=== block 1 ===
==> block_1/registers.png <==
Scale: 2 px per um. Other sequential cells in the stronger gray, the rest of the logic in the fainter gray.
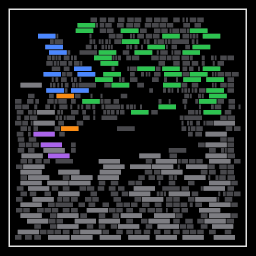

### config.mk
export PLATFORM = sky130hd
export DESIGN_NAME = mem_access_ctrl_flat
export DESIGN_NICKNAME = d
export VERILOG_FILES = /design/src/rtl/mem_access_ctrl_if.sv /design/src/rtl/mem_access_ctrl.sv /design/src/flat_wrapper.sv
export SDC_FILE = /design/constraint.sdc
export NUM_CORES = 1
export LEC_CHECK = 0
export CORE_MARGIN = 2
export CORE_UTILIZATION = 39
export DETAILED_ROUTE_END_ITERATION = 10
export PLACE_DENSITY = 0.77
export SLEW_MARGIN = 20
export SYNTH_ARGS = -nofsm -noshare
export SYNTH_HDL_FRONTEND = slang
export SYNTH_SLANG_ARGS = --single-unit
### constraint.sdc
create_clock -name clk -period 7.6 [get_ports clk]
set_input_delay 1.9 -clock clk [delete_from_list [all_inputs] [get_ports clk]]
set_output_delay 1.9 -clock clk [all_outputs]
set_load 0.03 [all_outputs]
### src/rtl/mem_access_ctrl_if.sv
// ---------------------------------------------------------------------------
// mem_access_ctrl_if
//   Signal bundle between the core load/store unit, the access controller
//   and the data-memory bus.
//
//   Core side : mem_read, mem_write, fn3, addr, wdata  -> controller
//               stall, rdata, err                      <- controller
//   Bus side  : bus_req, bus_we, bus_addr, bus_be,
//               bus_wdata                              <- controller
//               bus_ready, bus_rdata                   -> controller
//
//   master : controller view (drives stall/rdata/err and the bus request)
//   slave  : environment view (core requests plus memory response)
// ---------------------------------------------------------------------------
interface mem_access_ctrl_if;
   logic        mem_read;
   logic        mem_write;
   logic [2:0]  fn3;
   logic [31:0] addr;
   logic [31:0] wdata;
   logic        stall;
   logic [31:0] rdata;
   logic        err;
   logic        bus_req;
   logic        bus_we;
   logic [31:0] bus_addr;
   logic [3:0]  bus_be;
   logic [31:0] bus_wdata;
   logic        bus_ready;
   logic [31:0] bus_rdata;

   modport master (
      input  mem_read, mem_write, fn3, addr, wdata, bus_ready, bus_rdata,
      output stall, rdata, err, bus_req, bus_we, bus_addr, bus_be, bus_wdata
   );

   modport slave (
      output mem_read, mem_write, fn3, addr, wdata, bus_ready, bus_rdata,
      input  stall, rdata, err, bus_req, bus_we, bus_addr, bus_be, bus_wdata
   );
endinterface

### src/rtl/mem_access_ctrl.sv
// ---------------------------------------------------------------------------
// mem_access_ctrl
//   Turns RISC-V byte/half/word load-store requests into single-beat
//   data-memory bus accesses. Holds the core with stall while an access is
//   outstanding, aborts after TIMEOUT cycles without bus_ready, and flags
//   illegal or misaligned requests with a one-cycle err pulse.
//
//   Ports:
//     clk   - clock, rising edge
//     reset - asynchronous, active-high
//     io    - mem_access_ctrl_if.master (core request/response + memory bus)
// ---------------------------------------------------------------------------
module mem_access_ctrl #(
   parameter int unsigned TIMEOUT = 255
) (
   input  logic clk,
   input  logic reset,
   mem_access_ctrl_if.master io
);

   typedef enum logic [1:0] {
      IDLE   = 2'd0,
      ACCESS = 2'd1,
      DONE   = 2'd2
   } state_t;

   state_t      state, state_nx;
   logic [7:0]  cnt, cnt_nx;
   logic        to_flag, to_flag_nx;
   logic [31:0] rdata_q;
   logic        req, illegal, misalign, accept, capture, stall, err;

   // request captured at acceptance
   logic        we_p0;
   logic [2:0]  fn3_p0;
   logic [31:0] addr_p0;
   logic [31:0] wdata_p0;

   function automatic logic [3:0] lane_be(input logic [1:0] size, input logic [1:0] off);
      case (size)
         2'b00:   return 4'b0001 << off;
         2'b01:   return 4'b0011 << {off[1], 1'b0};
         default: return 4'b1111;
      endcase
   endfunction

   function automatic logic [31:0] lane_wdata(input logic [1:0] size, input logic [31:0] wd);
      case (size)
         2'b00:   return {4{wd[7:0]}};
         2'b01:   return {2{wd[15:0]}};
         default: return wd;
      endcase
   endfunction

   // fn3[2] selects zero extension (BU/HU)
   function automatic logic [31:0] load_extract(input logic [2:0] f, input logic [1:0] off,
                                                input logic [31:0] word);
      logic [31:0] b_sh, h_sh;
      b_sh = word >> {off, 3'b000};
      h_sh = word >> {off[1], 4'b0000};
      case (f[1:0])
         2'b00:   return {{24{b_sh[7] & ~f[2]}}, b_sh[7:0]};
         2'b01:   return {{16{h_sh[15] & ~f[2]}}, h_sh[15:0]};
         default: return word;
      endcase
   endfunction

   always_comb begin
      req      = io.mem_read | io.mem_write;
      illegal  = (io.mem_read & io.mem_write)
               | (io.mem_write & (io.fn3[2] | (io.fn3[1:0] == 2'b11)))
               | (io.mem_read & ((io.fn3[1:0] == 2'b11) | (io.fn3[2:1] == 2'b11)));
      misalign = ((io.fn3[1:0] == 2'b01) & io.addr[0])
               | ((io.fn3[1:0] == 2'b10) & (io.addr[1:0] != 2'b00));
   end

   always_comb begin
      state_nx   = state;
      cnt_nx     = cnt;
      to_flag_nx = 1'b0;
      accept     = 1'b0;
      capture    = 1'b0;
      stall      = 1'b0;
      err        = 1'b0;
      case (state)
         IDLE: begin
            if (req) begin
               if (illegal | misalign) begin
                  err = 1'b1;
               end else begin
                  accept   = 1'b1;
                  stall    = 1'b1;
                  state_nx = ACCESS;
               end
            end
         end
         ACCESS: begin
            stall = 1'b1;
            if (io.bus_ready) begin
               capture  = ~we_p0;
               cnt_nx   = 8'd0;
               state_nx = DONE;
            end else begin
               cnt_nx = cnt + 8'd1;
               if (cnt + 8'd1 == 8'(TIMEOUT)) begin
                  to_flag_nx = 1'b1;
                  state_nx   = DONE;
               end
            end
         end
         DONE: begin
            // timeout err is reported here, after bus_req has dropped
            err      = to_flag;
            cnt_nx   = 8'd0;
            state_nx = IDLE;
         end
         default: state_nx = IDLE;
      endcase
   end

   // control state
   always_ff @(posedge clk or posedge reset) begin
      if (reset) begin
         state   <= IDLE;
         cnt     <= 8'd0;
         to_flag <= 1'b0;
         rdata_q <= 32'd0;
      end else begin
         state   <= state_nx;
         cnt     <= cnt_nx;
         to_flag <= to_flag_nx;
         if (capture) rdata_q <= load_extract(fn3_p0, addr_p0[1:0], io.bus_rdata);
      end
   end

   // request latch
   always_ff @(posedge clk) begin
      if (accept) begin
         we_p0    <= io.mem_write;
         fn3_p0   <= io.fn3;
         addr_p0  <= io.addr;
         wdata_p0 <= io.wdata;
      end
   end

   assign io.stall     = stall;
   assign io.err       = err;
   assign io.rdata     = rdata_q;
   assign io.bus_req   = (state == ACCESS);
   assign io.bus_we    = (state == ACCESS) & we_p0;
   assign io.bus_addr  = {addr_p0[31:2], 2'b00};
   assign io.bus_be    = (state == ACCESS) ? lane_be(fn3_p0[1:0], addr_p0[1:0]) : 4'b0000;
   assign io.bus_wdata = lane_wdata(fn3_p0[1:0], wdata_p0);

endmodule
### src/flat_wrapper.sv
// flat-port wrapper written by rule: the top's interface ports become plain ports
module mem_access_ctrl_flat 
#(
   parameter int unsigned TIMEOUT = 255
)
  (clk, reset, io_mem_read, io_mem_write, io_fn3, io_addr, io_wdata, io_bus_ready, io_bus_rdata, io_stall, io_rdata, io_err, io_bus_req, io_bus_we, io_bus_addr, io_bus_be, io_bus_wdata);
  mem_access_ctrl_if io_i ();
  input  logic clk;
  input  logic reset;
  input wire logic [$bits(io_i.mem_read)-1:0] io_mem_read;
  input wire logic [$bits(io_i.mem_write)-1:0] io_mem_write;
  input wire logic [$bits(io_i.fn3)-1:0] io_fn3;
  input wire logic [$bits(io_i.addr)-1:0] io_addr;
  input wire logic [$bits(io_i.wdata)-1:0] io_wdata;
  input wire logic [$bits(io_i.bus_ready)-1:0] io_bus_ready;
  input wire logic [$bits(io_i.bus_rdata)-1:0] io_bus_rdata;
  output wire logic [$bits(io_i.stall)-1:0] io_stall;
  output wire logic [$bits(io_i.rdata)-1:0] io_rdata;
  output wire logic [$bits(io_i.err)-1:0] io_err;
  output wire logic [$bits(io_i.bus_req)-1:0] io_bus_req;
  output wire logic [$bits(io_i.bus_we)-1:0] io_bus_we;
  output wire logic [$bits(io_i.bus_addr)-1:0] io_bus_addr;
  output wire logic [$bits(io_i.bus_be)-1:0] io_bus_be;
  output wire logic [$bits(io_i.bus_wdata)-1:0] io_bus_wdata;
  assign io_i.mem_read = io_mem_read;
  assign io_i.mem_write = io_mem_write;
  assign io_i.fn3 = io_fn3;
  assign io_i.addr = io_addr;
  assign io_i.wdata = io_wdata;
  assign io_i.bus_ready = io_bus_ready;
  assign io_i.bus_rdata = io_bus_rdata;
  assign io_stall = io_i.stall;
  assign io_rdata = io_i.rdata;
  assign io_err = io_i.err;
  assign io_bus_req = io_i.bus_req;
  assign io_bus_we = io_i.bus_we;
  assign io_bus_addr = io_i.bus_addr;
  assign io_bus_be = io_i.bus_be;
  assign io_bus_wdata = io_i.bus_wdata;
  mem_access_ctrl #(.TIMEOUT(TIMEOUT)) u_core (.clk(clk), .reset(reset), .io(io_i));
endmodule
=== block 2 ===
--- src/rtl/umi_regbank.sv ---
// umi_regbank
//   Register bank fed by the UMI register-interface strobes. It holds a control
//   register, a sticky write-one-to-clear status register with interrupt enable,
//   a gated free-running counter and general scratch registers.
//
// Register map (index = reg_addr[REGAW-1:BL], BL = log2(RW/8)):
//   0 CTRL    read/write, bit 0 enables the counter
//   1 STATUS  sticky event bits, write 1 to clear, a new event wins over a clear
//   2 IRQEN   read/write interrupt enable mask
//   3 COUNT   increments while CTRL[0]=1; a write loads the written bytes
//   4..NREG-1 scratch read/write
//   Indices >= NREG ignore writes and read as 0.
//
// Ports:
//   clk, nreset            clock, asynchronous active-low reset
//   reg_addr               byte address; only the low REGAW bits are decoded
//   reg_write, reg_read    single-cycle access strobes
//   reg_size               log2(bytes) of a write; above BL means full width
//   reg_wrdata             write data, byte lanes aligned to the register
//   reg_rddata             registered read data, held until the next read
//   hw_event               per-bit event pulses into STATUS
//   ctrl                   CTRL register contents
//   irq                    registered |(STATUS & IRQEN)
module umi_regbank #(
    parameter int AW    = 64,
    parameter int RW    = 64,
    parameter int NREG  = 16,
    parameter int REGAW = 8
) (
    input  logic          clk,
    input  logic          nreset,
    input  logic [AW-1:0] reg_addr,
    input  logic          reg_write,
    input  logic          reg_read,
    input  logic [2:0]    reg_size,
    input  logic [RW-1:0] reg_wrdata,
    output logic [RW-1:0] reg_rddata,
    input  logic [RW-1:0] hw_event,
    output logic [RW-1:0] ctrl,
    output logic          irq
);

    localparam int NB = RW / 8;
    localparam int BL = $clog2(NB);
    localparam int IW = REGAW - BL;
    // Wide enough to hold off + 2^BL without overflow
    localparam int MW = BL + 2;

    logic [RW-1:0] r_regs [NREG];
    logic [RW-1:0] r_rddata;
    logic          r_irq;

    logic [IW-1:0]   w_idx;
    logic [BL-1:0]   w_off;
    logic [MW-1:0]   w_lo;
    logic [MW-1:0]   w_hi;
    logic [NB-1:0]   w_bytemask;
    logic [RW-1:0]   w_bitmask;
    logic [NREG-1:0] w_hit;
    logic [RW-1:0]   w_rdsel;
    logic [RW-1:0]   w_next [NREG];
    logic            w_unused;

    assign w_idx = reg_addr[REGAW-1:BL];
    assign w_off = reg_addr[BL-1:0];
    // Upper address bits select the register group upstream and are not decoded here
    assign w_unused = &{1'b0, reg_addr[AW-1:REGAW]};

    // Byte enables: bytes off..off+2^size-1, clipped at the register top
    always_comb begin
        w_lo       = {2'b00, w_off};
        w_hi       = w_lo;
        w_bytemask = '0;
        if (reg_size > 3'(BL)) begin
            w_bytemask = '1;
        end else begin
            w_hi = w_lo + (MW'(1) << reg_size);
            for (int k = 0; k < NB; k++) begin
                if ((MW'(k) >= w_lo) && (MW'(k) < w_hi)) begin
                    w_bytemask[k] = 1'b1;
                end else begin
                    w_bytemask[k] = 1'b0;
                end
            end
        end
    end

    // Expand byte enables to a bit mask
    always_comb begin
        w_bitmask = '0;
        for (int k = 0; k < NB; k++) begin
            w_bitmask[8*k +: 8] = {8{w_bytemask[k]}};
        end
    end

    // Per-register write select and read mux; out-of-range indices match nothing
    always_comb begin
        w_hit   = '0;
        w_rdsel = '0;
        for (int i = 0; i < NREG; i++) begin
            if (w_idx == IW'(i)) begin
                w_hit[i] = reg_write;
                w_rdsel  = r_regs[i];
            end else begin
                w_hit[i] = 1'b0;
            end
        end
    end

    // Next-state value of every register
    always_comb begin
        for (int i = 0; i < NREG; i++) begin
            w_next[i] = r_regs[i];
            if (i == 1) begin
                // Clear first, then OR in events so a same-cycle event survives the clear
                w_next[i] = (r_regs[i] & ~(w_hit[i] ? (reg_wrdata & w_bitmask) : '0)) | hw_event;
            end else if (w_hit[i]) begin
                w_next[i] = (r_regs[i] & ~w_bitmask) | (reg_wrdata & w_bitmask);
            end else if ((i == 3) && r_regs[0][0]) begin
                w_next[i] = r_regs[i] + RW'(1);
            end else begin
                w_next[i] = r_regs[i];
            end
        end
    end

    // Register state, read-data capture and interrupt
    always_ff @(posedge clk or negedge nreset) begin
        if (!nreset) begin
            for (int i = 0; i < NREG; i++) begin
                r_regs[i] <= '0;
            end
            r_rddata <= '0;
            r_irq    <= 1'b0;
        end else begin
            for (int i = 0; i < NREG; i++) begin
                r_regs[i] <= w_next[i];
            end
            // Read mux uses current values, so a simultaneous write returns pre-write data
            if (reg_read) begin
                r_rddata <= w_rdsel;
            end else begin
                r_rddata <= r_rddata;
            end
            r_irq <= |(r_regs[1] & r_regs[2]);
        end
    end

    assign reg_rddata = r_rddata;
    assign ctrl       = r_regs[0];
    assign irq        = r_irq;

endmodule

--- config.mk ---
export PLATFORM = sky130hd
export DESIGN_NAME = umi_regbank
export DESIGN_NICKNAME = d
export VERILOG_FILES = /design/src/rtl/umi_regbank.sv
export SDC_FILE = /design/constraint.sdc
export NUM_CORES = 2
export LEC_CHECK = 0
export CELL_PAD_IN_SITES_DETAIL_PLACEMENT = 1
export CELL_PAD_IN_SITES_GLOBAL_PLACEMENT = 1
export CORE_MARGIN = 1
export CORE_UTILIZATION = 45
export CTS_CLUSTER_SIZE = 40
export DETAILED_ROUTE_END_ITERATION = 10
export GPL_TIMING_DRIVEN = 0
export PLACE_DENSITY_LB_ADDON = 0.1
export SKIP_CTS_REPAIR_TIMING = 1
export SLEW_MARGIN = 0
export SYNTH_ARGS = -nofsm -noshare
export SYNTH_HDL_FRONTEND = slang
export SYNTH_SLANG_ARGS = --single-unit
--- constraint.sdc ---
create_clock -name clk -period 2.7 [get_ports clk]
set_clock_uncertainty 0.1 [all_clocks]
set_input_delay 0.675 -clock clk [delete_from_list [all_inputs] [get_ports clk]]
set_output_delay 0.675 -clock clk [all_outputs]
set_load 0.02 [all_outputs]
==> block_1/port_nets.png <==
Scale: 4 px per um.
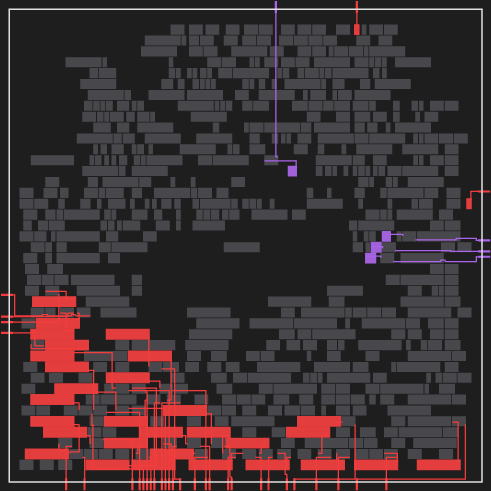
red -> io_bus_addr  # direction output, end cells 32, buffers 30, wire 756 um
purple -> io_bus_be  # direction output, end cells 4, buffers 4, wire 118 um
IO Pins: 208
Port Buffers: 205

==> block_1/gate_families.png <==
Scale: 3 px per um.
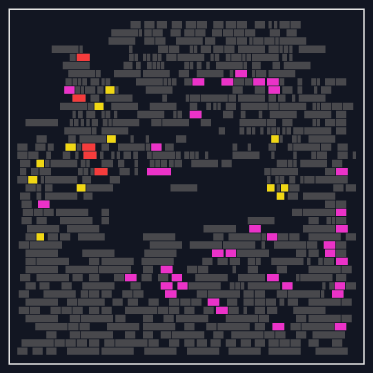
yellow -> AND-OR and OR-AND gates  # cells 12
red -> adder and majority cells  # cells 5, most used ha_1
magenta -> multiplexers  # cells 35, most used mux2_2
combinational share of cell area: 0.209
non-filler instance count after layout: 756
commonest non-fill, non-tap cell in the layout: clkdlybuf4s50_1

About block_1/registers.png:
blue -> u_core.cnt  # sequential cells 8, where upper left
green -> u_core.io.rdata  # sequential cells 32
purple -> u_core.fn3_p0  # sequential cells 3
orange -> u_core.state  # sequential cells 2
not colored = 66
final core utilization: 0.575
sequential power: 875 uW
Seq/total area: 0.429
Register Area: 3120 um^2

==> results.py, block 1 <==
# Generated from Yosys and OpenROAD reports
metrics = {
    "outcome": {
        "status": "finished clean",
    },
    "timing": {
        "hold_ws_ns": 0.491,
        "worstMarginPinSlew_ns": 1.04,
        "hold_violations": 0,
        "setup_tns_ns": 0,
    },
    "cells_and_area": {
        "logic_gate_count": 237,
        "fillCellCount": 1098,
        "clkCellAreaFrac": 0.0388,
        "nonClkBufAreaFrac": 0.288,
    },
    "clocking": {
        "clkTransAtPathRegs_ns": 0.07,
        "cts_hold_buf": 0,
        "numCtsBuffers": 9,
        "cts_max_path_buffers": 2,
        "clockRootBuffer": "clkbuf_16",
    },
    "detailed_routing": {
        "wl_per_cell_um": 17.9,
        "drt-initial-drc-count": 261,
        "route.top_layer_used": "met4",
        "drtPass1Iterations": 6,
    },
    "synth": {
        "synth_cell_type_count": 45,
        "postSynthSeqShare": 0.617,
        "top_area_frac": 0.404,
        "avgSynthCellArea_um2": 12.1,
        "synthArstFlopShare": 0.387,
        "ys_sh_adder": 0.0124,
    },
    "place": {
        "dp_cells": 740,
        "gp_congestion": 0.887,
    },
    "setup_path": {
        "max_stage_delay_ns": 0.66,
        "crit_chain": "clkdlybuf4s50_1 -> mux2_2 -> o21ai_0 -> nand2_1 -> nor2_4 -> or2_2 -> clkdlybuf4s50_1",
        "path_buffers": 2,
        "crit_top_cell": "clkdlybuf4s50_1",
        "required_ns": 5.70,
        "worstRegToRegCells": 4,
    },
    "global_routing": {
        "antenna_found_initial": 0,
        "track_usage": 0.198,
        "grt_pass1_wl_mm": 21.5,
        "grt.met2_usage": 0.340,
    },
    "power_and_ir_drop": {
        "p_leak_uw": 0.00273,
        "power_density_nw_per_um2": 316,
    },
    "min_path": {
        "hold_depth": 2,
    },
    "job": {
        "cap_violations": 0,
    },
}
block 1: state kept, by name (all words and copies together), names as in the netlist:
name             flops
u_core.addr_p0      32
u_core.io.rdata     32
u_core.wdata_p0     32
u_core.cnt           8
u_core.fn3_p0        3
u_core.state         2
u_core.to_flag       1
u_core.we_p0         1
block 1: worst paths after layout:
path | from | to | slack (ns)
max in group asynchronous | reset | u_core.io.rdata[23]$_DFFE_PP0P_ | 5.22
setup reg to reg | u_core.addr_p0[1]$_DFFE_PP_ | u_core.io.rdata[12]$_DFFE_PP0P_ | 5.13
setup / recovery | io_fn3[0] | io_stall | 1.56
min in group asynchronous | reset | u_core.io.rdata[29]$_DFFE_PP0P_ | 1.99
hold / removal | u_core.io.rdata[2]$_DFFE_PP0P_ | u_core.io.rdata[2]$_DFFE_PP0P_ | 0.49
hold reg to reg | u_core.io.rdata[2]$_DFFE_PP0P_ | u_core.io.rdata[2]$_DFFE_PP0P_ | 0.49
block 1: power breakdown:
group          total (uW)  internal, uW  switching, uW
Sequential            875           796           78.8
Combinational         966           403            562
Clock                 455           227            228
==> block_2/final_clocks.png <==
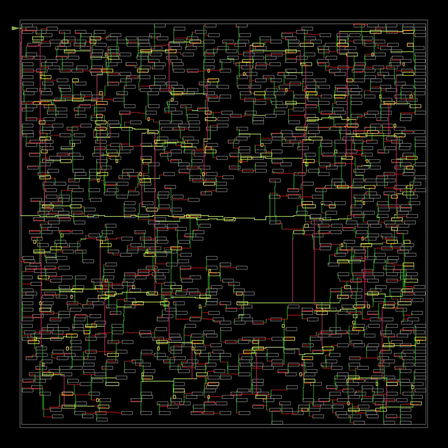
Clk. pwr: 16800 uW
Late-Pin Clk Latency: 0.77 ns
CLK BUF: 180

==> results.py, block 2 <==
# Generated from Yosys and OpenROAD reports
metrics = {
    "detailed_routing": {
        "wl_per_cell_um": 46.0,
        "drt-initial-drc-count": 6145,
    },
    "place": {
        "dpl_cell_area_um2": 59300,
    },
    "outcome": {
        "status": "finished with violations",
        "violations": "hold timing, capacitance limit, slew limit, setup timing",
    },
    "synth": {
        "postSynthSeqShare": 0.520,
        "top_cell": "dfrtp_1",
        "avgSynthCellArea_um2": 11.6,
    },
    "timing": {
        "hold_ws_ns": -0.171,
        "hold_violations": 147,
        "finalSetupViolCount": 963,
        "finalCriticalPeriod_ns": 3.21,
        "slew_viol_final": 11,
        "setup_ws_ns": -0.509,
    },
    "setup_path": {
        "critPathCapture": "reg_rddata[43]$_DFFE_PN0P_",
        "cp_slowest_cell": "nor3_1",
        "r2r_setup_slack_ns": -0.30,
    },
    "cells_and_area": {
        "buffers": 772,
        "syn2layout_area_growth_pct": 27.2,
        "flop-count": 1089,
        "antennaDiodeCount": 34,
    },
    "power_and_ir_drop": {
        "powerComb_uw": 9300,
        "power_density_nw_per_um2": 716,
    },
    "clocking": {
        "cts-htree-levels": 3,
        "clockRootBuffer": "clkbuf_16",
    },
    "job": {
        "cap_violations": 1,
    },
    "die": {
        "num_rows": 124,
    },
}
==> block 2: metrics by stage <==
stage                     power (uW)  TNS (ns)  worst slack, ns  std cells
after CTS                      46500  -1448.82            -2.32       6520
after global placement         29600         -           -50.38       6289
after detailed placement       30000  -2454.08            -2.99       6305
after global routing           48600   -155.11           -0.333       6652
after floorplan                25700   -293.68           -0.463       4508
final                          47700   -126.91           -0.509       6683
==> block 2: per-layer routing <==
metal  GRT usage  vias to the layer above  share of wire
met1       0.635                    24900           0.36
li1            -                    17900              -
met5     0.00200                        -        0.00089
met3       0.200                     1261           0.13
met2       0.693                     3771           0.40
met4       0.412                       26          0.098
==> block 2: logic make-up after synthesis <==
group                      count (synthesis)  share of synthesized area
AOI/OAI and AO/OA                       1163                      0.149
and+or+nand+nor                          915                     0.0912
buffers and inverters                    388                     0.0357
DFF                                     1089                      0.520
xor gates and xnor gates                   5                   0.000836
muxes                                    943                      0.201
adders and majority gates                  5                    0.00134
==> block 2: worst reg2reg max path: stages (launching register included) <==
cell and delay [ns]:
dfrtp_1 0.53, and4_1 0.36, and4_2 0.51, nand2_1 0.40, nor4_4 0.61, a211oi_1 0.16
a311oi_1 0.25

==> gallery <==
Wiring by layer.
Plate I
Scale: 3 px per um.
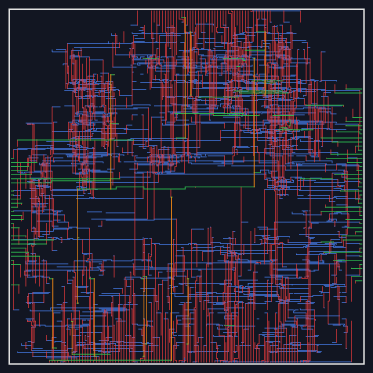
Plate II
Scale: 1 px per um.
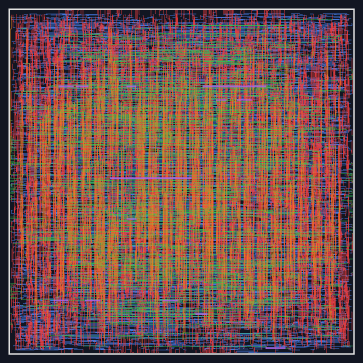
For block 2, see Plate II.
For block 1, see Plate I.
Of these, largest die: Plate II


=== block 3 ===
==> block_3/registers.png <==
Scale: 3 px per um. Other sequential cells in the stronger gray, the rest of the logic in the fainter gray.
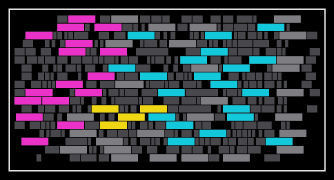

## config.mk

```make
export PLATFORM = sky130hd
export DESIGN_NAME = product_bcd_converter
export DESIGN_NICKNAME = d
export VERILOG_FILES = /design/src/rtl/product_bcd_converter.sv
export SDC_FILE = /design/constraint.sdc
export NUM_CORES = 1
export LEC_CHECK = 0
export CORE_ASPECT_RATIO = 0.5
export CORE_UTILIZATION = 61
export CTS_BUF_LIST = sky130_fd_sc_hd__clkbuf_8
export DETAILED_ROUTE_END_ITERATION = 12
export PLACE_DENSITY = 0.87
export SETUP_SLACK_MARGIN = 0.2
export SLEW_MARGIN = 20
export SYNTH_ARGS = -nofsm -noshare
export SYNTH_HDL_FRONTEND = slang
export SYNTH_SLANG_ARGS = --single-unit
```

## constraint.sdc

```tcl
create_clock -name clk -period 2.48 [get_ports clk]
set_input_delay 0.372 -clock clk [delete_from_list [all_inputs] [get_ports clk]]
set_output_delay 0.372 -clock clk [all_outputs]
set_load 0.01 [all_outputs]
```

## src/rtl/product_bcd_converter.sv

```systemverilog
// Iterative double-dabble stage that turns the multiplier's 16-bit magnitude and sign
// into packed BCD digits plus a display minus flag, one bit per clock.
module product_bcd_converter #(
   parameter int IN_W   = 16,
   parameter int DIGITS = 5
) (
   input  logic                  clk,
   input  logic                  rst_n,
   input  logic                  product_valid,
   input  logic [IN_W-1:0]       product,
   input  logic                  sign,
   output logic                  busy,
   output logic                  valid,
   output logic [4*DIGITS-1:0]   bcd,
   output logic                  neg
);

   localparam int BCD_W = 4 * DIGITS;
   localparam int CNT_W = (IN_W > 1) ? $clog2(IN_W) : 1;

   localparam logic [0:0] IDLE  = 1'b0;
   localparam logic [0:0] SHIFT = 1'b1;

   logic [0:0]            state;
   logic                  pv_q;
   logic [IN_W-1:0]       shreg;
   logic [BCD_W-1:0]      scratch;
   logic [CNT_W-1:0]      count;
   logic                  sign_q;
   logic                  zero_q;

   logic                  trigger;
   logic                  last_iter;
   logic [BCD_W-1:0]      adjusted;
   logic [BCD_W+IN_W-1:0] combined;
   logic [BCD_W-1:0]      next_scratch;
   logic [IN_W-1:0]       next_shreg;

   // Only a fresh rising edge of the multiplier's done level starts work, and only when idle.
   assign trigger   = product_valid & ~pv_q & (state == IDLE);
   assign last_iter = (count == CNT_W'(IN_W - 1));

   // One double-dabble step: correct every nibble that would overflow past 9, then shift.
   always_comb begin
      adjusted = scratch;
      for (int d = 0; d < DIGITS; d++) begin
         if (scratch[4*d +: 4] >= 4'd5) begin
            adjusted[4*d +: 4] = scratch[4*d +: 4] + 4'd3;
         end
      end
      combined     = {adjusted, shreg} << 1;
      next_scratch = combined[BCD_W+IN_W-1 -: BCD_W];
      next_shreg   = combined[IN_W-1:0];
   end

   always_ff @(posedge clk or negedge rst_n) begin
      if (!rst_n) begin
         state   <= IDLE;
         pv_q    <= 1'b0;
         shreg   <= '0;
         scratch <= '0;
         count   <= '0;
         sign_q  <= 1'b0;
         zero_q  <= 1'b0;
         busy    <= 1'b0;
         valid   <= 1'b0;
         bcd     <= '0;
         neg     <= 1'b0;
      end else begin
         pv_q <= product_valid;
         case (state)
            IDLE: begin
               if (trigger) begin
                  shreg   <= product;
                  scratch <= '0;
                  count   <= '0;
                  sign_q  <= sign;
                  zero_q  <= (product == '0);
                  busy    <= 1'b1;
                  valid   <= 1'b0;
                  state   <= SHIFT;
               end
            end
            SHIFT: begin
               scratch <= next_scratch;
               shreg   <= next_shreg;
               count   <= count + 1'b1;
               // Zero is never shown as negative, whatever sign the multiplier reported.
               if (last_iter) begin
                  bcd   <= next_scratch;
                  neg   <= sign_q & ~zero_q;
                  valid <= 1'b1;
                  busy  <= 1'b0;
                  state <= IDLE;
               end
            end
         endcase
      end
   end

endmodule

```

=== block 4 ===
===== config.mk =====
export PLATFORM = sky130hd
export DESIGN_NAME = adder_operand_loader
export DESIGN_NICKNAME = d
export VERILOG_FILES = /design/src/rtl/adder_operand_loader_pkg.sv /design/src/rtl/adder_operand_loader_btn_debounce.sv /design/src/rtl/adder_operand_loader.sv
export SDC_FILE = /design/constraint.sdc
export NUM_CORES = 1
export LEC_CHECK = 0
export CORE_MARGIN = 8
export CORE_UTILIZATION = 45
export CTS_BUF_LIST = sky130_fd_sc_hd__clkbuf_4 sky130_fd_sc_hd__clkbuf_8
export DETAILED_ROUTE_END_ITERATION = 10
export PLACE_DENSITY_LB_ADDON = 0.12
export SLEW_MARGIN = 20
export SYNTH_ARGS = -nofsm -noshare
export SYNTH_HDL_FRONTEND = slang
export SYNTH_SLANG_ARGS = --single-unit

===== constraint.sdc =====
create_clock -name clk -period 1.5 [get_ports clk]
set_input_delay 0.3 -clock clk [delete_from_list [all_inputs] [get_ports clk]]
set_output_delay 0.3 -clock clk [all_outputs]
set_load 0.02 [all_outputs]

===== src/rtl/adder_operand_loader_pkg.sv =====
// Shared definitions for the adder operand loader: FSM state encoding and default sizing.
package adder_operand_loader_pkg;

    // Encodings are driven straight onto the board LEDs, so the values are fixed.
    typedef enum logic [1:0] {
        S_IDLE  = 2'b00,
        S_GOT_A = 2'b01,
        S_GOT_B = 2'b10,
        S_RUN   = 2'b11
    } state_t;

    localparam int unsigned OPW_DEFAULT       = 2;
    localparam int unsigned DB_CYCLES_DEFAULT = 4;

endpackage


===== src/rtl/adder_operand_loader_btn_debounce.sv =====
// Button conditioner: 2-FF synchronizer, stability counter, accepted level and rising-edge pulse.
module btn_debounce #(
    parameter int unsigned DB_CYCLES = 4
) (
    input  logic clk,
    input  logic rst,
    input  logic btn_raw,
    output logic pulse
);

    localparam int unsigned CW = (DB_CYCLES > 1) ? $clog2(DB_CYCLES) : 1;
    localparam logic [CW-1:0] CNT_LAST = CW'(DB_CYCLES - 1);

    logic          s1;
    logic          s2;
    logic [CW-1:0] cnt;
    logic          stable;
    logic          stable_q;

    always_ff @(posedge clk) begin
        if (rst) begin
            s1 <= 1'b0;
            s2 <= 1'b0;
        end else begin
            s1 <= btn_raw;
            s2 <= s1;
        end
    end

    // cnt only advances while s2 disagrees and is cleared on acceptance, so it never wraps.
    always_ff @(posedge clk) begin
        if (rst) begin
            cnt      <= '0;
            stable   <= 1'b0;
            stable_q <= 1'b0;
        end else begin
            stable_q <= stable;
            if (s2 != stable) begin
                if (cnt == CNT_LAST) begin
                    stable <= s2;
                    cnt    <= '0;
                end else begin
                    cnt <= cnt + CW'(1);
                end
            end else begin
                cnt <= '0;
            end
        end
    end

    assign pulse = stable & ~stable_q;

endmodule


===== src/rtl/adder_operand_loader.sv =====
// Captures operand A, operand B and carry-in from board switches, one field per LOAD press.
module adder_operand_loader
    import adder_operand_loader_pkg::*;
#(
    parameter int unsigned OPW       = OPW_DEFAULT,
    parameter int unsigned DB_CYCLES = DB_CYCLES_DEFAULT
) (
    input  logic           clk,
    input  logic           rst,
    input  logic [OPW-1:0] sw,
    input  logic           sw_ci,
    input  logic           btn_load,
    input  logic           btn_clear,
    output logic [OPW-1:0] a_out,
    output logic [OPW-1:0] b_out,
    output logic           ci_out,
    output logic           op_valid,
    output logic [1:0]     state_led
);

    logic [OPW-1:0] sw_m;
    logic [OPW-1:0] sw_s;
    logic           ci_m;
    logic           ci_s;
    logic           load_pulse;
    logic           clear_pulse;

    state_t         state;
    state_t         state_nxt;
    logic [OPW-1:0] a_nxt;
    logic [OPW-1:0] b_nxt;
    logic           ci_nxt;

    btn_debounce #(.DB_CYCLES(DB_CYCLES)) u_load_db (
        .clk     (clk),
        .rst     (rst),
        .btn_raw (btn_load),
        .pulse   (load_pulse)
    );

    btn_debounce #(.DB_CYCLES(DB_CYCLES)) u_clear_db (
        .clk     (clk),
        .rst     (rst),
        .btn_raw (btn_clear),
        .pulse   (clear_pulse)
    );

    always_ff @(posedge clk) begin
        if (rst) begin
            sw_m <= '0;
            sw_s <= '0;
            ci_m <= 1'b0;
            ci_s <= 1'b0;
        end else begin
            sw_m <= sw;
            sw_s <= sw_m;
            ci_m <= sw_ci;
            ci_s <= ci_m;
        end
    end

    always_ff @(posedge clk) begin
        if (rst) begin
            state    <= S_IDLE;
            a_out    <= '0;
            b_out    <= '0;
            ci_out   <= 1'b0;
            op_valid <= 1'b0;
        end else begin
            state    <= state_nxt;
            a_out    <= a_nxt;
            b_out    <= b_nxt;
            ci_out   <= ci_nxt;
            op_valid <= (state_nxt == S_RUN);
        end
    end

    // Clear has priority; a coincident load pulse is simply dropped.
    always_comb begin
        state_nxt = state;
        a_nxt     = a_out;
        b_nxt     = b_out;
        ci_nxt    = ci_out;
        if (clear_pulse) begin
            state_nxt = S_IDLE;
            a_nxt     = '0;
            b_nxt     = '0;
            ci_nxt    = 1'b0;
        end else if (load_pulse) begin
            case (state)
                S_IDLE: begin
                    a_nxt     = sw_s;
                    state_nxt = S_GOT_A;
                end
                S_GOT_A: begin
                    b_nxt     = sw_s;
                    state_nxt = S_GOT_B;
                end
                S_GOT_B: begin
                    ci_nxt    = ci_s;
                    state_nxt = S_RUN;
                end
                S_RUN: begin
                    a_nxt     = sw_s;
                    b_nxt     = '0;
                    ci_nxt    = 1'b0;
                    state_nxt = S_GOT_A;
                end
                default: state_nxt = S_IDLE;
            endcase
        end
    end

    assign state_led = state;

endmodule


=== block 5 ===
<file path="src/rtl/crc4_frame_sequencer_if.sv">
// crc4_frame_sequencer_if
//   Stream-side bundle for the CRC4 frame sequencer.
//   s_*  : byte/word input stream (valid/ready, s_last marks end of frame).
//   m_*  : checksum result stream (valid/ready).
//   master modport = producer of words / consumer of results.
//   slave  modport = the sequencer itself.
interface crc4_frame_sequencer_if #(
  parameter int DATA_W = 8
);
  logic [DATA_W-1:0] s_data;
  logic              s_last;
  logic              s_valid;
  logic              s_ready;
  logic [3:0]        m_crc;
  logic              m_valid;
  logic              m_ready;

  modport master (
    output s_data, s_last, s_valid, m_ready,
    input  s_ready, m_crc, m_valid
  );

  modport slave (
    input  s_data, s_last, s_valid, m_ready,
    output s_ready, m_crc, m_valid
  );
endinterface

</file>
<file path="src/rtl/crc4_frame_sequencer.sv">
// crc4_frame_sequencer
//   Drives a bit-serial CRC4 engine from a word-framed valid/ready stream.
//   The engine is cleared on the first accepted word of a frame, each word is
//   shifted in one bit per cycle, and after the last word the engine state is
//   captured and offered on the result port.
//
//   Parameters : DATA_W    bits per input word (1..16)
//                MSB_FIRST 1 = bit DATA_W-1 first, 0 = bit 0 first
//   Macro      : CRC4_AUGMENT_EN - when defined, four zero bits are appended
//                after the last word before the checksum is captured.
//   Ports      : clk, rst        clock / synchronous active-high reset
//                bus (slave)     s_data/s_last/s_valid/s_ready input stream,
//                                m_crc/m_valid/m_ready result stream
//                crc_s_in        serial bit to engine
//                crc_en          engine shift enable
//                crc_rst         engine synchronous clear
//                crc_checksum    engine state (bit3 = s[3])
//                busy            frame in progress (state != IDLE)
module crc4_frame_sequencer #(
  parameter int DATA_W    = 8,
  parameter bit MSB_FIRST = 1'b1
) (
  input  logic                         clk,
  input  logic                         rst,
  crc4_frame_sequencer_if.slave        bus,
  output logic                         crc_s_in,
  output logic                         crc_en,
  output logic                         crc_rst,
  input  logic [3:0]                   crc_checksum,
  output logic                         busy
);

  // Counter is shared between the bit count of SHIFT and the 4-cycle AUG
  // phase, so it must hold max(DATA_W-1, 3).
  localparam int             CW       = $clog2(DATA_W + 4);
  localparam logic [CW-1:0]  BIT_LAST = CW'(DATA_W - 1);

`ifdef CRC4_AUGMENT_EN
  localparam logic [CW-1:0]  AUG_LAST = CW'(3);
  typedef enum logic [2:0] {
    IDLE, NEXT, SHIFT, AUG, CAPTURE, RESULT
  } state_t;
`else
  typedef enum logic [2:0] {
    IDLE, NEXT, SHIFT, CAPTURE, RESULT
  } state_t;
`endif

  state_t            state;
  logic [DATA_W-1:0] sreg;
  logic [CW-1:0]     cnt;
  logic              last_q;
  logic              en_q;
  logic              mval_q;
  logic [3:0]        mcrc_q;
  logic              cur_bit;
  logic              accept;

  assign cur_bit     = MSB_FIRST ? sreg[DATA_W-1] : sreg[0];

  // Ready is withheld during the reset cycle even though the state may
  // already read IDLE.
  assign bus.s_ready = !rst && (state == IDLE || state == NEXT);
  assign accept      = bus.s_ready && bus.s_valid;

  // Clear the engine combinationally on the first word of a frame so the
  // first data bit on the next cycle shifts into a zero state.
  assign crc_rst     = rst || (accept && state == IDLE);

  // Reset gates the registered enables so crc_en and crc_rst never overlap
  // when reset lands mid-frame.
  assign crc_en      = en_q && !rst;
  assign crc_s_in    = crc_en && (state == SHIFT) && cur_bit;

  assign bus.m_valid = mval_q && !rst;
  assign bus.m_crc   = rst ? 4'h0 : mcrc_q;
  assign busy        = (state != IDLE);

  always_ff @(posedge clk) begin
    if (rst) begin
      state  <= IDLE;
      sreg   <= '0;
      cnt    <= '0;
      last_q <= 1'b0;
      en_q   <= 1'b0;
      mval_q <= 1'b0;
      mcrc_q <= 4'h0;
    end else begin
      unique case (state)
        IDLE, NEXT: begin
          if (accept) begin
            sreg   <= bus.s_data;
            last_q <= bus.s_last;
            cnt    <= '0;
            en_q   <= 1'b1;
            state  <= SHIFT;
          end
        end

        SHIFT: begin
          // Shifting zeros in keeps cur_bit at 0 once the word is consumed.
          sreg <= MSB_FIRST ? (sreg << 1) : (sreg >> 1);
          if (cnt == BIT_LAST) begin
            cnt <= '0;
            if (last_q) begin
`ifdef CRC4_AUGMENT_EN
              state <= AUG;
`else
              en_q  <= 1'b0;
              state <= CAPTURE;
`endif
            end else begin
              // Engine state is held in NEXT until the next word arrives.
              en_q  <= 1'b0;
              state <= NEXT;
            end
          end else begin
            cnt <= cnt + CW'(1);
          end
        end

`ifdef CRC4_AUGMENT_EN
        AUG: begin
          if (cnt == AUG_LAST) begin
            cnt   <= '0;
            en_q  <= 1'b0;
            state <= CAPTURE;
          end else begin
            cnt <= cnt + CW'(1);
          end
        end
`endif

        CAPTURE: begin
          // Engine is idle this cycle, so crc_checksum is the final value.
          mcrc_q <= crc_checksum;
          mval_q <= 1'b1;
          state  <= RESULT;
        end

        RESULT: begin
          if (bus.m_ready) begin
            mval_q <= 1'b0;
            state  <= IDLE;
          end
        end

        default: begin
          en_q   <= 1'b0;
          mval_q <= 1'b0;
          state  <= IDLE;
        end
      endcase
    end
  end

endmodule

</file>
<file path="src/flat_wrapper.sv">
// flat-port wrapper written by rule: the top's interface ports become plain ports
module crc4_frame_sequencer_flat 
#(
  parameter int DATA_W    = 8,
  parameter bit MSB_FIRST = 1'b1
)
  (clk, rst, crc_s_in, crc_en, crc_rst, crc_checksum, busy, bus_s_data, bus_s_last, bus_s_valid, bus_m_ready, bus_s_ready, bus_m_crc, bus_m_valid);
  crc4_frame_sequencer_if #(.DATA_W(DATA_W)) bus_i ();
  input  logic clk;
  input  logic rst;
  output logic crc_s_in;
  output logic crc_en;
  output logic crc_rst;
  input  logic [3:0] crc_checksum;
  output logic busy;
  input wire logic [$bits(bus_i.s_data)-1:0] bus_s_data;
  input wire logic [$bits(bus_i.s_last)-1:0] bus_s_last;
  input wire logic [$bits(bus_i.s_valid)-1:0] bus_s_valid;
  input wire logic [$bits(bus_i.m_ready)-1:0] bus_m_ready;
  output wire logic [$bits(bus_i.s_ready)-1:0] bus_s_ready;
  output wire logic [$bits(bus_i.m_crc)-1:0] bus_m_crc;
  output wire logic [$bits(bus_i.m_valid)-1:0] bus_m_valid;
  assign bus_i.s_data = bus_s_data;
  assign bus_i.s_last = bus_s_last;
  assign bus_i.s_valid = bus_s_valid;
  assign bus_i.m_ready = bus_m_ready;
  assign bus_s_ready = bus_i.s_ready;
  assign bus_m_crc = bus_i.m_crc;
  assign bus_m_valid = bus_i.m_valid;
  crc4_frame_sequencer #(.DATA_W(DATA_W), .MSB_FIRST(MSB_FIRST)) u_core (.clk(clk), .rst(rst), .bus(bus_i), .crc_s_in(crc_s_in), .crc_en(crc_en), .crc_rst(crc_rst), .crc_checksum(crc_checksum), .busy(busy));
endmodule
</file>
<file path="config.mk">
export PLATFORM = sky130hd
export DESIGN_NAME = crc4_frame_sequencer_flat
export DESIGN_NICKNAME = d
export VERILOG_FILES = /design/src/rtl/crc4_frame_sequencer_if.sv /design/src/rtl/crc4_frame_sequencer.sv /design/src/flat_wrapper.sv
export SDC_FILE = /design/constraint.sdc
export NUM_CORES = 1
export LEC_CHECK = 0
export CAP_MARGIN = 20
export CORE_ASPECT_RATIO = 1.2
export CORE_MARGIN = 2
export CORE_UTILIZATION = 25
export DETAILED_ROUTE_END_ITERATION = 8
export PLACE_DENSITY = 0.51
export SYNTH_ARGS = -nofsm -noshare
export SYNTH_HDL_FRONTEND = slang
export SYNTH_SLANG_ARGS = --single-unit
</file>
<file path="constraint.sdc">
create_clock -name clk -period 3.1 [get_ports clk]
set_input_delay 0.775 -clock clk [delete_from_list [all_inputs] [get_ports clk]]
set_output_delay 0.775 -clock clk [all_outputs]
set_load 0.005 [all_outputs]
</file>
==> block_4/gate_families.png <==
Scale: 6 px per um.
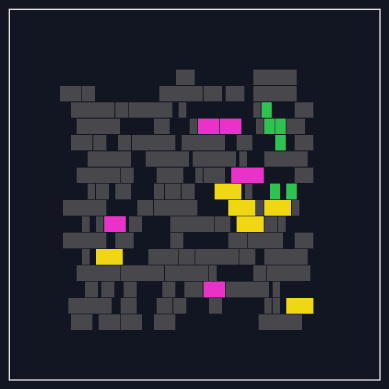
green -> inverting AOI/OAI gates  # cells 6
magenta -> multiplexers  # cells 5, most used mux2i_1
yellow -> adder and majority cells  # cells 6, most used ha_1
combinational share of cell area: 0.337
commonest non-fill, non-tap cell in the layout: dfxtp_1
non-filler instance count after layout: 137

==> block_4/port_nets.png <==
Scale: 8 px per um.
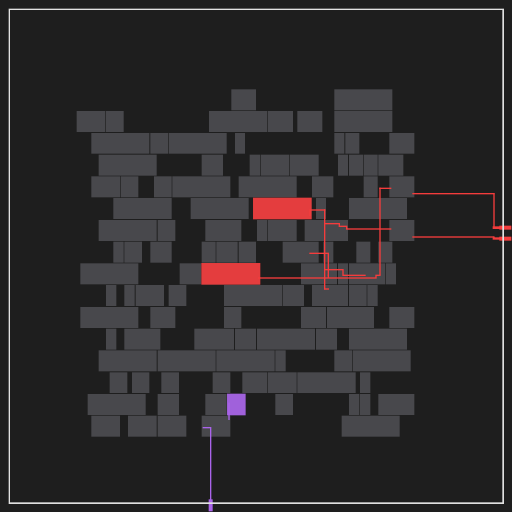
purple -> sw_ci  # direction input, end cells 1, buffers 1, wire 12.0 um
red -> state_led  # direction output, end cells 2, buffers 2, wire 86.7 um
Port Buffers: 14
IO Pins: 15

==> results.py, block 4 <==
# Generated from Yosys and OpenROAD reports
metrics = {
    "setup_path": {
        "cp_top_family": "flip-flops",
        "timing.rr.end": "a_out[1]$_SDFFE_PP0P_",
        "startpoint": "state_led[0]$_SDFF_PP0_",
    },
    "die": {
        "die-area_um2": 3790,
        "die_h_um": 61.5,
    },
    "cells_and_area": {
        "fin_area_um2": 1180,
        "largestClassByArea": "sequential cells",
        "final_net_count": 124,
        "seq_area_um2": 520,
    },
    "clocking": {
        "cts_tree": "done",
        "cts_sinks": 26,
        "cts-htree-levels": 1,
        "clkTransAtPathRegs_ns": 0.12,
    },
    "power_and_ir_drop": {
        "power_leader": "sequential cells",
        "power_density_nw_per_um2": 922,
        "power_frac_clock": 0.304,
    },
    "synth": {
        "postSynthSeqShare": 0.558,
    },
    "place": {
        "gp_congestion": 0.795,
    },
    "detailed_routing": {
        "vias": 621,
    },
    "min_path": {
        "hold_depth": 1,
    },
    "outcome": {
        "status": "finished clean",
    },
}
-- block 4: synth_stat cells --
cell	number	share of area
a21bo_2	1	0.011
nor2b_1	13	0.087
o21ai_0	3	0.016
nor3_1	1	0.0054
mux2i_1	4	0.043
inv_1	4	0.016
ha_1	6	0.080
a21oi_1	3	0.016
nand2b_2	1	0.0094
nor2_1	11	0.044
dfxtp_1	26	0.56
or3_1	3	0.020
clkbuf_1	2	0.0080
xnor2_1	2	0.019
mux2_4	1	0.016
nor4_2	1	0.013
or2_2	1	0.0067
nand2_1	3	0.012
nand3b_1	1	0.0080
nor4bb_1	1	0.011
-- block 4: metal layers --
layer  track usage  vias to the layer above  routed length (um)
met5             0                        -                   0
met4        0.0682                        0                  31
met3        0.0188                        4                  57
met2         0.133                       11                 622
met1        0.0947                      279                 642
li1              -                      327                   -
-- block 4: logic make-up after synthesis --
kind of cell    synth area share
mux                       0.0590
compound gates            0.0429
xor+xnor                  0.0188
fa+ha+maj                 0.0804
simple gates               0.217
buf+inv                   0.0241
flops                      0.558
-- block 4: repair_timing --
| item | 4_1_cts | 5_1_grt |
|---|---|---|
| setup endpoints to repair | 8 | 2 |
| endpoints found under the hold margin | 0 | 0 |
| gates resized | 8 | 1 |
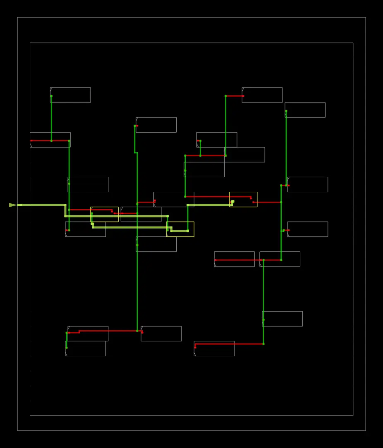
(block_5/final_clocks.png)
CTS sink count: 22
CLK BUF: 3
Late-Pin Clk Latency: 0.26 ns

==> results.py, block 5 <==
# Generated from Yosys and OpenROAD reports
metrics = {
    "timing": {
        "max_freq_ghz": 0.349,
        "worstMarginPinSlew_ns": 0.348,
        "setup_tns_ns": 0,
    },
    "global_routing": {
        "top_usage_layer": "met2",
    },
    "power_and_ir_drop": {
        "seqPwrFrac": 0.525,
        "vdd_ir_drop_max_mv": 0.316,
        "combPwrFrac": 0.177,
        "power_density_nw_per_um2": 421,
    },
    "synth": {
        "syn_nets": 142,
        "area_leaders": "dfxtp_1 (42%), nand2_1 (7.4%), a311oi_1 (6.6%)",
        "top_cell": "dfxtp_1",
        "synth-main-ff-cell": "dfxtp_1",
        "common_cells": "dfxtp_1 (22), nand2_1 (21), nor3_1 (9)",
        "synthArstFlopShare": 0,
    },
    "clocking": {
        "cts_max_path_buffers": 2,
    },
    "outcome": {
        "status": "finished clean",
    },
    "detailed_routing": {
        "routed_wl_mm": 2.43,
    },
}
[block 5: final cells by class]
class	instances	area [um^2]	share of cell area
well taps	54	67.6	0.0479
clock buffers	3	41.3	0.0293
repair buffers	31	298	0.211
inverters	3	11.3	0.00799
multi-input cells	89	552	0.391
flip-flops and latches	22	440	0.312
[block 5: state kept, by name, indices dropped and copies added, names as in the netlist]
name and count:
u_core.sreg 8, u_core.cnt 4, u_core.mcrc_q 4, u_core.state 3
u_core.en_q 1, u_core.last_q 1, u_core.mval_q 1
[block 5: cell families (layout without fill, tap and decap cells)]
logic type | count (synthesis) | in the layout | share of synthesized area
buffers and inverters | 13 | 37 | 0.0649
multiplexers | 5 | 5 | 0.0472
AND/OR/NAND/NOR | 59 | 59 | 0.303
flip-flops | 22 | 22 | 0.415
adder cells (fa/ha/maj) | 1 | 1 | 0.0118
AND-OR/OR-AND | 24 | 24 | 0.158
[block 5: tightest hold or removal path: cells and delay by family, from the launching register on]
family | cells | cell delay, ns
AND/OR/NAND/NOR | 2 | 0.13
flip-flops | 1 | 0.32
==> block_3/port_nets.png <==
Scale: 6 px per um.
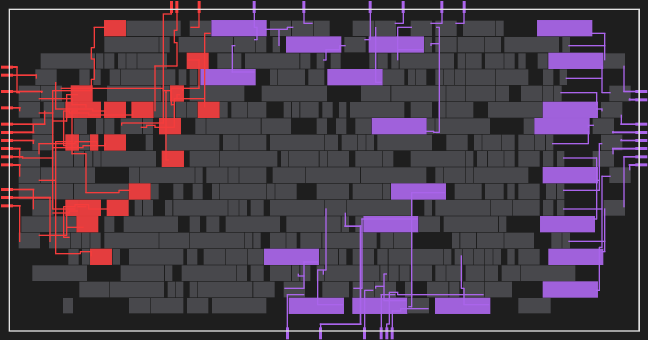
red -> product  # direction input, end cells 20, buffers 16, wire 406 um
purple -> bcd  # direction output, end cells 20, buffers 20, wire 430 um
IO Pins: 43
Port Buffers: 42

Notes on block_3/registers.png above:
magenta -> shreg  # sequential cells 16
cyan -> scratch  # sequential cells 20
yellow -> count  # sequential cells 4
not colored = 27
Register Area: 1680 um^2
final core utilization: 0.782

==> results.py, block 3 <==
# Generated from Yosys and OpenROAD reports
metrics = {
    "outcome": {
        "status": "finished clean",
    },
    "synth": {
        "synthCells": 303,
        "yosys_area_um2": 3220,
        "avgSynthCellArea_um2": 10.6,
    },
    "die": {
        "num_rows": 18,
        "core_um2": 5000,
    },
    "setup_path": {
        "timing.rr.end": "sign_q$_DFFE_PN0P_",
        "r2r_setup_slack_ns": 0.79,
        "path_buffers": 1,
        "endpoint_kind": "flip-flop",
        "start_kind": "flip-flop",
        "worstRegToRegCells": 3,
    },
    "cells_and_area": {
        "fin_area_um2": 3910,
    },
    "timing": {
        "slew_headroom": 0.540,
        "slew_viol_final": 0,
        "hold_violations": 0,
        "finalSetupViolCount": 0,
    },
    "detailed_routing": {
        "drt-initial-drc-count": 91,
    },
    "job": {
        "cap_violations": 0,
    },
    "power_and_ir_drop": {
        "swShare": 0.364,
    },
}
==> block 3: cell type report <==
type,count,area [um^2],area share
flip-flops and latches,67,1680,0.429
multi-input cells,211,1410,0.360
repair buffers,46,458,0.117
clock buffers,10,138,0.0352
clock inverters,6,104,0.0266
well taps,70,87.6,0.0224
inverters,10,37.5,0.00960
==> block 3: metal layers <==
| metal | vias to the layer above | track usage | part of all wire |
|---|---|---|---|
| li1 | 1122 | - | - |
| met1 | 1137 | 0.321 | 0.44 |
| met2 | 60 | 0.424 | 0.49 |
| met3 | 19 | 0.0640 | 0.038 |
| met4 | 0 | 0.143 | 0.026 |
| met5 | - | 0 | 0 |
==> block 3: layout by cell type, fill, tap and decap left out <==
master	count
nand2b_4	1
buf_4	3
nor3b_1	9
ha_1	11
nand2_1	66
nand4_1	2
o21a_1	1
dfrtp_1	66
nand4_4	1
o21ai_0	1
clkbuf_8	10
a21oi_1	10
clkinv_2	2
mux2_4	6
buf_12	1
inv_1	11
dfrtp_2	1
mux2i_1	35
nand2b_1	7
bufinv_16	3
and2b_4	1
buf_2	1
xnor2_1	5
o21ai_1	42
nand3_1	2
nor4_1	4
mux2_1	1
clkdlybuf4s50_1	41
a21oi_2	5
o31ai_1	1

=== block 6 ===
==> block_6/final_clocks.png <==
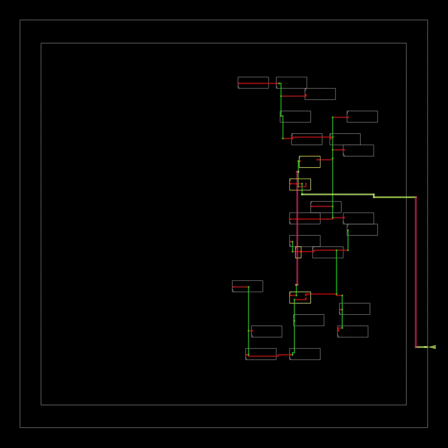

## src/rtl/adder_16b_if.sv

```systemverilog
// Operand/result bundle for the registered adder.
// master drives operands and receives results; slave is the adder side.
interface adder_16b_if #(parameter int WIDTH = 16);
   logic             in_valid;
   logic [WIDTH-1:0] x;
   logic [WIDTH-1:0] y;
   logic             out_valid;
   logic [WIDTH-1:0] z;
   logic             sign;
   logic             zero;
   logic             carry;
   logic             parity;
   logic             overflow;

   modport master (
      output in_valid, x, y,
      input  out_valid, z, sign, zero, carry, parity, overflow
   );

   modport slave (
      input  in_valid, x, y,
      output out_valid, z, sign, zero, carry, parity, overflow
   );
endinterface

```

## src/rtl/adder_16b.sv

```systemverilog
// Single-cycle registered adder that produces the sum together with its status flags.
// Every flag comes from the same combinational sum, so all flags update on the same edge as z.
module adder_16b #(
   parameter int WIDTH = 16
) (
   input logic          clk,
   input logic          rst,
   adder_16b_if.slave   bus
);

   logic [WIDTH:0]   sum;
   logic [WIDTH-1:0] sum_low;
   logic             sum_ovf;

   always_comb begin
      sum     = {1'b0, bus.x} + {1'b0, bus.y};
      sum_low = sum[WIDTH-1:0];
      // Signed overflow: both operands share a sign and the result's sign differs from it.
      sum_ovf = (bus.x[WIDTH-1] == bus.y[WIDTH-1]) && (sum_low[WIDTH-1] != bus.x[WIDTH-1]);
   end

   always_ff @(posedge clk) begin
      if (rst) begin
         bus.out_valid <= 1'b0;
         bus.z         <= '0;
         bus.sign      <= 1'b0;
         bus.zero      <= 1'b0;
         bus.carry     <= 1'b0;
         bus.parity    <= 1'b0;
         bus.overflow  <= 1'b0;
      end else begin
         bus.out_valid <= bus.in_valid;
         if (bus.in_valid) begin
            bus.z        <= sum_low;
            bus.sign     <= sum_low[WIDTH-1];
            bus.zero     <= (sum_low == '0);
            bus.carry    <= sum[WIDTH];
            bus.parity   <= ~^sum_low;
            bus.overflow <= sum_ovf;
         end
      end
   end

endmodule

```

## src/flat_wrapper.sv

```systemverilog
// flat-port wrapper written by rule: the top's interface ports become plain ports
module adder_16b_flat 
#(
   parameter int WIDTH = 16
)
  (clk, rst, bus_in_valid, bus_x, bus_y, bus_out_valid, bus_z, bus_sign, bus_zero, bus_carry, bus_parity, bus_overflow);
  adder_16b_if #(.WIDTH(WIDTH)) bus_i ();
  input logic clk;
  input logic rst;
  input wire logic [$bits(bus_i.in_valid)-1:0] bus_in_valid;
  input wire logic [$bits(bus_i.x)-1:0] bus_x;
  input wire logic [$bits(bus_i.y)-1:0] bus_y;
  output wire logic [$bits(bus_i.out_valid)-1:0] bus_out_valid;
  output wire logic [$bits(bus_i.z)-1:0] bus_z;
  output wire logic [$bits(bus_i.sign)-1:0] bus_sign;
  output wire logic [$bits(bus_i.zero)-1:0] bus_zero;
  output wire logic [$bits(bus_i.carry)-1:0] bus_carry;
  output wire logic [$bits(bus_i.parity)-1:0] bus_parity;
  output wire logic [$bits(bus_i.overflow)-1:0] bus_overflow;
  assign bus_i.in_valid = bus_in_valid;
  assign bus_i.x = bus_x;
  assign bus_i.y = bus_y;
  assign bus_out_valid = bus_i.out_valid;
  assign bus_z = bus_i.z;
  assign bus_sign = bus_i.sign;
  assign bus_zero = bus_i.zero;
  assign bus_carry = bus_i.carry;
  assign bus_parity = bus_i.parity;
  assign bus_overflow = bus_i.overflow;
  adder_16b #(.WIDTH(WIDTH)) u_core (.clk(clk), .rst(rst), .bus(bus_i));
endmodule
```

## config.mk

```make
export PLATFORM = sky130hd
export DESIGN_NAME = adder_16b_flat
export DESIGN_NICKNAME = d
export VERILOG_FILES = /design/src/rtl/adder_16b_if.sv /design/src/rtl/adder_16b.sv /design/src/flat_wrapper.sv
export SDC_FILE = /design/constraint.sdc
export NUM_CORES = 1
export LEC_CHECK = 0
export ABC_AREA = 1
export CELL_PAD_IN_SITES_DETAIL_PLACEMENT = 2
export CELL_PAD_IN_SITES_GLOBAL_PLACEMENT = 2
export CORE_MARGIN = 5
export CORE_UTILIZATION = 25
export CTS_CLUSTER_DIAMETER = 40
export DETAILED_ROUTE_END_ITERATION = 8
export PLACE_DENSITY = 0.87
export SLEW_MARGIN = 20
export SYNTH_ARGS = -nofsm -noshare
export SYNTH_HDL_FRONTEND = slang
export SYNTH_SLANG_ARGS = --single-unit
```

## constraint.sdc

```tcl
create_clock -name clk -period 3.6 [get_ports clk]
set_clock_uncertainty 0.2 [all_clocks]
set_input_delay 0.72 -clock clk [delete_from_list [all_inputs] [get_ports clk]]
set_output_delay 0.72 -clock clk [all_outputs]
set_load 0.01 [all_outputs]
```

=== block 7 ===
**config.mk**
```make
export PLATFORM = sky130hd
export DESIGN_NAME = uart_tx_stream
export DESIGN_NICKNAME = d
export VERILOG_FILES = /design/src/rtl/uart_pkg.sv /design/src/rtl/uart_tx_fifo.sv /design/src/rtl/uart_tx_stream.sv
export SDC_FILE = /design/constraint.sdc
export NUM_CORES = 1
export LEC_CHECK = 0
export CAP_MARGIN = 20
export CELL_PAD_IN_SITES_DETAIL_PLACEMENT = 0
export CELL_PAD_IN_SITES_GLOBAL_PLACEMENT = 2
export CORE_MARGIN = 5
export CORE_UTILIZATION = 46
export DETAILED_ROUTE_END_ITERATION = 7
export PLACE_DENSITY = 0.89
export SLEW_MARGIN = 20
export SYNTH_ARGS = -nofsm -noshare
export SYNTH_HDL_FRONTEND = slang
export SYNTH_SLANG_ARGS = --single-unit
```
**constraint.sdc**
```tcl
create_clock -name clk -period 3.6 [get_ports clk]
set_input_delay 0.72 -clock clk [delete_from_list [all_inputs] [get_ports clk]]
set_output_delay 0.72 -clock clk [all_outputs]
set_load 0.02 [all_outputs]
```
**src/rtl/uart_pkg.sv**
```systemverilog
// Shared types and helpers for the UART transmit stream: FSM state encoding,
// parity mode constants and the frame-length calculation.
package uart_pkg;

   typedef enum logic [2:0] {
      ST_IDLE,
      ST_START,
      ST_DATA,
      ST_PARITY,
      ST_STOP
   } uart_state_e;

   localparam int PAR_NONE = 0;
   localparam int PAR_EVEN = 1;
   localparam int PAR_ODD  = 2;

   // Number of baud ticks one complete frame occupies on the line.
   function automatic int frame_len(input int data_bits, input int parity, input int stop_bits);
      return 1 + data_bits + ((parity != PAR_NONE) ? 1 : 0) + stop_bits;
   endfunction

endpackage

```
**src/rtl/uart_tx_fifo.sv**
```systemverilog
// Synchronous first-word-fall-through FIFO: the head word is always visible on
// rd_data while the FIFO is non-empty; pushes into a full FIFO are ignored.
module uart_tx_fifo #(
   parameter int WIDTH = 8,
   parameter int DEPTH = 16
) (
   input  logic                     clk,
   input  logic                     rst,
   input  logic                     push,
   input  logic [WIDTH-1:0]         wr_data,
   input  logic                     pop,
   output logic [WIDTH-1:0]         rd_data,
   output logic [$clog2(DEPTH):0]   count,
   output logic                     full,
   output logic                     empty
);

   localparam int AW = $clog2(DEPTH);

   logic [WIDTH-1:0] mem_q [DEPTH];
   logic [AW-1:0]    wr_ptr_q, wr_ptr_d;
   logic [AW-1:0]    rd_ptr_q, rd_ptr_d;
   logic [AW:0]      count_q, count_d;
   logic             do_push, do_pop;

   assign full    = (count_q == (AW+1)'(DEPTH));
   assign empty   = (count_q == '0);
   assign count   = count_q;
   assign rd_data = mem_q[rd_ptr_q];

   // Pointers wrap naturally because DEPTH is a power of two.
   always_comb begin
      do_push  = push && !full;
      do_pop   = pop && !empty;
      wr_ptr_d = do_push ? wr_ptr_q + 1'b1 : wr_ptr_q;
      rd_ptr_d = do_pop  ? rd_ptr_q + 1'b1 : rd_ptr_q;
      count_d  = count_q;
      unique case ({do_push, do_pop})
         2'b10:   count_d = count_q + 1'b1;
         2'b01:   count_d = count_q - 1'b1;
         default: count_d = count_q;
      endcase
   end

   always_ff @(posedge clk or posedge rst) begin
      if (rst) begin
         wr_ptr_q <= '0;
         rd_ptr_q <= '0;
         count_q  <= '0;
      end else begin
         wr_ptr_q <= wr_ptr_d;
         rd_ptr_q <= rd_ptr_d;
         count_q  <= count_d;
      end
   end

   // Storage is not reset; occupancy alone decides what is valid.
   always_ff @(posedge clk) begin
      if (do_push) begin
         mem_q[wr_ptr_q] <= wr_data;
      end
   end

endmodule

```
**src/rtl/uart_tx_stream.sv**
```systemverilog
// UART transmitter fed by a FIFO: frames start/data/parity/stop bits onto tx,
// advancing one bit per baud_tick and chaining queued words with no idle gap.
module uart_tx_stream
   import uart_pkg::*;
#(
   parameter int DATA_BITS  = 8,
   parameter int PARITY     = 0,
   parameter int STOP_BITS  = 1,
   parameter int FIFO_DEPTH = 16
) (
   input  logic                          clk,
   input  logic                          rst,
   input  logic                          baud_tick,
   input  logic [DATA_BITS-1:0]          in_data,
   input  logic                          in_valid,
   output logic                          in_ready,
   output logic                          tx,
   output logic                          busy,
   output logic [$clog2(FIFO_DEPTH):0]   fifo_count
);

   localparam int CW        = $clog2(FIFO_DEPTH) + 1;
   localparam int FRAME_LEN = frame_len(DATA_BITS, PARITY, STOP_BITS);
   localparam int BCW       = $clog2(FRAME_LEN + 1);

   if (DATA_BITS < 5 || DATA_BITS > 9) begin : g_bad_data_bits
      $fatal(1, "uart_tx_stream: DATA_BITS must be 5..9");
   end
   if (PARITY != PAR_NONE && PARITY != PAR_EVEN && PARITY != PAR_ODD) begin : g_bad_parity
      $fatal(1, "uart_tx_stream: PARITY must be 0, 1 or 2");
   end
   if (STOP_BITS != 1 && STOP_BITS != 2) begin : g_bad_stop_bits
      $fatal(1, "uart_tx_stream: STOP_BITS must be 1 or 2");
   end
   if (FIFO_DEPTH < 2 || FIFO_DEPTH > 256 || (FIFO_DEPTH & (FIFO_DEPTH - 1)) != 0) begin : g_bad_depth
      $fatal(1, "uart_tx_stream: FIFO_DEPTH must be a power of two in 2..256");
   end

   uart_state_e          state_q, state_d;
   logic [DATA_BITS-1:0] shreg_q, shreg_d;
   logic [BCW-1:0]       bit_cnt_q, bit_cnt_d;
   logic [1:0]           stop_cnt_q, stop_cnt_d;
   logic                 par_q, par_d;
   logic                 tx_q, tx_d;

   logic [DATA_BITS-1:0] head;
   logic [CW-1:0]        count;
   logic                 fifo_full, fifo_empty;
   logic                 pop, last_data, last_stop;

   uart_tx_fifo #(
      .WIDTH (DATA_BITS),
      .DEPTH (FIFO_DEPTH)
   ) u_fifo (
      .clk     (clk),
      .rst     (rst),
      .push    (in_valid && in_ready),
      .wr_data (in_data),
      .pop     (pop),
      .rd_data (head),
      .count   (count),
      .full    (fifo_full),
      .empty   (fifo_empty)
   );

   assign in_ready   = !fifo_full;
   assign fifo_count = count;
   assign tx         = tx_q;
   assign busy       = (state_q != ST_IDLE) || (count != '0);

   // bit_cnt counts data bits already placed on the line.
   assign last_data = (bit_cnt_q == BCW'(DATA_BITS));
   assign last_stop = (stop_cnt_q == 2'(STOP_BITS));
   assign pop = baud_tick && !fifo_empty &&
                ((state_q == ST_IDLE) || (state_q == ST_STOP && last_stop));

   always_ff @(posedge clk or posedge rst) begin
      if (rst) begin
         state_q    <= ST_IDLE;
         shreg_q    <= '0;
         bit_cnt_q  <= '0;
         stop_cnt_q <= '0;
         par_q      <= 1'b0;
         tx_q       <= 1'b1;
      end else begin
         state_q    <= state_d;
         shreg_q    <= shreg_d;
         bit_cnt_q  <= bit_cnt_d;
         stop_cnt_q <= stop_cnt_d;
         par_q      <= par_d;
         tx_q       <= tx_d;
      end
   end

   always_comb begin
      state_d = state_q;
      if (baud_tick) begin
         unique case (state_q)
            ST_IDLE:   if (!fifo_empty) state_d = ST_START;
            ST_START:  state_d = ST_DATA;
            ST_DATA:   if (last_data) state_d = (PARITY != PAR_NONE) ? ST_PARITY : ST_STOP;
            ST_PARITY: state_d = ST_STOP;
            ST_STOP:   if (last_stop) state_d = fifo_empty ? ST_IDLE : ST_START;
            default:   state_d = ST_IDLE;
         endcase
      end
   end

   always_comb begin
      shreg_d    = shreg_q;
      bit_cnt_d  = bit_cnt_q;
      stop_cnt_d = stop_cnt_q;
      par_d      = par_q;
      tx_d       = tx_q;
      if (pop) begin
         // Parity is latched at load so the shift register can be consumed freely.
         shreg_d   = head;
         par_d     = (^head) ^ (PARITY == PAR_ODD);
         bit_cnt_d = '0;
         tx_d      = 1'b0;
      end else if (baud_tick) begin
         unique case (state_q)
            ST_START: begin
               tx_d      = shreg_q[0];
               shreg_d   = shreg_q >> 1;
               bit_cnt_d = BCW'(1);
            end
            ST_DATA: begin
               if (last_data) begin
                  if (PARITY != PAR_NONE) begin
                     tx_d = par_q;
                  end else begin
                     tx_d       = 1'b1;
                     stop_cnt_d = 2'd1;
                  end
               end else begin
                  tx_d      = shreg_q[0];
                  shreg_d   = shreg_q >> 1;
                  bit_cnt_d = bit_cnt_q + 1'b1;
               end
            end
            ST_PARITY: begin
               tx_d       = 1'b1;
               stop_cnt_d = 2'd1;
            end
            ST_STOP: begin
               tx_d = 1'b1;
               if (!last_stop) stop_cnt_d = stop_cnt_q + 1'b1;
            end
            default: tx_d = 1'b1;
         endcase
      end
   end

endmodule

```

==> screenshots <==
Logic cells by family.
shot_01.png
Scale: 4 px per um.
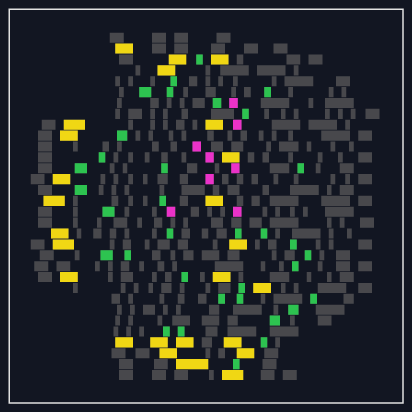
shot_02.png
Scale: 3 px per um.
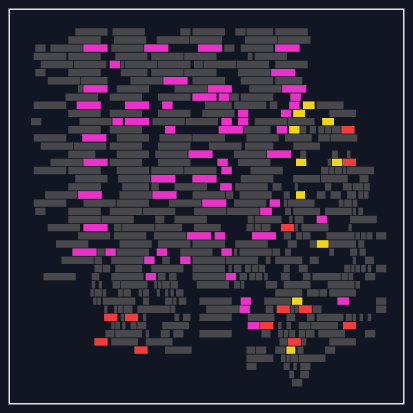
| picture | from |
|---|---|
| shot_02.png | block 7 |
| shot_01.png | block 6 |
The one with the most cells is shot_02.png.

Key to shot_02.png:
yellow -> AND-OR and OR-AND gates  # cells 10, most used a221o_2
red -> adder and majority cells  # cells 12, most used ha_1
magenta -> multiplexers  # cells 57, most used mux4_2

==> block_6/metal_stack.png <==
Scale: 4 px per um.
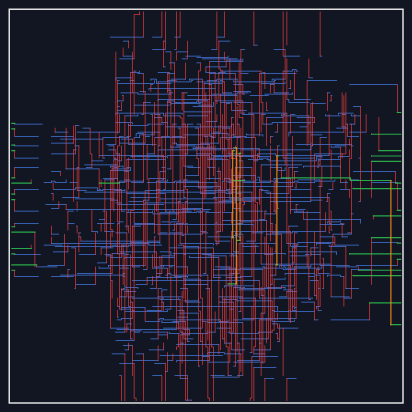
orange -> met4  # wire length 141 um
green -> met3  # wire length 171 um
blue -> met1  # wire length 3020 um
red -> met2  # wire length 3850 um
Tot GR Track Use: 0.140
drt wl/cell: 15.5 um

About block_6/final_clocks.png:
CTS sink count: 21
Flop Count: 21
Clk. pwr: 154 uW
CLK BUF: 4
CTS Buf Count: 3

==> results.py, block 6 <==
# Generated from Yosys and OpenROAD reports
metrics = {
    "setup_path": {
        "required_ns": 3.56,
        "timing.rr.end": "u_core.bus.z[6]$_SDFFE_PP0P_",
        "path_buffers": 2,
        "cp_top_family": "adder cells",
        "worstRegToRegCells": 4,
    },
    "timing": {
        "hold_violations": 0,
        "max_freq_ghz": 0.282,
        "finalSetupViolCount": 0,
        "setup_tns_ns": 0,
        "hold_ws_ns": 0.275,
    },
    "synth": {
        "postSynthSeqShare": 0.217,
        "netlist_area_um2": 1940,
        "xor_area_frac": 0.0587,
        "yosys.area.top_type": "dfxtp_1",
        "edf_count": 0,
    },
    "cells_and_area": {
        "num-nonclk-inverters": 50,
        "fin_area_um2": 2760,
        "largestClassByArea": "combinational gates",
        "antennaDiodeCount": 0,
        "sh_seq_area": 0.152,
        "clkCellAreaFrac": 0.0163,
        "logic_area_um2": 1320,
        "drive_gt1_frac": 0.124,
        "logic_gate_count": 219,
    },
    "outcome": {
        "status": "finished clean",
    },
    "die": {
        "taps": 102,
        "die_h_um": 98.0,
        "die-area_um2": 9610,
        "ios": 57,
    },
    "min_path": {
        "hold_start": "u_core.bus.overflow$_SDFFE_PP0P_",
    },
    "detailed_routing": {
        "wirelength_met1_mm": 3.02,
        "vias": 2133,
        "route.top_layer_used": "met4",
        "ant_nets": 0,
    },
    "place": {
        "dpl_cell_area_um2": 2650,
    },
    "clocking": {
        "clock_latency_ns": 0.26,
        "cts_hold_buf": 0,
        "postCtsSetupBuffers": 0,
    },
    "global_routing": {
        "grt_pass1_wl_mm": 11.1,
        "grt.met2_usage": 0.263,
        "antenna_found_initial": 0,
    },
}
-- block 6: power by group --
| group | internal [uW] | total [uW] | switching (uW) | leakage, uW |
|---|---|---|---|---|
| Sequential | 256 | 269 | 13.3 | 0.000174 |
| Clock | 78.8 | 154 | 75.1 | 0.0000228 |
| Combinational | 259 | 548 | 289 | 0.00118 |
-- block 6: per-stage QoR --
stage,instances,util
after global routing,464,0.361
after CTS,462,0.354
final,464,0.361
after detailed placement,458,0.347
after global placement,458,0.347
after floorplan,296,-
-- block 6: cells in the final DEF (no fill, tap or decap), types with 2 or more instances in the layout --
master and count:
a21oi_1 14, a21oi_2 5, and2_1 8, buf_4 12, clkbuf_8 3, clkdlybuf4s50_1 53
dfxtp_1 21, dlymetal6s2s_1 3, ha_1 20, ha_2 4, inv_1 45, inv_2 5
nand2_1 63, nand2_2 10, nand3_1 22, nand4_1 5, nor2_1 32, nor3_1 2
nor3_2 2, o211ai_1 2, o21ai_0 11, xnor2_1 8, xor2_1 3
-- block 6: sequential cells by signal, indices dropped and copies added (netlist names) --
register and flops:
u_core.bus.z 15, u_core.bus.carry 1, u_core.bus.out_valid 1, u_core.bus.overflow 1
u_core.bus.parity 1, u_core.bus.sign 1, u_core.bus.zero 1
==> block_7/port_nets.png <==
Scale: 4 px per um.
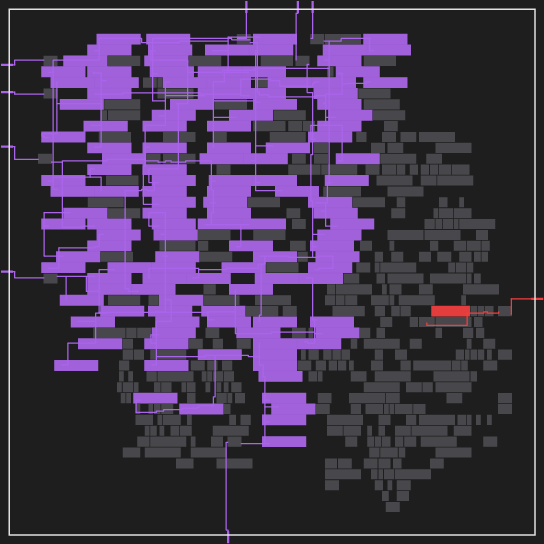
red -> tx  # direction output, end cells 1, buffers 1, wire 31.9 um
purple -> in_data  # direction input, end cells 128, buffers 8, wire 1440 um
IO Pins: 20
Port Buffers: 19

==> results.py, block 7 <==
# Generated from Yosys and OpenROAD reports
metrics = {
    "timing": {
        "finalCriticalPeriod_ns": 3.37,
        "max_freq_ghz": 0.297,
        "setup_ws_ns": 0.233,
        "slew_headroom": 0.498,
        "hold_ws_ns": 0.487,
    },
    "power_and_ir_drop": {
        "vdd_ir_drop_max_mv": 0.385,
        "power_frac_clock": 0.267,
    },
    "cells_and_area": {
        "final_net_count": 464,
        "layout_top_cell": "edfxtp_1",
        "fin_util": 0.538,
        "syn2layout_area_growth_pct": 15.2,
        "fillCellCount": 1161,
    },
    "clocking": {
        "clock_latency_ns": 0.42,
        "postCtsSetupBuffers": 0,
        "numCtsBuffers": 17,
        "cts_tree": "done",
        "cts-htree-levels": 4,
        "cts_sinks": 159,
    },
    "outcome": {
        "status": "finished clean",
    },
    "synth": {
        "area_leaders": "edfxtp_1 (57%), dfrtp_1 (11%), mux4_2 (9.0%)",
        "synth_cell_type_count": 58,
        "xor_area_frac": 0.0156,
        "aoi_share": 0.0492,
    },
    "global_routing": {
        "antenna_found_initial": 0,
        "use_met3": 0.0362,
        "grt.met2_usage": 0.261,
    },
    "detailed_routing": {
        "met3_wirelength_um": 495,
    },
    "die": {
        "initCoreUtil": 0.467,
    },
    "place": {
        "dp_cells": 605,
    },
    "setup_path": {
        "endpoint_kind": "primary output",
    },
}
-- block 7: worst paths after layout --
kind | to | cells past startpoint | start
setup / recovery | busy | 3 | u_fifo.count[1]$_DFFE_PP0P_
hold / removal | shreg_q[7]$_DFFE_PP0P_ | 1 | shreg_q[7]$_DFFE_PP0P_
setup reg to reg | u_fifo.count[4]$_DFFE_PP0P_ | 10 | u_fifo.count[1]$_DFFE_PP0P_
hold reg to reg | shreg_q[7]$_DFFE_PP0P_ | 1 | shreg_q[7]$_DFFE_PP0P_
max in group asynchronous | u_fifo.rd_ptr_q[0]$_DFFE_PP0P_ | 3 | rst
min in group asynchronous | bit_cnt_q[0]$_DFFE_PP0P_ | 2 | rst
-- block 7: cell type report --
cell class | instances | area, um^2 | share of cell area
Clock inverter | 13 | 108 | 0.0139
Timing Repair Buffer | 42 | 363 | 0.0467
Sequential cell | 159 | 4620 | 0.595
Tap cell | 184 | 230 | 0.0297
Inverter | 13 | 53.8 | 0.00693
Clock buffer | 18 | 429 | 0.0553
Multi-Input combinational cell | 207 | 1960 | 0.252
-- block 7: worst max-delay path, cell delays in order, from the launching register on --
cell and delay (ns):
dfrtp_1 0.48, or4_4 0.58, or4_2 0.61, clkdlybuf4s50_1 0.56

=== block 8 ===
==> block_8/port_nets.png <==
Scale: 4 px per um.
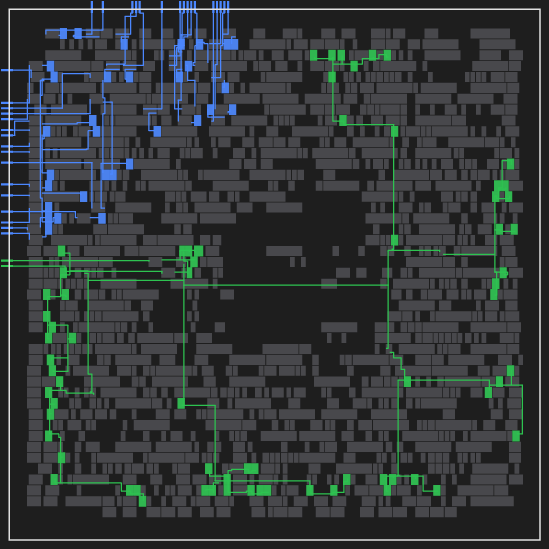

$ cat config.mk
export PLATFORM = sky130hd
export DESIGN_NAME = gpio_bus_arbiter
export DESIGN_NICKNAME = d
export VERILOG_FILES = /design/src/rtl/gpio_bus_arbiter.sv
export SDC_FILE = /design/constraint.sdc
export NUM_CORES = 1
export LEC_CHECK = 0
export ABC_AREA = 1
export CAP_MARGIN = 20
export CORE_MARGIN = 4
export CORE_UTILIZATION = 41
export DETAILED_ROUTE_END_ITERATION = 12
export GPL_TIMING_DRIVEN = 0
export HOLD_SLACK_MARGIN = 0.15
export PLACE_DENSITY = 0.8
export SLEW_MARGIN = 20
export SYNTH_ARGS = -nofsm -noshare
export SYNTH_HDL_FRONTEND = slang
export SYNTH_SLANG_ARGS = --single-unit
$ cat constraint.sdc
create_clock -name clk_i -period 1.7 [get_ports clk_i]
set_input_delay 0.34 -clock clk_i [delete_from_list [all_inputs] [get_ports clk_i]]
set_output_delay 0.34 -clock clk_i [all_outputs]
set_load 0.05 [all_outputs]
$ cat src/rtl/gpio_bus_arbiter.sv
`default_nettype none
// ============================================================================
// Module   : gpio_bus_arbiter
// Purpose  : Two-requester arbiter for the GPIO peripheral register port.
//            Define GPIO_ARB_FIXED_PRIO_EN to make requester 0 win every tie.
// Revision : 1.0 - initial release
// ============================================================================
module gpio_bus_arbiter #(
  parameter int ADDR_W = 32,
  parameter int DATA_W = 32
) (
  input  logic              clk_i,
  input  logic              rst_n_i,
  input  logic [1:0]        req_i,
  input  logic [1:0]        we_i,
  input  logic [ADDR_W-1:0] addr0_i,
  input  logic [ADDR_W-1:0] addr1_i,
  input  logic [DATA_W-1:0] wdata0_i,
  input  logic [DATA_W-1:0] wdata1_i,
  output logic [1:0]        gnt_o,
  output logic [1:0]        rvalid_o,
  output logic [DATA_W-1:0] rdata_o,
  output logic              wen_o,
  output logic [ADDR_W-1:0] waddr_o,
  output logic [DATA_W-1:0] wdata_o,
  output logic [ADDR_W-1:0] raddr_o,
  input  logic [DATA_W-1:0] rdata_i
);

  typedef enum logic [1:0] {
    S_IDLE  = 2'd0,
    S_ISSUE = 2'd1,
    S_RWAIT = 2'd2,
    S_RESP  = 2'd3
  } state_t;

  state_t r_state;
  logic   r_win;
  logic   r_we;
  logic   w_win;

`ifdef GPIO_ARB_FIXED_PRIO_EN
  assign w_win = req_i[1] & ~req_i[0];
`else
  // r_last holds the index granted most recently; a tie goes to the other one.
  logic r_last;

  assign w_win = req_i[1] & (~req_i[0] | ~r_last);

  always_ff @(posedge clk_i or negedge rst_n_i) begin
    if (!rst_n_i) begin
      r_last <= 1'b1;
    end else if (r_state == S_IDLE && |req_i) begin
      r_last <= w_win;
    end
  end
`endif

  always_ff @(posedge clk_i or negedge rst_n_i) begin
    if (!rst_n_i) begin
      r_state  <= S_IDLE;
      r_win    <= 1'b0;
      r_we     <= 1'b0;
      gnt_o    <= 2'b00;
      rvalid_o <= 2'b00;
      rdata_o  <= '0;
      wen_o    <= 1'b0;
      waddr_o  <= '0;
      wdata_o  <= '0;
      raddr_o  <= '0;
    end else begin
      gnt_o    <= 2'b00;
      rvalid_o <= 2'b00;
      wen_o    <= 1'b0;
      case (r_state)
        S_IDLE: begin
          if (|req_i) begin
            r_win   <= w_win;
            r_we    <= we_i[w_win];
            gnt_o   <= w_win ? 2'b10 : 2'b01;
            r_state <= S_ISSUE;
            if (we_i[w_win]) begin
              wen_o   <= 1'b1;
              waddr_o <= w_win ? addr1_i : addr0_i;
              wdata_o <= w_win ? wdata1_i : wdata0_i;
            end else begin
              raddr_o <= w_win ? addr1_i : addr0_i;
            end
          end
        end
        S_ISSUE: begin
          r_state <= r_we ? S_IDLE : S_RWAIT;
        end
        S_RWAIT: begin
          // Peripheral data is valid this cycle, one cycle after raddr_o.
          rdata_o  <= rdata_i;
          rvalid_o <= r_win ? 2'b10 : 2'b01;
          r_state  <= S_RESP;
        end
        S_RESP: begin
          r_state <= S_IDLE;
        end
        default: begin
          r_state <= S_IDLE;
        end
      endcase
    end
  end

endmodule
`default_nettype wire

=== block 9 ===
--- src/rtl/dmem_arb_pkg.sv ---
`default_nettype none
// ============================================================================
// Module   : dmem_arb_pkg
// Purpose  : Shared types and constants for the dmem two-port arbiter.
// Revision : 1.0 - initial release
// ============================================================================
package dmem_arb_pkg;

  localparam int DEF_ADDR_W = 12;
  localparam int DEF_DATA_W = 32;

  // Burst counter wide enough for MAX_BURST up to 15
  localparam int BURST_W = 4;

  // Statistics counter width and saturation value
  localparam int STAT_W = 16;
  localparam logic [STAT_W-1:0] STAT_MAX = {STAT_W{1'b1}};

  typedef enum logic {
    OWNER_P0 = 1'b0,
    OWNER_P1 = 1'b1
  } owner_e;

  typedef enum logic [1:0] {
    ST_IDLE   = 2'd0,
    ST_OWN_P0 = 2'd1,
    ST_OWN_P1 = 2'd2
  } state_e;

  // Increment that sticks at the given limit
  function automatic logic [BURST_W-1:0] sat_inc(input logic [BURST_W-1:0] v,
                                                 input logic [BURST_W-1:0] lim);
    return (v >= lim) ? lim : v + BURST_W'(1);
  endfunction

endpackage
`default_nettype wire

--- src/rtl/dmem_arb_stats.sv ---
`default_nettype none
// ============================================================================
// Module   : dmem_arb_stats
// Purpose  : Saturating grant/conflict counters for the dmem arbiter.
//            Only instantiated when DMEM_ARB_STATS_EN is defined.
// Revision : 1.0 - initial release
// ============================================================================
module dmem_arb_stats
  import dmem_arb_pkg::*;
(
  input  logic              clk,
  input  logic              rst_n,
  input  logic              gnt0,
  input  logic              gnt1,
  input  logic              conflict,
  output logic [STAT_W-1:0] stat_gnt0,
  output logic [STAT_W-1:0] stat_gnt1,
  output logic [STAT_W-1:0] stat_conflict
);

  logic [STAT_W-1:0] gnt0_cnt_q, gnt0_cnt_d;
  logic [STAT_W-1:0] gnt1_cnt_q, gnt1_cnt_d;
  logic [STAT_W-1:0] conf_cnt_q, conf_cnt_d;

  // Next counter values: count events, stop at all-ones
  always_comb begin
    gnt0_cnt_d = gnt0_cnt_q;
    gnt1_cnt_d = gnt1_cnt_q;
    conf_cnt_d = conf_cnt_q;
    if (gnt0 && (gnt0_cnt_q != STAT_MAX)) gnt0_cnt_d = gnt0_cnt_q + STAT_W'(1);
    if (gnt1 && (gnt1_cnt_q != STAT_MAX)) gnt1_cnt_d = gnt1_cnt_q + STAT_W'(1);
    if (conflict && (conf_cnt_q != STAT_MAX)) conf_cnt_d = conf_cnt_q + STAT_W'(1);
  end

  // Counter registers, cleared by reset
  always_ff @(posedge clk or negedge rst_n) begin
    if (!rst_n) begin
      gnt0_cnt_q <= '0;
      gnt1_cnt_q <= '0;
      conf_cnt_q <= '0;
    end else begin
      gnt0_cnt_q <= gnt0_cnt_d;
      gnt1_cnt_q <= gnt1_cnt_d;
      conf_cnt_q <= conf_cnt_d;
    end
  end

  assign stat_gnt0     = gnt0_cnt_q;
  assign stat_gnt1     = gnt1_cnt_q;
  assign stat_conflict = conf_cnt_q;

endmodule
`default_nettype wire

--- src/rtl/dmem_arbiter.sv ---
`default_nettype none
// ============================================================================
// Module   : dmem_arbiter
// Purpose  : Two-port arbiter in front of the single-port dmem syncram.
//            Port 0 = processor load/store, port 1 = debug/loader.
//            Round-robin ownership with a bounded burst under contention.
//            Optional statistics counters: define DMEM_ARB_STATS_EN.
// Revision : 1.0 - initial release
// ============================================================================
module dmem_arbiter
  import dmem_arb_pkg::*;
#(
  parameter int ADDR_W    = DEF_ADDR_W,
  parameter int DATA_W    = DEF_DATA_W,
  parameter int MAX_BURST = 4
) (
  input  logic              clock,
  input  logic              reset,
  input  logic              p0_req,
  input  logic              p0_wren,
  input  logic [ADDR_W-1:0] p0_addr,
  input  logic [DATA_W-1:0] p0_data,
  output logic              p0_gnt,
  output logic              p0_rvalid,
  input  logic              p1_req,
  input  logic              p1_wren,
  input  logic [ADDR_W-1:0] p1_addr,
  input  logic [DATA_W-1:0] p1_data,
  output logic              p1_gnt,
  output logic              p1_rvalid,
  output logic [DATA_W-1:0] rdata,
  output logic [ADDR_W-1:0] mem_address,
  output logic [DATA_W-1:0] mem_data,
  output logic              mem_wren,
  input  logic [DATA_W-1:0] mem_q
`ifdef DMEM_ARB_STATS_EN
  ,
  output logic [STAT_W-1:0] stat_gnt0,
  output logic [STAT_W-1:0] stat_gnt1,
  output logic [STAT_W-1:0] stat_conflict
`endif
);

  localparam logic [BURST_W-1:0] MAX_CNT = BURST_W'(MAX_BURST);

  state_e               state_q, state_d;
  owner_e               owner_q, owner_d;
  logic [BURST_W-1:0]   burst_cnt_q, burst_cnt_d;
  logic                 p0_rvalid_q, p0_rvalid_d;
  logic                 p1_rvalid_q, p1_rvalid_d;

  logic                 both_req;
  logic                 any_gnt;
  owner_e               winner;
  logic [BURST_W-1:0]   eff_cnt;

  // Combinational arbitration from registered ownership plus live requests
  always_comb begin
    both_req = p0_req & p1_req;
    // The burst count only means something while a port holds ownership
    eff_cnt  = (state_q == ST_IDLE) ? '0 : burst_cnt_q;
    any_gnt  = reset & (p0_req | p1_req);
    winner   = owner_q;
    if (both_req) begin
      winner = (eff_cnt < MAX_CNT) ? owner_q : owner_e'(~owner_q);
    end else if (p0_req) begin
      winner = OWNER_P0;
    end else if (p1_req) begin
      winner = OWNER_P1;
    end
    p0_gnt = any_gnt & (winner == OWNER_P0);
    p1_gnt = any_gnt & (winner == OWNER_P1);
  end

  // Memory-side mux; held at zero while in reset
  always_comb begin
    mem_address = '0;
    mem_data    = '0;
    mem_wren    = 1'b0;
    if (reset) begin
      if (winner == OWNER_P1) begin
        mem_address = p1_addr;
        mem_data    = p1_data;
        mem_wren    = any_gnt & p1_wren;
      end else begin
        mem_address = p0_addr;
        mem_data    = p0_data;
        mem_wren    = any_gnt & p0_wren;
      end
    end
  end

  // Next ownership, burst count and read-valid pipeline
  always_comb begin
    state_d     = ST_IDLE;
    owner_d     = owner_q;
    burst_cnt_d = '0;
    if (any_gnt) begin
      state_d = (winner == OWNER_P1) ? ST_OWN_P1 : ST_OWN_P0;
      if (winner == owner_q) begin
        burst_cnt_d = sat_inc(eff_cnt, MAX_CNT);
      end else begin
        owner_d     = winner;
        burst_cnt_d = BURST_W'(1);
      end
    end
    p0_rvalid_d = p0_gnt & ~p0_wren;
    p1_rvalid_d = p1_gnt & ~p1_wren;
  end

  // State registers with asynchronous active-low reset
  always_ff @(posedge clock or negedge reset) begin
    if (!reset) begin
      state_q     <= ST_IDLE;
      owner_q     <= OWNER_P0;
      burst_cnt_q <= '0;
      p0_rvalid_q <= 1'b0;
      p1_rvalid_q <= 1'b0;
    end else begin
      state_q     <= state_d;
      owner_q     <= owner_d;
      burst_cnt_q <= burst_cnt_d;
      p0_rvalid_q <= p0_rvalid_d;
      p1_rvalid_q <= p1_rvalid_d;
    end
  end

  assign p0_rvalid = p0_rvalid_q;
  assign p1_rvalid = p1_rvalid_q;
  assign rdata     = mem_q;

`ifdef DMEM_ARB_STATS_EN
  dmem_arb_stats u_stats (
    .clk           (clock),
    .rst_n         (reset),
    .gnt0          (p0_gnt),
    .gnt1          (p1_gnt),
    .conflict      (both_req),
    .stat_gnt0     (stat_gnt0),
    .stat_gnt1     (stat_gnt1),
    .stat_conflict (stat_conflict)
  );
`endif

endmodule
`default_nettype wire

--- config.mk ---
export PLATFORM = sky130hd
export DESIGN_NAME = dmem_arbiter
export DESIGN_NICKNAME = d
export VERILOG_FILES = /design/src/rtl/dmem_arb_pkg.sv /design/src/rtl/dmem_arb_stats.sv /design/src/rtl/dmem_arbiter.sv
export SDC_FILE = /design/constraint.sdc
export NUM_CORES = 1
export LEC_CHECK = 0
export ABC_CLOCK_PERIOD_IN_PS = 2830
export CAP_MARGIN = 25
export CELL_PAD_IN_SITES_DETAIL_PLACEMENT = 1
export CELL_PAD_IN_SITES_GLOBAL_PLACEMENT = 1
export CORE_MARGIN = 5
export CORE_UTILIZATION = 16
export DETAILED_ROUTE_END_ITERATION = 7
export PLACE_DENSITY = 0.92
export SKIP_CTS_REPAIR_TIMING = 1
export SLEW_MARGIN = 20
export SYNTH_ARGS = -nofsm -noshare
export SYNTH_HDL_FRONTEND = slang
export SYNTH_HIERARCHICAL = 1
export SYNTH_SLANG_ARGS = --single-unit
--- constraint.sdc ---
create_clock -name clock -period 2.83 [get_ports clock]
set_input_delay 0.7075 -clock clock [delete_from_list [all_inputs] [get_ports clock]]
set_output_delay 0.7075 -clock clock [all_outputs]
set_load 0.1 [all_outputs]
=== block 10 ===
==> config.mk <==
export PLATFORM = sky130hd
export DESIGN_NAME = recv_img_flat
export DESIGN_NICKNAME = d
export VERILOG_FILES = /design/src/rtl/img_pkg.sv /design/src/rtl/recv_img_if.sv /design/src/rtl/recv_img_uart_rx.sv /design/src/rtl/recv_img.sv /design/src/flat_wrapper.sv
export SDC_FILE = /design/constraint.sdc
export NUM_CORES = 1
export LEC_CHECK = 0
export CAP_MARGIN = 20
export CORE_UTILIZATION = 53
export CTS_BUF_LIST = sky130_fd_sc_hd__clkbuf_4
export CTS_CLUSTER_DIAMETER = 200
export DETAILED_ROUTE_END_ITERATION = 12
export PLACE_DENSITY = 0.86
export RECOVER_POWER = 100
export SLEW_MARGIN = 0
export SYNTH_ARGS = -nofsm -noshare
export SYNTH_HDL_FRONTEND = slang
export SYNTH_SLANG_ARGS = --single-unit
==> constraint.sdc <==
create_clock -name clk -period 2.44 [get_ports clk]
set_input_delay 0.244 -clock clk [delete_from_list [all_inputs] [get_ports clk]]
set_output_delay 0.244 -clock clk [all_outputs]
set_load 0.01 [all_outputs]
==> src/rtl/img_pkg.sv <==
`default_nettype none
// ============================================================================
// Module      : img_pkg
// Description : Shared types and constants for the image receive/transmit path.
// Revision    : 1.0 - initial release
// ============================================================================
package img_pkg;

    localparam int BYTE_W             = 8;
    localparam int IMG_PIXELS_DEFAULT = 16384;

    typedef enum logic [1:0] {
        IDLE      = 2'd0,
        RECEIVING = 2'd1,
        DONE      = 2'd2
    } rx_state_t;

endpackage : img_pkg
`default_nettype wire

==> src/rtl/recv_img_if.sv <==
`default_nettype none
// ============================================================================
// Module      : recv_img_if
// Description : Image BRAM write port bundle.
// Revision    : 1.0 - initial release
// ============================================================================
interface recv_img_if #(
    parameter int ADDR_W = 14
);
    import img_pkg::*;

    logic [ADDR_W-1:0] bram_addr;
    logic [BYTE_W-1:0] bram_din;
    logic              bram_we;

    modport master (output bram_addr, output bram_din, output bram_we);
    modport slave  (input  bram_addr, input  bram_din, input  bram_we);

endinterface : recv_img_if
`default_nettype wire

==> src/rtl/recv_img_uart_rx.sv <==
`default_nettype none
// ============================================================================
// Module      : uart_rx
// Description : 8N1 UART receiver, synchronised input, mid-bit sampling.
// Revision    : 1.0 - initial release
// ============================================================================
module uart_rx
    import img_pkg::*;
#(
    parameter int CLOCKS_PER_BAUD = 50
) (
    input  wire logic              clk,
    input  wire logic              rst_in,
    input  wire logic              rx,
    output logic [BYTE_W-1:0]      data_o,
    output logic                   byte_valid,
    output logic                   frame_err
);

    localparam int c_cnt_w = (CLOCKS_PER_BAUD > 1) ? $clog2(CLOCKS_PER_BAUD) : 1;
    localparam logic [c_cnt_w-1:0] c_full = c_cnt_w'(CLOCKS_PER_BAUD - 1);
    localparam logic [c_cnt_w-1:0] c_half = c_cnt_w'(CLOCKS_PER_BAUD / 2 - 1);

    localparam logic [1:0] c_st_idle  = 2'd0;
    localparam logic [1:0] c_st_start = 2'd1;
    localparam logic [1:0] c_st_data  = 2'd2;
    localparam logic [1:0] c_st_stop  = 2'd3;

    logic [1:0]        r_state;
    logic [1:0]        w_next;
    logic [2:0]        r_sync;
    logic [c_cnt_w-1:0] r_baud;
    logic [2:0]        r_bit;
    logic [BYTE_W-1:0] r_shift;
    logic              w_rx;
    logic              w_rx_prev;
    logic              w_tick;

    // Third stage gives edge detection so a low line after a bad stop bit is not taken as a start.
    assign w_rx      = r_sync[1];
    assign w_rx_prev = r_sync[2];
    assign w_tick    = (r_state == c_st_start) ? (r_baud == c_half) : (r_baud == c_full);

    always_ff @(posedge clk) begin
        if (rst_in) begin
            r_state <= c_st_idle;
        end else begin
            r_state <= w_next;
        end
    end

    always_comb begin
        w_next = r_state;
        case (r_state)
            c_st_idle:  if (w_rx_prev && !w_rx) w_next = c_st_start;
            c_st_start: if (w_tick) w_next = w_rx ? c_st_idle : c_st_data;
            c_st_data:  if (w_tick && (r_bit == 3'd7)) w_next = c_st_stop;
            c_st_stop:  if (w_tick) w_next = c_st_idle;
            default:    w_next = c_st_idle;
        endcase
    end

    always_comb begin
        data_o     = r_shift;
        byte_valid = (r_state == c_st_stop) && w_tick && w_rx;
        frame_err  = (r_state == c_st_stop) && w_tick && !w_rx;
    end

    always_ff @(posedge clk) begin
        if (rst_in) begin
            r_sync  <= 3'b111;
            r_baud  <= '0;
            r_bit   <= '0;
            r_shift <= '0;
        end else begin
            r_sync <= {r_sync[1:0], rx};
            if ((r_state == c_st_idle) || w_tick) begin
                r_baud <= '0;
            end else begin
                r_baud <= r_baud + 1'b1;
            end
            if (r_state == c_st_idle) begin
                r_bit <= '0;
            end else if ((r_state == c_st_data) && w_tick) begin
                r_bit   <= r_bit + 1'b1;
                r_shift <= {w_rx, r_shift[BYTE_W-1:1]};
            end
        end
    end

endmodule : uart_rx
`default_nettype wire

==> src/rtl/recv_img.sv <==
`default_nettype none
// ============================================================================
// Module      : recv_img
// Description : UART image loader writing one byte per pixel into image BRAM.
// Revision    : 1.0 - initial release
// ============================================================================
module recv_img
    import img_pkg::*;
#(
    parameter int CLOCKS_PER_BAUD = 50,
    parameter int IMG_PIXELS      = IMG_PIXELS_DEFAULT,
    parameter int ADDR_W          = 14,
    parameter int TIMEOUT_CYCLES  = 50000
) (
    input  wire logic   clk,
    input  wire logic   rst_in,
    input  wire logic   rx,
    input  wire logic   send_busy,
    recv_img_if.master  bram,
    output logic        full_image_received,
    output logic        busy,
    output logic [1:0]  out_state,
    output logic        timeout,
    output logic        rx_err
);

    localparam int c_tcnt_w = $clog2(TIMEOUT_CYCLES + 1);
    localparam logic [ADDR_W:0]     c_last_idx = (ADDR_W + 1)'(IMG_PIXELS - 1);
    localparam logic [c_tcnt_w-1:0] c_tmo_last = c_tcnt_w'(TIMEOUT_CYCLES - 1);

    rx_state_t           r_state;
    rx_state_t           w_next;
    logic [BYTE_W-1:0]   w_byte;
    logic                w_byte_valid;
    logic                w_frame_err;
    logic                w_accept;
    logic                w_tmo_hit;
    logic [ADDR_W:0]     r_count;
    logic [c_tcnt_w-1:0] r_tcnt;
    logic                r_last;
    logic [ADDR_W-1:0]   r_addr;
    logic [BYTE_W-1:0]   r_din;
    logic                r_we;
    logic                r_timeout;
    logic                r_rx_err;

    uart_rx #(
        .CLOCKS_PER_BAUD (CLOCKS_PER_BAUD)
    ) u_uart_rx (
        .clk        (clk),
        .rst_in     (rst_in),
        .rx         (rx),
        .data_o     (w_byte),
        .byte_valid (w_byte_valid),
        .frame_err  (w_frame_err)
    );

    // r_last marks the cycle the final pixel is on the BRAM port; DONE follows it.
    assign w_accept  = w_byte_valid && !send_busy && (r_state != DONE) && !r_last;
    assign w_tmo_hit = (r_state == RECEIVING) && !r_last && !w_accept && (r_tcnt == c_tmo_last);

    always_ff @(posedge clk) begin
        if (rst_in) begin
            r_state <= IDLE;
        end else begin
            r_state <= w_next;
        end
    end

    always_comb begin
        w_next = r_state;
        case (r_state)
            IDLE:      if (w_accept) w_next = RECEIVING;
            RECEIVING: begin
                if (r_last) begin
                    w_next = DONE;
                end else if (w_tmo_hit) begin
                    w_next = IDLE;
                end
            end
            DONE:      w_next = IDLE;
            default:   w_next = IDLE;
        endcase
    end

    always_comb begin
        full_image_received = (r_state == DONE);
        busy                = (r_state != IDLE);
        out_state           = r_state;
        timeout             = r_timeout;
        rx_err              = r_rx_err;
        bram.bram_addr      = r_addr;
        bram.bram_din       = r_din;
        bram.bram_we        = r_we;
    end

    always_ff @(posedge clk) begin
        if (rst_in) begin
            r_count   <= '0;
            r_tcnt    <= '0;
            r_last    <= 1'b0;
            r_addr    <= '0;
            r_din     <= '0;
            r_we      <= 1'b0;
            r_timeout <= 1'b0;
            r_rx_err  <= 1'b0;
        end else begin
            r_we      <= w_accept;
            r_rx_err  <= w_frame_err;
            r_timeout <= w_tmo_hit;
            r_last    <= w_accept && (r_count == c_last_idx);
            if (w_accept) begin
                r_addr  <= r_count[ADDR_W-1:0];
                r_din   <= w_byte;
                r_count <= r_count + 1'b1;
            end
            if ((w_next == IDLE) && (r_state != IDLE)) begin
                r_count <= '0;
                r_addr  <= '0;
            end
            if ((r_state == RECEIVING) && !w_accept && !w_tmo_hit) begin
                r_tcnt <= r_tcnt + 1'b1;
            end else begin
                r_tcnt <= '0;
            end
        end
    end

endmodule : recv_img
`default_nettype wire

==> src/flat_wrapper.sv <==
// flat-port wrapper written by rule: the top's interface ports become plain ports
module recv_img_flat import img_pkg::*;
#(
    parameter int CLOCKS_PER_BAUD = 50,
    parameter int IMG_PIXELS      = IMG_PIXELS_DEFAULT,
    parameter int ADDR_W          = 14,
    parameter int TIMEOUT_CYCLES  = 50000
)
  (clk, rst_in, rx, send_busy, full_image_received, busy, out_state, timeout, rx_err, bram_bram_addr, bram_bram_din, bram_bram_we);
  recv_img_if #(.ADDR_W(ADDR_W)) bram_i ();
  input  wire logic clk;
  input  wire logic rst_in;
  input  wire logic rx;
  input  wire logic send_busy;
  output logic full_image_received;
  output logic busy;
  output logic [1:0] out_state;
  output logic timeout;
  output logic rx_err;
  output wire logic [$bits(bram_i.bram_addr)-1:0] bram_bram_addr;
  output wire logic [$bits(bram_i.bram_din)-1:0] bram_bram_din;
  output wire logic [$bits(bram_i.bram_we)-1:0] bram_bram_we;
  assign bram_bram_addr = bram_i.bram_addr;
  assign bram_bram_din = bram_i.bram_din;
  assign bram_bram_we = bram_i.bram_we;
  recv_img #(.CLOCKS_PER_BAUD(CLOCKS_PER_BAUD), .IMG_PIXELS(IMG_PIXELS), .ADDR_W(ADDR_W), .TIMEOUT_CYCLES(TIMEOUT_CYCLES)) u_core (.clk(clk), .rst_in(rst_in), .rx(rx), .send_busy(send_busy), .bram(bram_i), .full_image_received(full_image_received), .busy(busy), .out_state(out_state), .timeout(timeout), .rx_err(rx_err));
endmodule

==> gallery <==
Wiring by layer.
picture 1
Scale: 3 px per um.
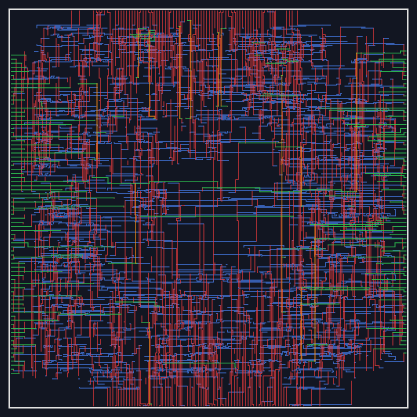
picture 2
Scale: 3 px per um.
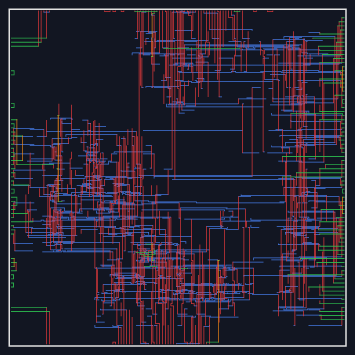
picture 3
Scale: 4 px per um.
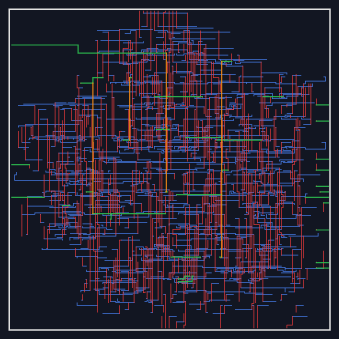
The one with the smallest die is picture 3.
The one with the most wire is picture 1.
- picture 3 = block 10
- picture 1 = block 8
- picture 2 = block 9

Key to picture 3:
red -> met2  # wire length 3240 um
green -> met3  # wire length 190 um
orange -> met4  # wire length 132 um
blue -> met1  # wire length 2940 um

==> block_8/final_clocks.png <==
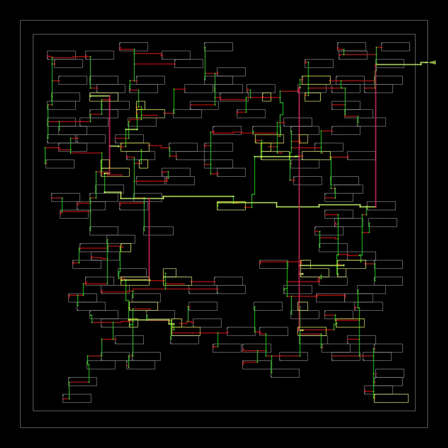
clock skew: 0.00518 ns
Clk. pwr: 3560 uW

## Picture notes: block_8/port_nets.png
green -> req_i  # direction input, end cells 69, buffers 9, wire 786 um
blue -> rdata_i  # direction input, end cells 32, buffers 32, wire 733 um
IO Pins: 299
Port Buffers: 298

==> results.py, block 8 <==
# Generated from Yosys and OpenROAD reports
metrics = {
    "detailed_routing": {
        "wl_met2_mm": 10.8,
        "ant_nets": 0,
        "drtPass1Iterations": 7,
        "wl_per_cell_um": 16.5,
    },
    "synth": {
        "common_cells": "nand2_1 (396), nand3_1 (197), dfrtp_1 (137)",
        "syn_nets": 976,
        "yosysWarnings": 0,
        "numSynthFlops": 138,
        "yosys_area_um2": 6340,
        "ys_cells": 810,
        "yosys.area.top_type": "dfrtp_1",
        "synthCells": 810,
    },
    "cells_and_area": {
        "fillCellCount": 1350,
        "buffers": 361,
        "num-nonclk-inverters": 10,
        "drive_gt1_frac": 0.0858,
        "sh_seq_area": 0.343,
        "flop-count": 138,
        "seq_area_um2": 3450,
    },
    "setup_path": {
        "path_buffers": 1,
        "critPathCapture": "rdata_o[19]",
        "endpoint_kind": "primary output",
        "max_stage_delay_ns": 0.56,
    },
    "place": {
        "gp_congestion": 0.882,
        "dp_cells": 1297,
        "dp_hpwl_mm": 16.4,
    },
    "clocking": {
        "clockRootBuffer": "clkbuf_16",
        "cts_sinks": 138,
    },
    "outcome": {
        "status": "finished clean",
    },
    "die": {
        "initCoreUtil": 0.417,
        "num_rows": 45,
    },
    "global_routing": {
        "grt_pass1_wl_mm": 34.6,
        "grt_pass1_vias": 6617,
        "antenna_found_initial": 0,
    },
    "power_and_ir_drop": {
        "power_leader": "combinational logic",
    },
    "timing": {
        "setup_tns_ns": 0,
        "worstMarginPinSlew_ns": 0.593,
        "rsz0062_at_grt": "no",
        "max_freq_ghz": 0.597,
        "finalSetupViolCount": 0,
    },
    "job": {
        "cap_violations": 0,
    },
}
-- block 8: metal layers --
layer / vias to the layer above / global-route usage
li1: 3235 / -
met1: 3081 / 0.300
met2: 252 / 0.421
met3: 32 / 0.0794
met4: 0 / 0.0779
met5: - / 0
-- block 8: placed cells by master (no fill, tap or decap), types with 3 or more instances in the layout --
| cell type | n |
|---|---|
| clkdlybuf4s15_1 | 25 |
| nor2_1 | 4 |
| clkbuf_4 | 4 |
| clkdlybuf4s50_1 | 164 |
| nand3_1 | 196 |
| clkinvlp_4 | 7 |
| buf_2 | 34 |
| clkbuf_1 | 8 |
| buf_4 | 5 |
| clkbuf_2 | 6 |
| buf_6 | 7 |
| clkbuf_16 | 17 |
| dlygate4sd2_1 | 105 |
| dfrtp_1 | 137 |
| o21ai_0 | 3 |
| nand2_1 | 393 |
| inv_1 | 8 |
| inv_6 | 3 |
-- block 8: cell families after synthesis --
kind of cell           count (synthesis)  share of synthesized area
AND/OR/NAND/NOR                      598                      0.393
flip-flops                           138                      0.545
buffers and inverters                 71                     0.0592
AND-OR/OR-AND                          3                    0.00237
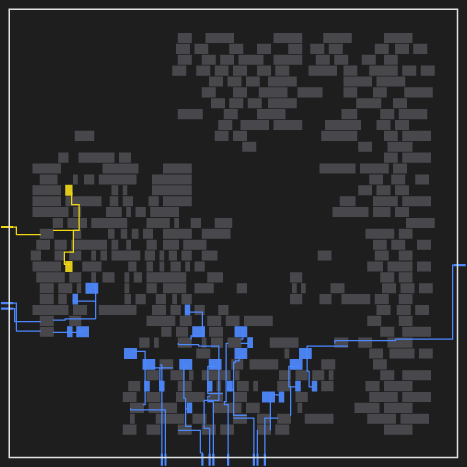
(block_9/port_nets.png)
Scale: 4 px per um.
blue -> p0_addr  # direction input, end cells 24, buffers 12, wire 438 um
yellow -> p1_wren  # direction input, end cells 2, buffers 1, wire 39.0 um
IO Pins: 207
Port Buffers: 142

==> results.py, block 9 <==
# Generated from Yosys and OpenROAD reports
metrics = {
    "outcome": {
        "status": "finished clean",
    },
    "die": {
        "initCoreUtil": 0.163,
        "die_h_um": 112,
        "taps": 136,
    },
    "timing": {
        "skew_ns": 0.00291,
        "max_freq_ghz": 0.359,
        "setup_ws_ns": 0.0433,
    },
    "setup_path": {
        "crit_top_cell": "buf_12",
        "r2r_setup_slack_ns": 1.15,
        "timing.rr.end": "p0_rvalid$_DFF_PN0_",
    },
    "global_routing": {
        "track_usage": 0.124,
        "grt_overflow": 0,
        "grtUsageMet1": 0.140,
        "antenna_found_initial": 0,
    },
    "synth": {
        "edf_count": 0,
        "aoi_share": 0.483,
        "yosysWarnings": 6,
        "numSynthFlops": 9,
        "ys_cells": 202,
        "top_cell": "a22o_1",
        "area_leaders": "a22o_1 (23%), buf_4 (16%), dfrtp_1 (14%)",
        "top_area_frac": 0.228,
        "synth-main-ff-cell": "dfrtp_1",
        "common_cells": "a22o_1 (43), buf_4 (35), nand2_1 (19)",
    },
    "cells_and_area": {
        "logic_gate_count": 127,
        "final_net_count": 460,
        "antennaDiodeCount": 0,
        "drive_gt1_frac": 0.438,
        "syn2layout_area_growth_pct": 142,
        "logic_area_um2": 1170,
        "clkCellAreaFrac": 0.0113,
    },
    "detailed_routing": {
        "ant_nets": 0,
    },
    "job": {
        "warnings": 26,
    },
    "min_path": {
        "hold_depth": 1,
    },
    "clocking": {
        "clockRootBuffer": "clkbuf_8",
    },
    "power_and_ir_drop": {
        "vdd_ir_drop_max_mv": 0.410,
    },
    "place": {
        "place_ws_ns": -0.306,
    },
}
==> block 9: where the power goes <==
group	leakage (uW)	switching, uW	internal, uW	total (uW)
registers	0.000114	21.2	142	163
clock network	0.0000228	51.2	98.2	149
logic	0.00155	1250	873	2130
==> block 9: state kept, by name, indices dropped and copies added, names as in the netlist <==
register / flops
burst_cnt_q: 4
state_q: 2
owner_q: 1
p0_rvalid: 1
p1_rvalid: 1
==> block 9: per-stage QoR <==
stage / instances / setup TNS (ns)
5_1_grt: 469 / -0.0251
3_3_place_gp: 448 / -9.34
4_1_cts: 452 / -10.51
3_5_place_dp: 448 / -10.32
6_report: 469 / 0
2_1_floorplan: 202 / 0
==> block 9: cell usage in the layout (no fill, tap or decap), types with 3 or more instances in the layout <==
cell and count:
clkdlybuf4s50_1 90, buf_12 53, a22o_2 31, buf_4 21, nand2_1 18, inv_1 15
a32oi_1 13, o221ai_1 13, a22o_4 10, dfrtp_1 7, buf_6 6, nand3_1 4
clkbuf_16 4, o21ai_0 3, a22o_1 3, clkbuf_8 3, dlymetal6s2s_1 3
==> block_10/gate_families.png <==
Scale: 4 px per um.
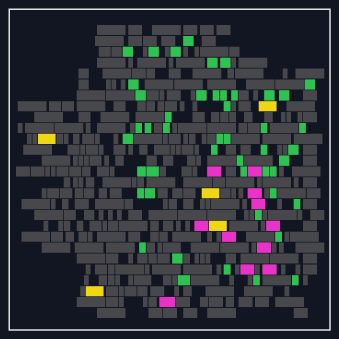
yellow -> adder and majority cells  # cells 5, most used ha_1
green -> inverting AOI/OAI gates  # cells 47, most used a21oi_1
magenta -> multiplexers  # cells 11, most used mux2i_1
commonest non-fill, non-tap cell in the layout: dfxtp_1
non-filler instance count after layout: 468
combinational share of cell area: 0.400

==> results.py, block 10 <==
# Generated from Yosys and OpenROAD reports
metrics = {
    "cells_and_area": {
        "clkCellAreaFrac": 0.0326,
        "buffers": 40,
        "fillCellCount": 474,
        "syn2layout_area_growth_pct": 15.8,
        "largestClassByArea": "sequential cells",
        "sh_seq_area": 0.436,
        "drive_gt1_frac": 0.0707,
        "lay_top_cells": "dfxtp_1 (81), nor2_1 (69), nand2_1 (30), dlygate4sd3_1 (30), a21oi_1 (19)",
        "num-nonclk-inverters": 8,
    },
    "setup_path": {
        "timing.rr.end": "u_core.r_tcnt[8]$_SDFF_PP0_",
        "worstPathArrival_ns": 2.41,
        "cp_slowest_cell": "or4b_1",
        "required_ns": 2.74,
        "r2r_setup_slack_ns": 0.33,
    },
    "detailed_routing": {
        "routed_wl_mm": 6.50,
        "drc_errors": 0,
        "wl_per_cell_um": 13.9,
    },
    "clocking": {
        "clkTransAtPathRegs_ns": 0.14,
        "cts-htree-levels": 3,
        "clockRootBuffer": "clkbuf_4",
        "cts_hold_buf": 0,
    },
    "timing": {
        "slew_viol_final": 0,
        "finalCriticalPeriod_ns": 2.11,
    },
    "synth": {
        "area_leaders": "dfxtp_1 (51%), nor2_1 (8.1%), xor2_1 (4.1%)",
        "avgSynthCellArea_um2": 9.01,
        "synthMuxAreaShare": 0.0347,
        "synthCells": 356,
        "yosys.area.top_type": "dfxtp_1",
    },
    "power_and_ir_drop": {
        "power_uw": 2050,
        "power_density_nw_per_um2": 552,
    },
    "outcome": {
        "status": "finished clean",
    },
    "job": {
        "warnings": 26,
    },
    "min_path": {
        "hold_start": "rx",
        "worstHoldPathType": "primary input to flip-flop",
    },
    "place": {
        "dp_hpwl_mm": 4.51,
        "gp_congestion": 0.859,
    },
    "die": {
        "die-area_um2": 6370,
        "ios": 33,
    },
}
block 10: report_power, final:
group	total (uW)	switching [uW]	internal, uW	leakage, uW
registers	1330	3.21	1330	0.000653
logic	31.6	20.2	11.3	0.000691
clock network	693	478	215	0.0000589
total	2050	501	1550	0.00140
block 10: sequential cells by signal (all words and copies together) (netlist names), named ones only:
name                      count
u_core.bram.bram_we           1
u_core.r_last                 1
u_core.u_uart_rx.data_o       8
u_core.rx_err                 1
u_core.r_count               15
u_core.u_uart_rx.r_baud       6
u_core.timeout                1
u_core.r_tcnt                16
u_core.out_state              2
u_core.u_uart_rx.r_bit        3
u_core.bram.bram_din          8
u_core.bram.bram_addr        14
u_core.u_uart_rx.r_state      1
u_core.u_uart_rx.r_sync       3
block 10: layer usage:
metal / vias up / global-route usage / part of all wire
met5: - / 0 / 0
met3: 11 / 0.0469 / 0.029
li1: 1288 / - / -
met1: 1231 / 0.268 / 0.45
met4: 0 / 0.116 / 0.020
met2: 45 / 0.374 / 0.50

=== block 11 ===
==> config.mk <==
export PLATFORM = sky130hd
export DESIGN_NAME = rsa_decrypt_flat
export DESIGN_NICKNAME = d
export VERILOG_FILES = /design/src/rtl/rsa_decrypt_if.sv /design/src/rtl/rsa_decrypt.sv /design/src/flat_wrapper.sv
export SDC_FILE = /design/constraint.sdc
export NUM_CORES = 2
export LEC_CHECK = 0
export ABC_AREA = 1
export CORE_MARGIN = 2
export CORE_UTILIZATION = 50
export CTS_BUF_LIST = sky130_fd_sc_hd__clkbuf_2 sky130_fd_sc_hd__clkbuf_4 sky130_fd_sc_hd__clkbuf_8
export DETAILED_ROUTE_END_ITERATION = 7
export HOLD_SLACK_MARGIN = 0.12
export PLACE_DENSITY = 0.72
export SYNTH_ARGS = -nofsm -noshare
export SYNTH_HDL_FRONTEND = slang
export SYNTH_SLANG_ARGS = --single-unit
export TNS_END_PERCENT = 100
==> constraint.sdc <==
create_clock -name pclk -period 5.18 [get_ports pclk]
set_clock_uncertainty 0.05 [all_clocks]
set_input_delay 0.518 -clock pclk [delete_from_list [all_inputs] [get_ports pclk]]
set_output_delay 0.518 -clock pclk [all_outputs]
set_load 0.005 [all_outputs]
==> src/rtl/rsa_decrypt_if.sv <==
// Register bus between the Cortex-M3 fabric interface and the RSA decryption engine.
interface rsa_decrypt_if;
    logic        bus_write_en;
    logic        bus_read_en;
    logic [7:0]  bus_addr;
    logic [31:0] bus_write_data;
    logic [31:0] bus_read_data;

    modport master (
        output bus_write_en,
        output bus_read_en,
        output bus_addr,
        output bus_write_data,
        input  bus_read_data
    );

    modport slave (
        input  bus_write_en,
        input  bus_read_en,
        input  bus_addr,
        input  bus_write_data,
        output bus_read_data
    );
endinterface

==> src/rtl/rsa_decrypt.sv <==
// Bus-mapped RSA decryption engine: PT = CT^d mod N.
// The exponent is scanned left to right with square-and-multiply, and each step
// uses a bit-serial interleaved (Blakley) modular multiplier.
//
// state  | meaning
// -------+------------------------------------------------------------
// IDLE   | waiting for a valid start; config registers are writable
// SQR    | R = R*R mod N, 64 cycles, multiplier bit k counts 63..0
// MUL    | R = R*C mod N, 64 cycles, entered only when d[i] = 1
module rsa_decrypt #(
    parameter int KEY_LENGTH = 64
) (
    input  logic          pclk,
    input  logic          nreset,
    rsa_decrypt_if.slave  bus,
    output logic          done_irq
);
    localparam int ACC_W = KEY_LENGTH + 2;
    localparam int IDX_W = $clog2(KEY_LENGTH);
    localparam logic [IDX_W-1:0] TOP_IDX = IDX_W'(KEY_LENGTH - 1);

    localparam logic [1:0] S_IDLE = 2'd0;
    localparam logic [1:0] S_SQR  = 2'd1;
    localparam logic [1:0] S_MUL  = 2'd2;

    logic [KEY_LENGTH-1:0] mod_reg, exp_reg, ct_reg, pt_reg;
    logic [KEY_LENGTH-1:0] n_w, d_w, c_w, r_w;
    logic [ACC_W-1:0]      acc;
    logic [IDX_W-1:0]      k_cnt, i_cnt;
    logic [1:0]            state;
    logic                  busy, done, err;

    logic                  wr, start_req, clr_req, start_ok;
    logic [KEY_LENGTH-1:0] mul_b;
    logic [ACC_W-1:0]      n_ext, acc_dbl, acc_red, acc_add, acc_next;

    // Config writes are locked out for the whole busy window.
    always_comb begin
        wr        = bus.bus_write_en & ~busy;
        start_req = wr && (bus.bus_addr == 8'h18) && bus.bus_write_data[0];
        clr_req   = wr && (bus.bus_addr == 8'h18) && bus.bus_write_data[1];
        start_ok  = (mod_reg >= KEY_LENGTH'(2)) && (ct_reg < mod_reg);
    end

    // One Blakley step: double, reduce, conditionally add B, reduce again.
    // Both operands stay below N, so two subtractions always suffice.
    always_comb begin
        mul_b    = (state == S_MUL) ? c_w : r_w;
        n_ext    = {2'b00, n_w};
        acc_dbl  = acc << 1;
        acc_red  = (acc_dbl >= n_ext) ? acc_dbl - n_ext : acc_dbl;
        acc_add  = r_w[k_cnt] ? acc_red + {2'b00, mul_b} : acc_red;
        acc_next = (acc_add >= n_ext) ? acc_add - n_ext : acc_add;
    end

    // Bus-visible key material and ciphertext.
    always_ff @(posedge pclk or negedge nreset) begin
        if (!nreset) begin
            mod_reg <= '0;
            exp_reg <= '0;
            ct_reg  <= '0;
        end else if (wr) begin
            case (bus.bus_addr)
                8'h00: mod_reg[31:0]            <= bus.bus_write_data;
                8'h04: mod_reg[KEY_LENGTH-1:32] <= bus.bus_write_data;
                8'h08: exp_reg[31:0]            <= bus.bus_write_data;
                8'h0C: exp_reg[KEY_LENGTH-1:32] <= bus.bus_write_data;
                8'h10: ct_reg[31:0]             <= bus.bus_write_data;
                8'h14: ct_reg[KEY_LENGTH-1:32]  <= bus.bus_write_data;
                default: ;
            endcase
        end
    end

    // Start validation, exponent walk and result hand-off.
    always_ff @(posedge pclk or negedge nreset) begin
        if (!nreset) begin
            state  <= S_IDLE;
            busy   <= 1'b0;
            done   <= 1'b0;
            err    <= 1'b0;
            pt_reg <= '0;
            n_w    <= '0;
            d_w    <= '0;
            c_w    <= '0;
            r_w    <= '0;
            acc    <= '0;
            k_cnt  <= '0;
            i_cnt  <= '0;
        end else begin
            case (state)
                S_IDLE: begin
                    if (start_req) begin
                        if (start_ok) begin
                            done  <= 1'b0;
                            err   <= 1'b0;
                            busy  <= 1'b1;
                            n_w   <= mod_reg;
                            d_w   <= exp_reg;
                            c_w   <= ct_reg;
                            r_w   <= KEY_LENGTH'(1);
                            acc   <= '0;
                            k_cnt <= TOP_IDX;
                            i_cnt <= TOP_IDX;
                            state <= S_SQR;
                        end else begin
                            err  <= 1'b1;
                            done <= 1'b0;
                        end
                    end else if (clr_req) begin
                        done <= 1'b0;
                        err  <= 1'b0;
                    end
                end
                S_SQR, S_MUL: begin
                    acc   <= acc_next;
                    k_cnt <= k_cnt - 1'b1;
                    if (k_cnt == '0) begin
                        acc   <= '0;
                        k_cnt <= TOP_IDX;
                        r_w   <= acc_next[KEY_LENGTH-1:0];
                        if (state == S_SQR && d_w[i_cnt]) begin
                            state <= S_MUL;
                        end else if (i_cnt == '0) begin
                            pt_reg <= acc_next[KEY_LENGTH-1:0];
                            busy   <= 1'b0;
                            done   <= 1'b1;
                            state  <= S_IDLE;
                        end else begin
                            i_cnt <= i_cnt - 1'b1;
                            state <= S_SQR;
                        end
                    end
                end
                default: state <= S_IDLE;
            endcase
        end
    end

    // Zero-wait-state read mux; write-only and unmapped offsets read 0.
    always_comb begin
        bus.bus_read_data = '0;
        if (bus.bus_read_en) begin
            case (bus.bus_addr)
                8'h00: bus.bus_read_data = mod_reg[31:0];
                8'h04: bus.bus_read_data = mod_reg[KEY_LENGTH-1:32];
                8'h10: bus.bus_read_data = ct_reg[31:0];
                8'h14: bus.bus_read_data = ct_reg[KEY_LENGTH-1:32];
                8'h1C: bus.bus_read_data = {29'd0, err, done, busy};
                8'h20: bus.bus_read_data = pt_reg[31:0];
                8'h24: bus.bus_read_data = pt_reg[KEY_LENGTH-1:32];
                default: bus.bus_read_data = '0;
            endcase
        end
    end

    assign done_irq = done;
endmodule
==> src/flat_wrapper.sv <==
// flat-port wrapper written by rule: the top's interface ports become plain ports
module rsa_decrypt_flat 
#(
    parameter int KEY_LENGTH = 64
)
  (pclk, nreset, done_irq, bus_bus_write_en, bus_bus_read_en, bus_bus_addr, bus_bus_write_data, bus_bus_read_data);
  rsa_decrypt_if bus_i ();
  input  logic pclk;
  input  logic nreset;
  output logic done_irq;
  input wire logic [$bits(bus_i.bus_write_en)-1:0] bus_bus_write_en;
  input wire logic [$bits(bus_i.bus_read_en)-1:0] bus_bus_read_en;
  input wire logic [$bits(bus_i.bus_addr)-1:0] bus_bus_addr;
  input wire logic [$bits(bus_i.bus_write_data)-1:0] bus_bus_write_data;
  output wire logic [$bits(bus_i.bus_read_data)-1:0] bus_bus_read_data;
  assign bus_i.bus_write_en = bus_bus_write_en;
  assign bus_i.bus_read_en = bus_bus_read_en;
  assign bus_i.bus_addr = bus_bus_addr;
  assign bus_i.bus_write_data = bus_bus_write_data;
  assign bus_bus_read_data = bus_i.bus_read_data;
  rsa_decrypt #(.KEY_LENGTH(KEY_LENGTH)) u_core (.pclk(pclk), .nreset(nreset), .bus(bus_i), .done_irq(done_irq));
endmodule
==> block_11/final_clocks.png <==
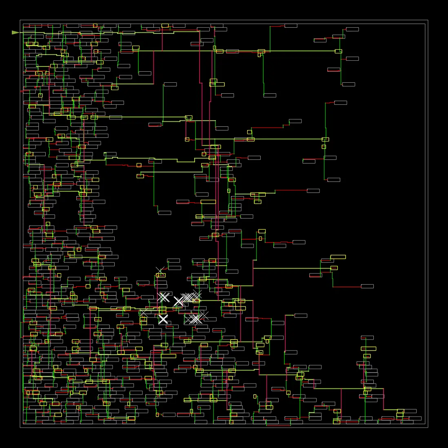
CTS sink count: 594
CTS Buf Count: 100
Clk. pwr: 4850 uW

==> block_11/metal_stack.png <==
Scale: 1 px per um.
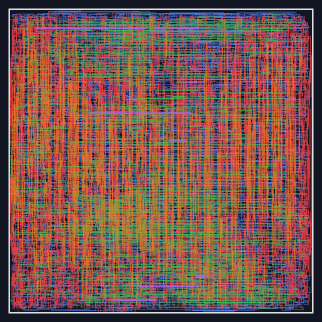
blue -> met1  # wire length 90.2 mm
green -> met3  # wire length 36.9 mm
red -> met2  # wire length 106 mm
orange -> met4  # wire length 25.8 mm
purple -> met5  # wire length 536 um
via count: 59000
drt wl/cell: 27.1 um
Tot GR Track Use: 0.532
final WL: 259 mm

==> results.py <==
# Generated from Yosys and OpenROAD reports
metrics = {
    "timing": {
        "setup_ws_ns": -2.31,
        "finalSetupViolCount": 193,
        "slew_headroom": 0.124,
        "hold_ws_ns": 0.289,
    },
    "global_routing": {
        "grt_max_degree": 125,
    },
    "outcome": {
        "status": "finished with violations",
        "violations": "DRC, setup timing",
    },
    "clocking": {
        "clkTransAtPathRegs_ns": 0.07,
        "cts-htree-levels": 3,
        "cts_max_path_buffers": 3,
        "cts_tree": "done",
    },
    "place": {
        "place_ws_ns": -2.66,
        "portBuffers": 76,
    },
    "detailed_routing": {
        "drt-initial-drc-count": 8762,
        "drc_errors": 70,
        "ant_nets": 0,
    },
    "setup_path": {
        "cp_slowest_cell": "dfrtp_1",
        "r2r_setup_slack_ns": -2.31,
        "timing.rr.end": "u_core.acc[12]$_DFFE_PN0P_",
    },
    "power_and_ir_drop": {
        "power_leader": "clock",
        "power_frac_clock": 0.471,
        "switching_power_uw": 2880,
    },
    "synth": {
        "yosysWarnings": 0,
        "top_cell": "nand2_1",
    },
    "die": {
        "chipWidth_um": 302,
        "initCoreUtil": 0.503,
    },
    "cells_and_area": {
        "layout_top_cell": "nand2_1",
    },
}
## layout make-up
class / instances / area, um^2
Multi-Input combinational cell: 4913 / 33000
Fill cell: 5904 / 18200
Timing Repair Buffer: 1768 / 14900
Sequential cell: 594 / 14900
Inverter: 925 / 3530
Clock buffer: 140 / 1800
Tap cell: 1165 / 1460
Clock inverter: 33 / 405
Antenna cell: 18 / 45.0
## layer usage
metal / up-vias / share of wire / global-route usage
li1: 25000 / - / -
met1: 27700 / 0.35 / 0.644
met2: 4744 / 0.41 / 0.770
met3: 1509 / 0.14 / 0.201
met4: 28 / 0.099 / 0.389
met5: - / 0.0021 / 0.0212
## kinds of logic (layout without fill, tap and decap cells)
group           count (synthesis)  count (layout)  share of synthesized area
simple gates                 3112            3113                      0.289
compound gates               1371            1371                      0.166
buf+inv                      1149            2866                      0.100
flops                         594             594                      0.335
fa+ha+maj                     265             265                     0.0752
xor+xnor                      132             132                     0.0260
mux                            32              32                    0.00811
other cells                     0              18                          0
## stage by stage
stage          area, um^2   util
3_5_place_dp        59400  0.673
2_1_floorplan       46000      -
4_1_cts             64500  0.731
5_1_grt             70000  0.793
3_3_place_gp        59400  0.673
6_report            70000  0.794


==> screenshots <==
Clock routing.
(a)
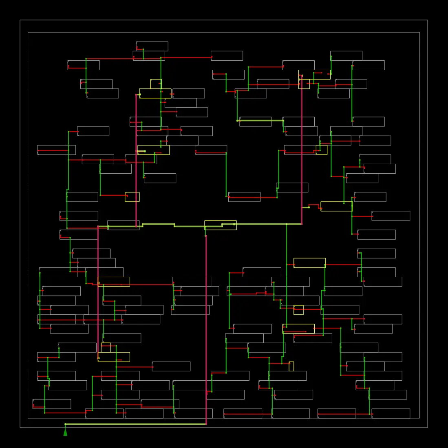
(b)
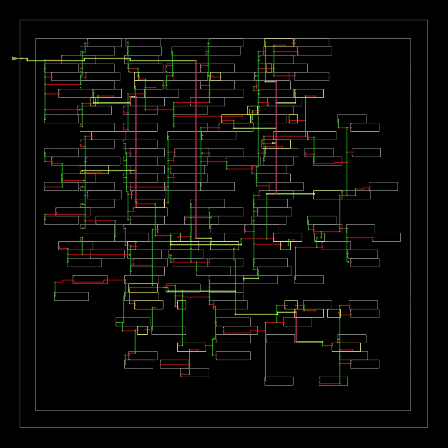
(c)
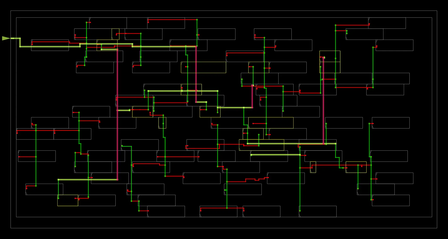
(d)
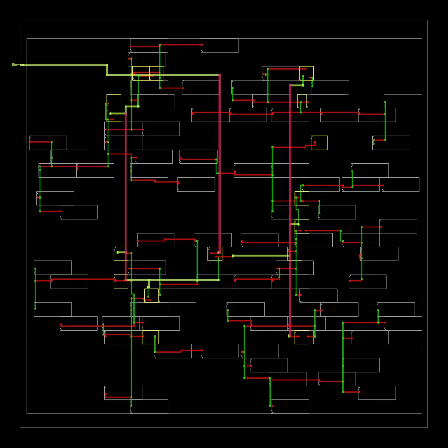
(e)
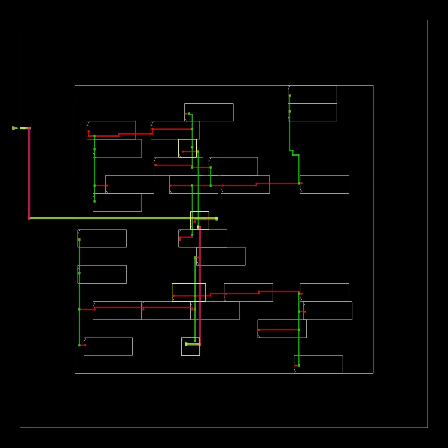
(f)
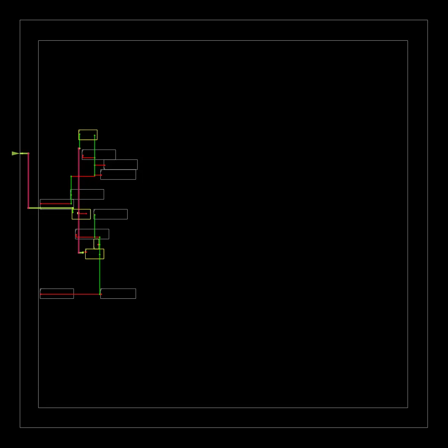
Of these, fewest sequential cells: (f)
Of these, most sequential cells: (b)
- block 10 = (d)
- block 7 = (b)
- block 1 = (a)
- block 4 = (e)
- block 3 = (c)
- block 9 = (f)


## Gallery

Logic cells by family.
image #1
Scale: 4 px per um.
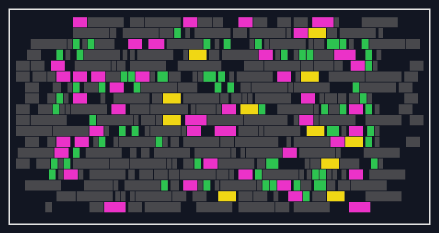
image #2
Scale: 3 px per um.
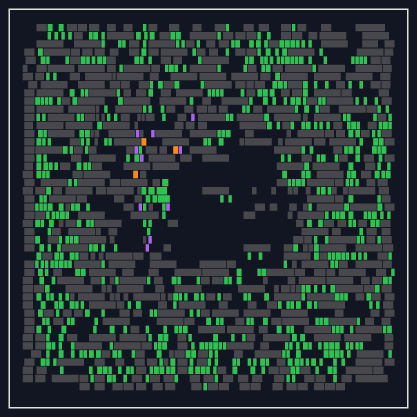
image #3
Scale: 4 px per um.
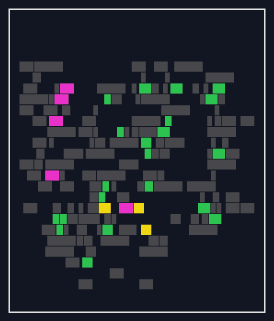
image #4
Scale: 3 px per um.
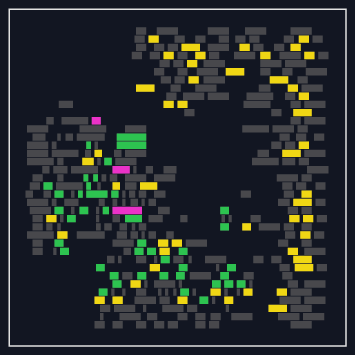
The one with the fewest cells is image #3.
The one with the largest die is image #2.
- image #4 = block 9
- image #1 = block 3
- image #3 = block 5
- image #2 = block 8

Power and IR drop assume default switching activity.
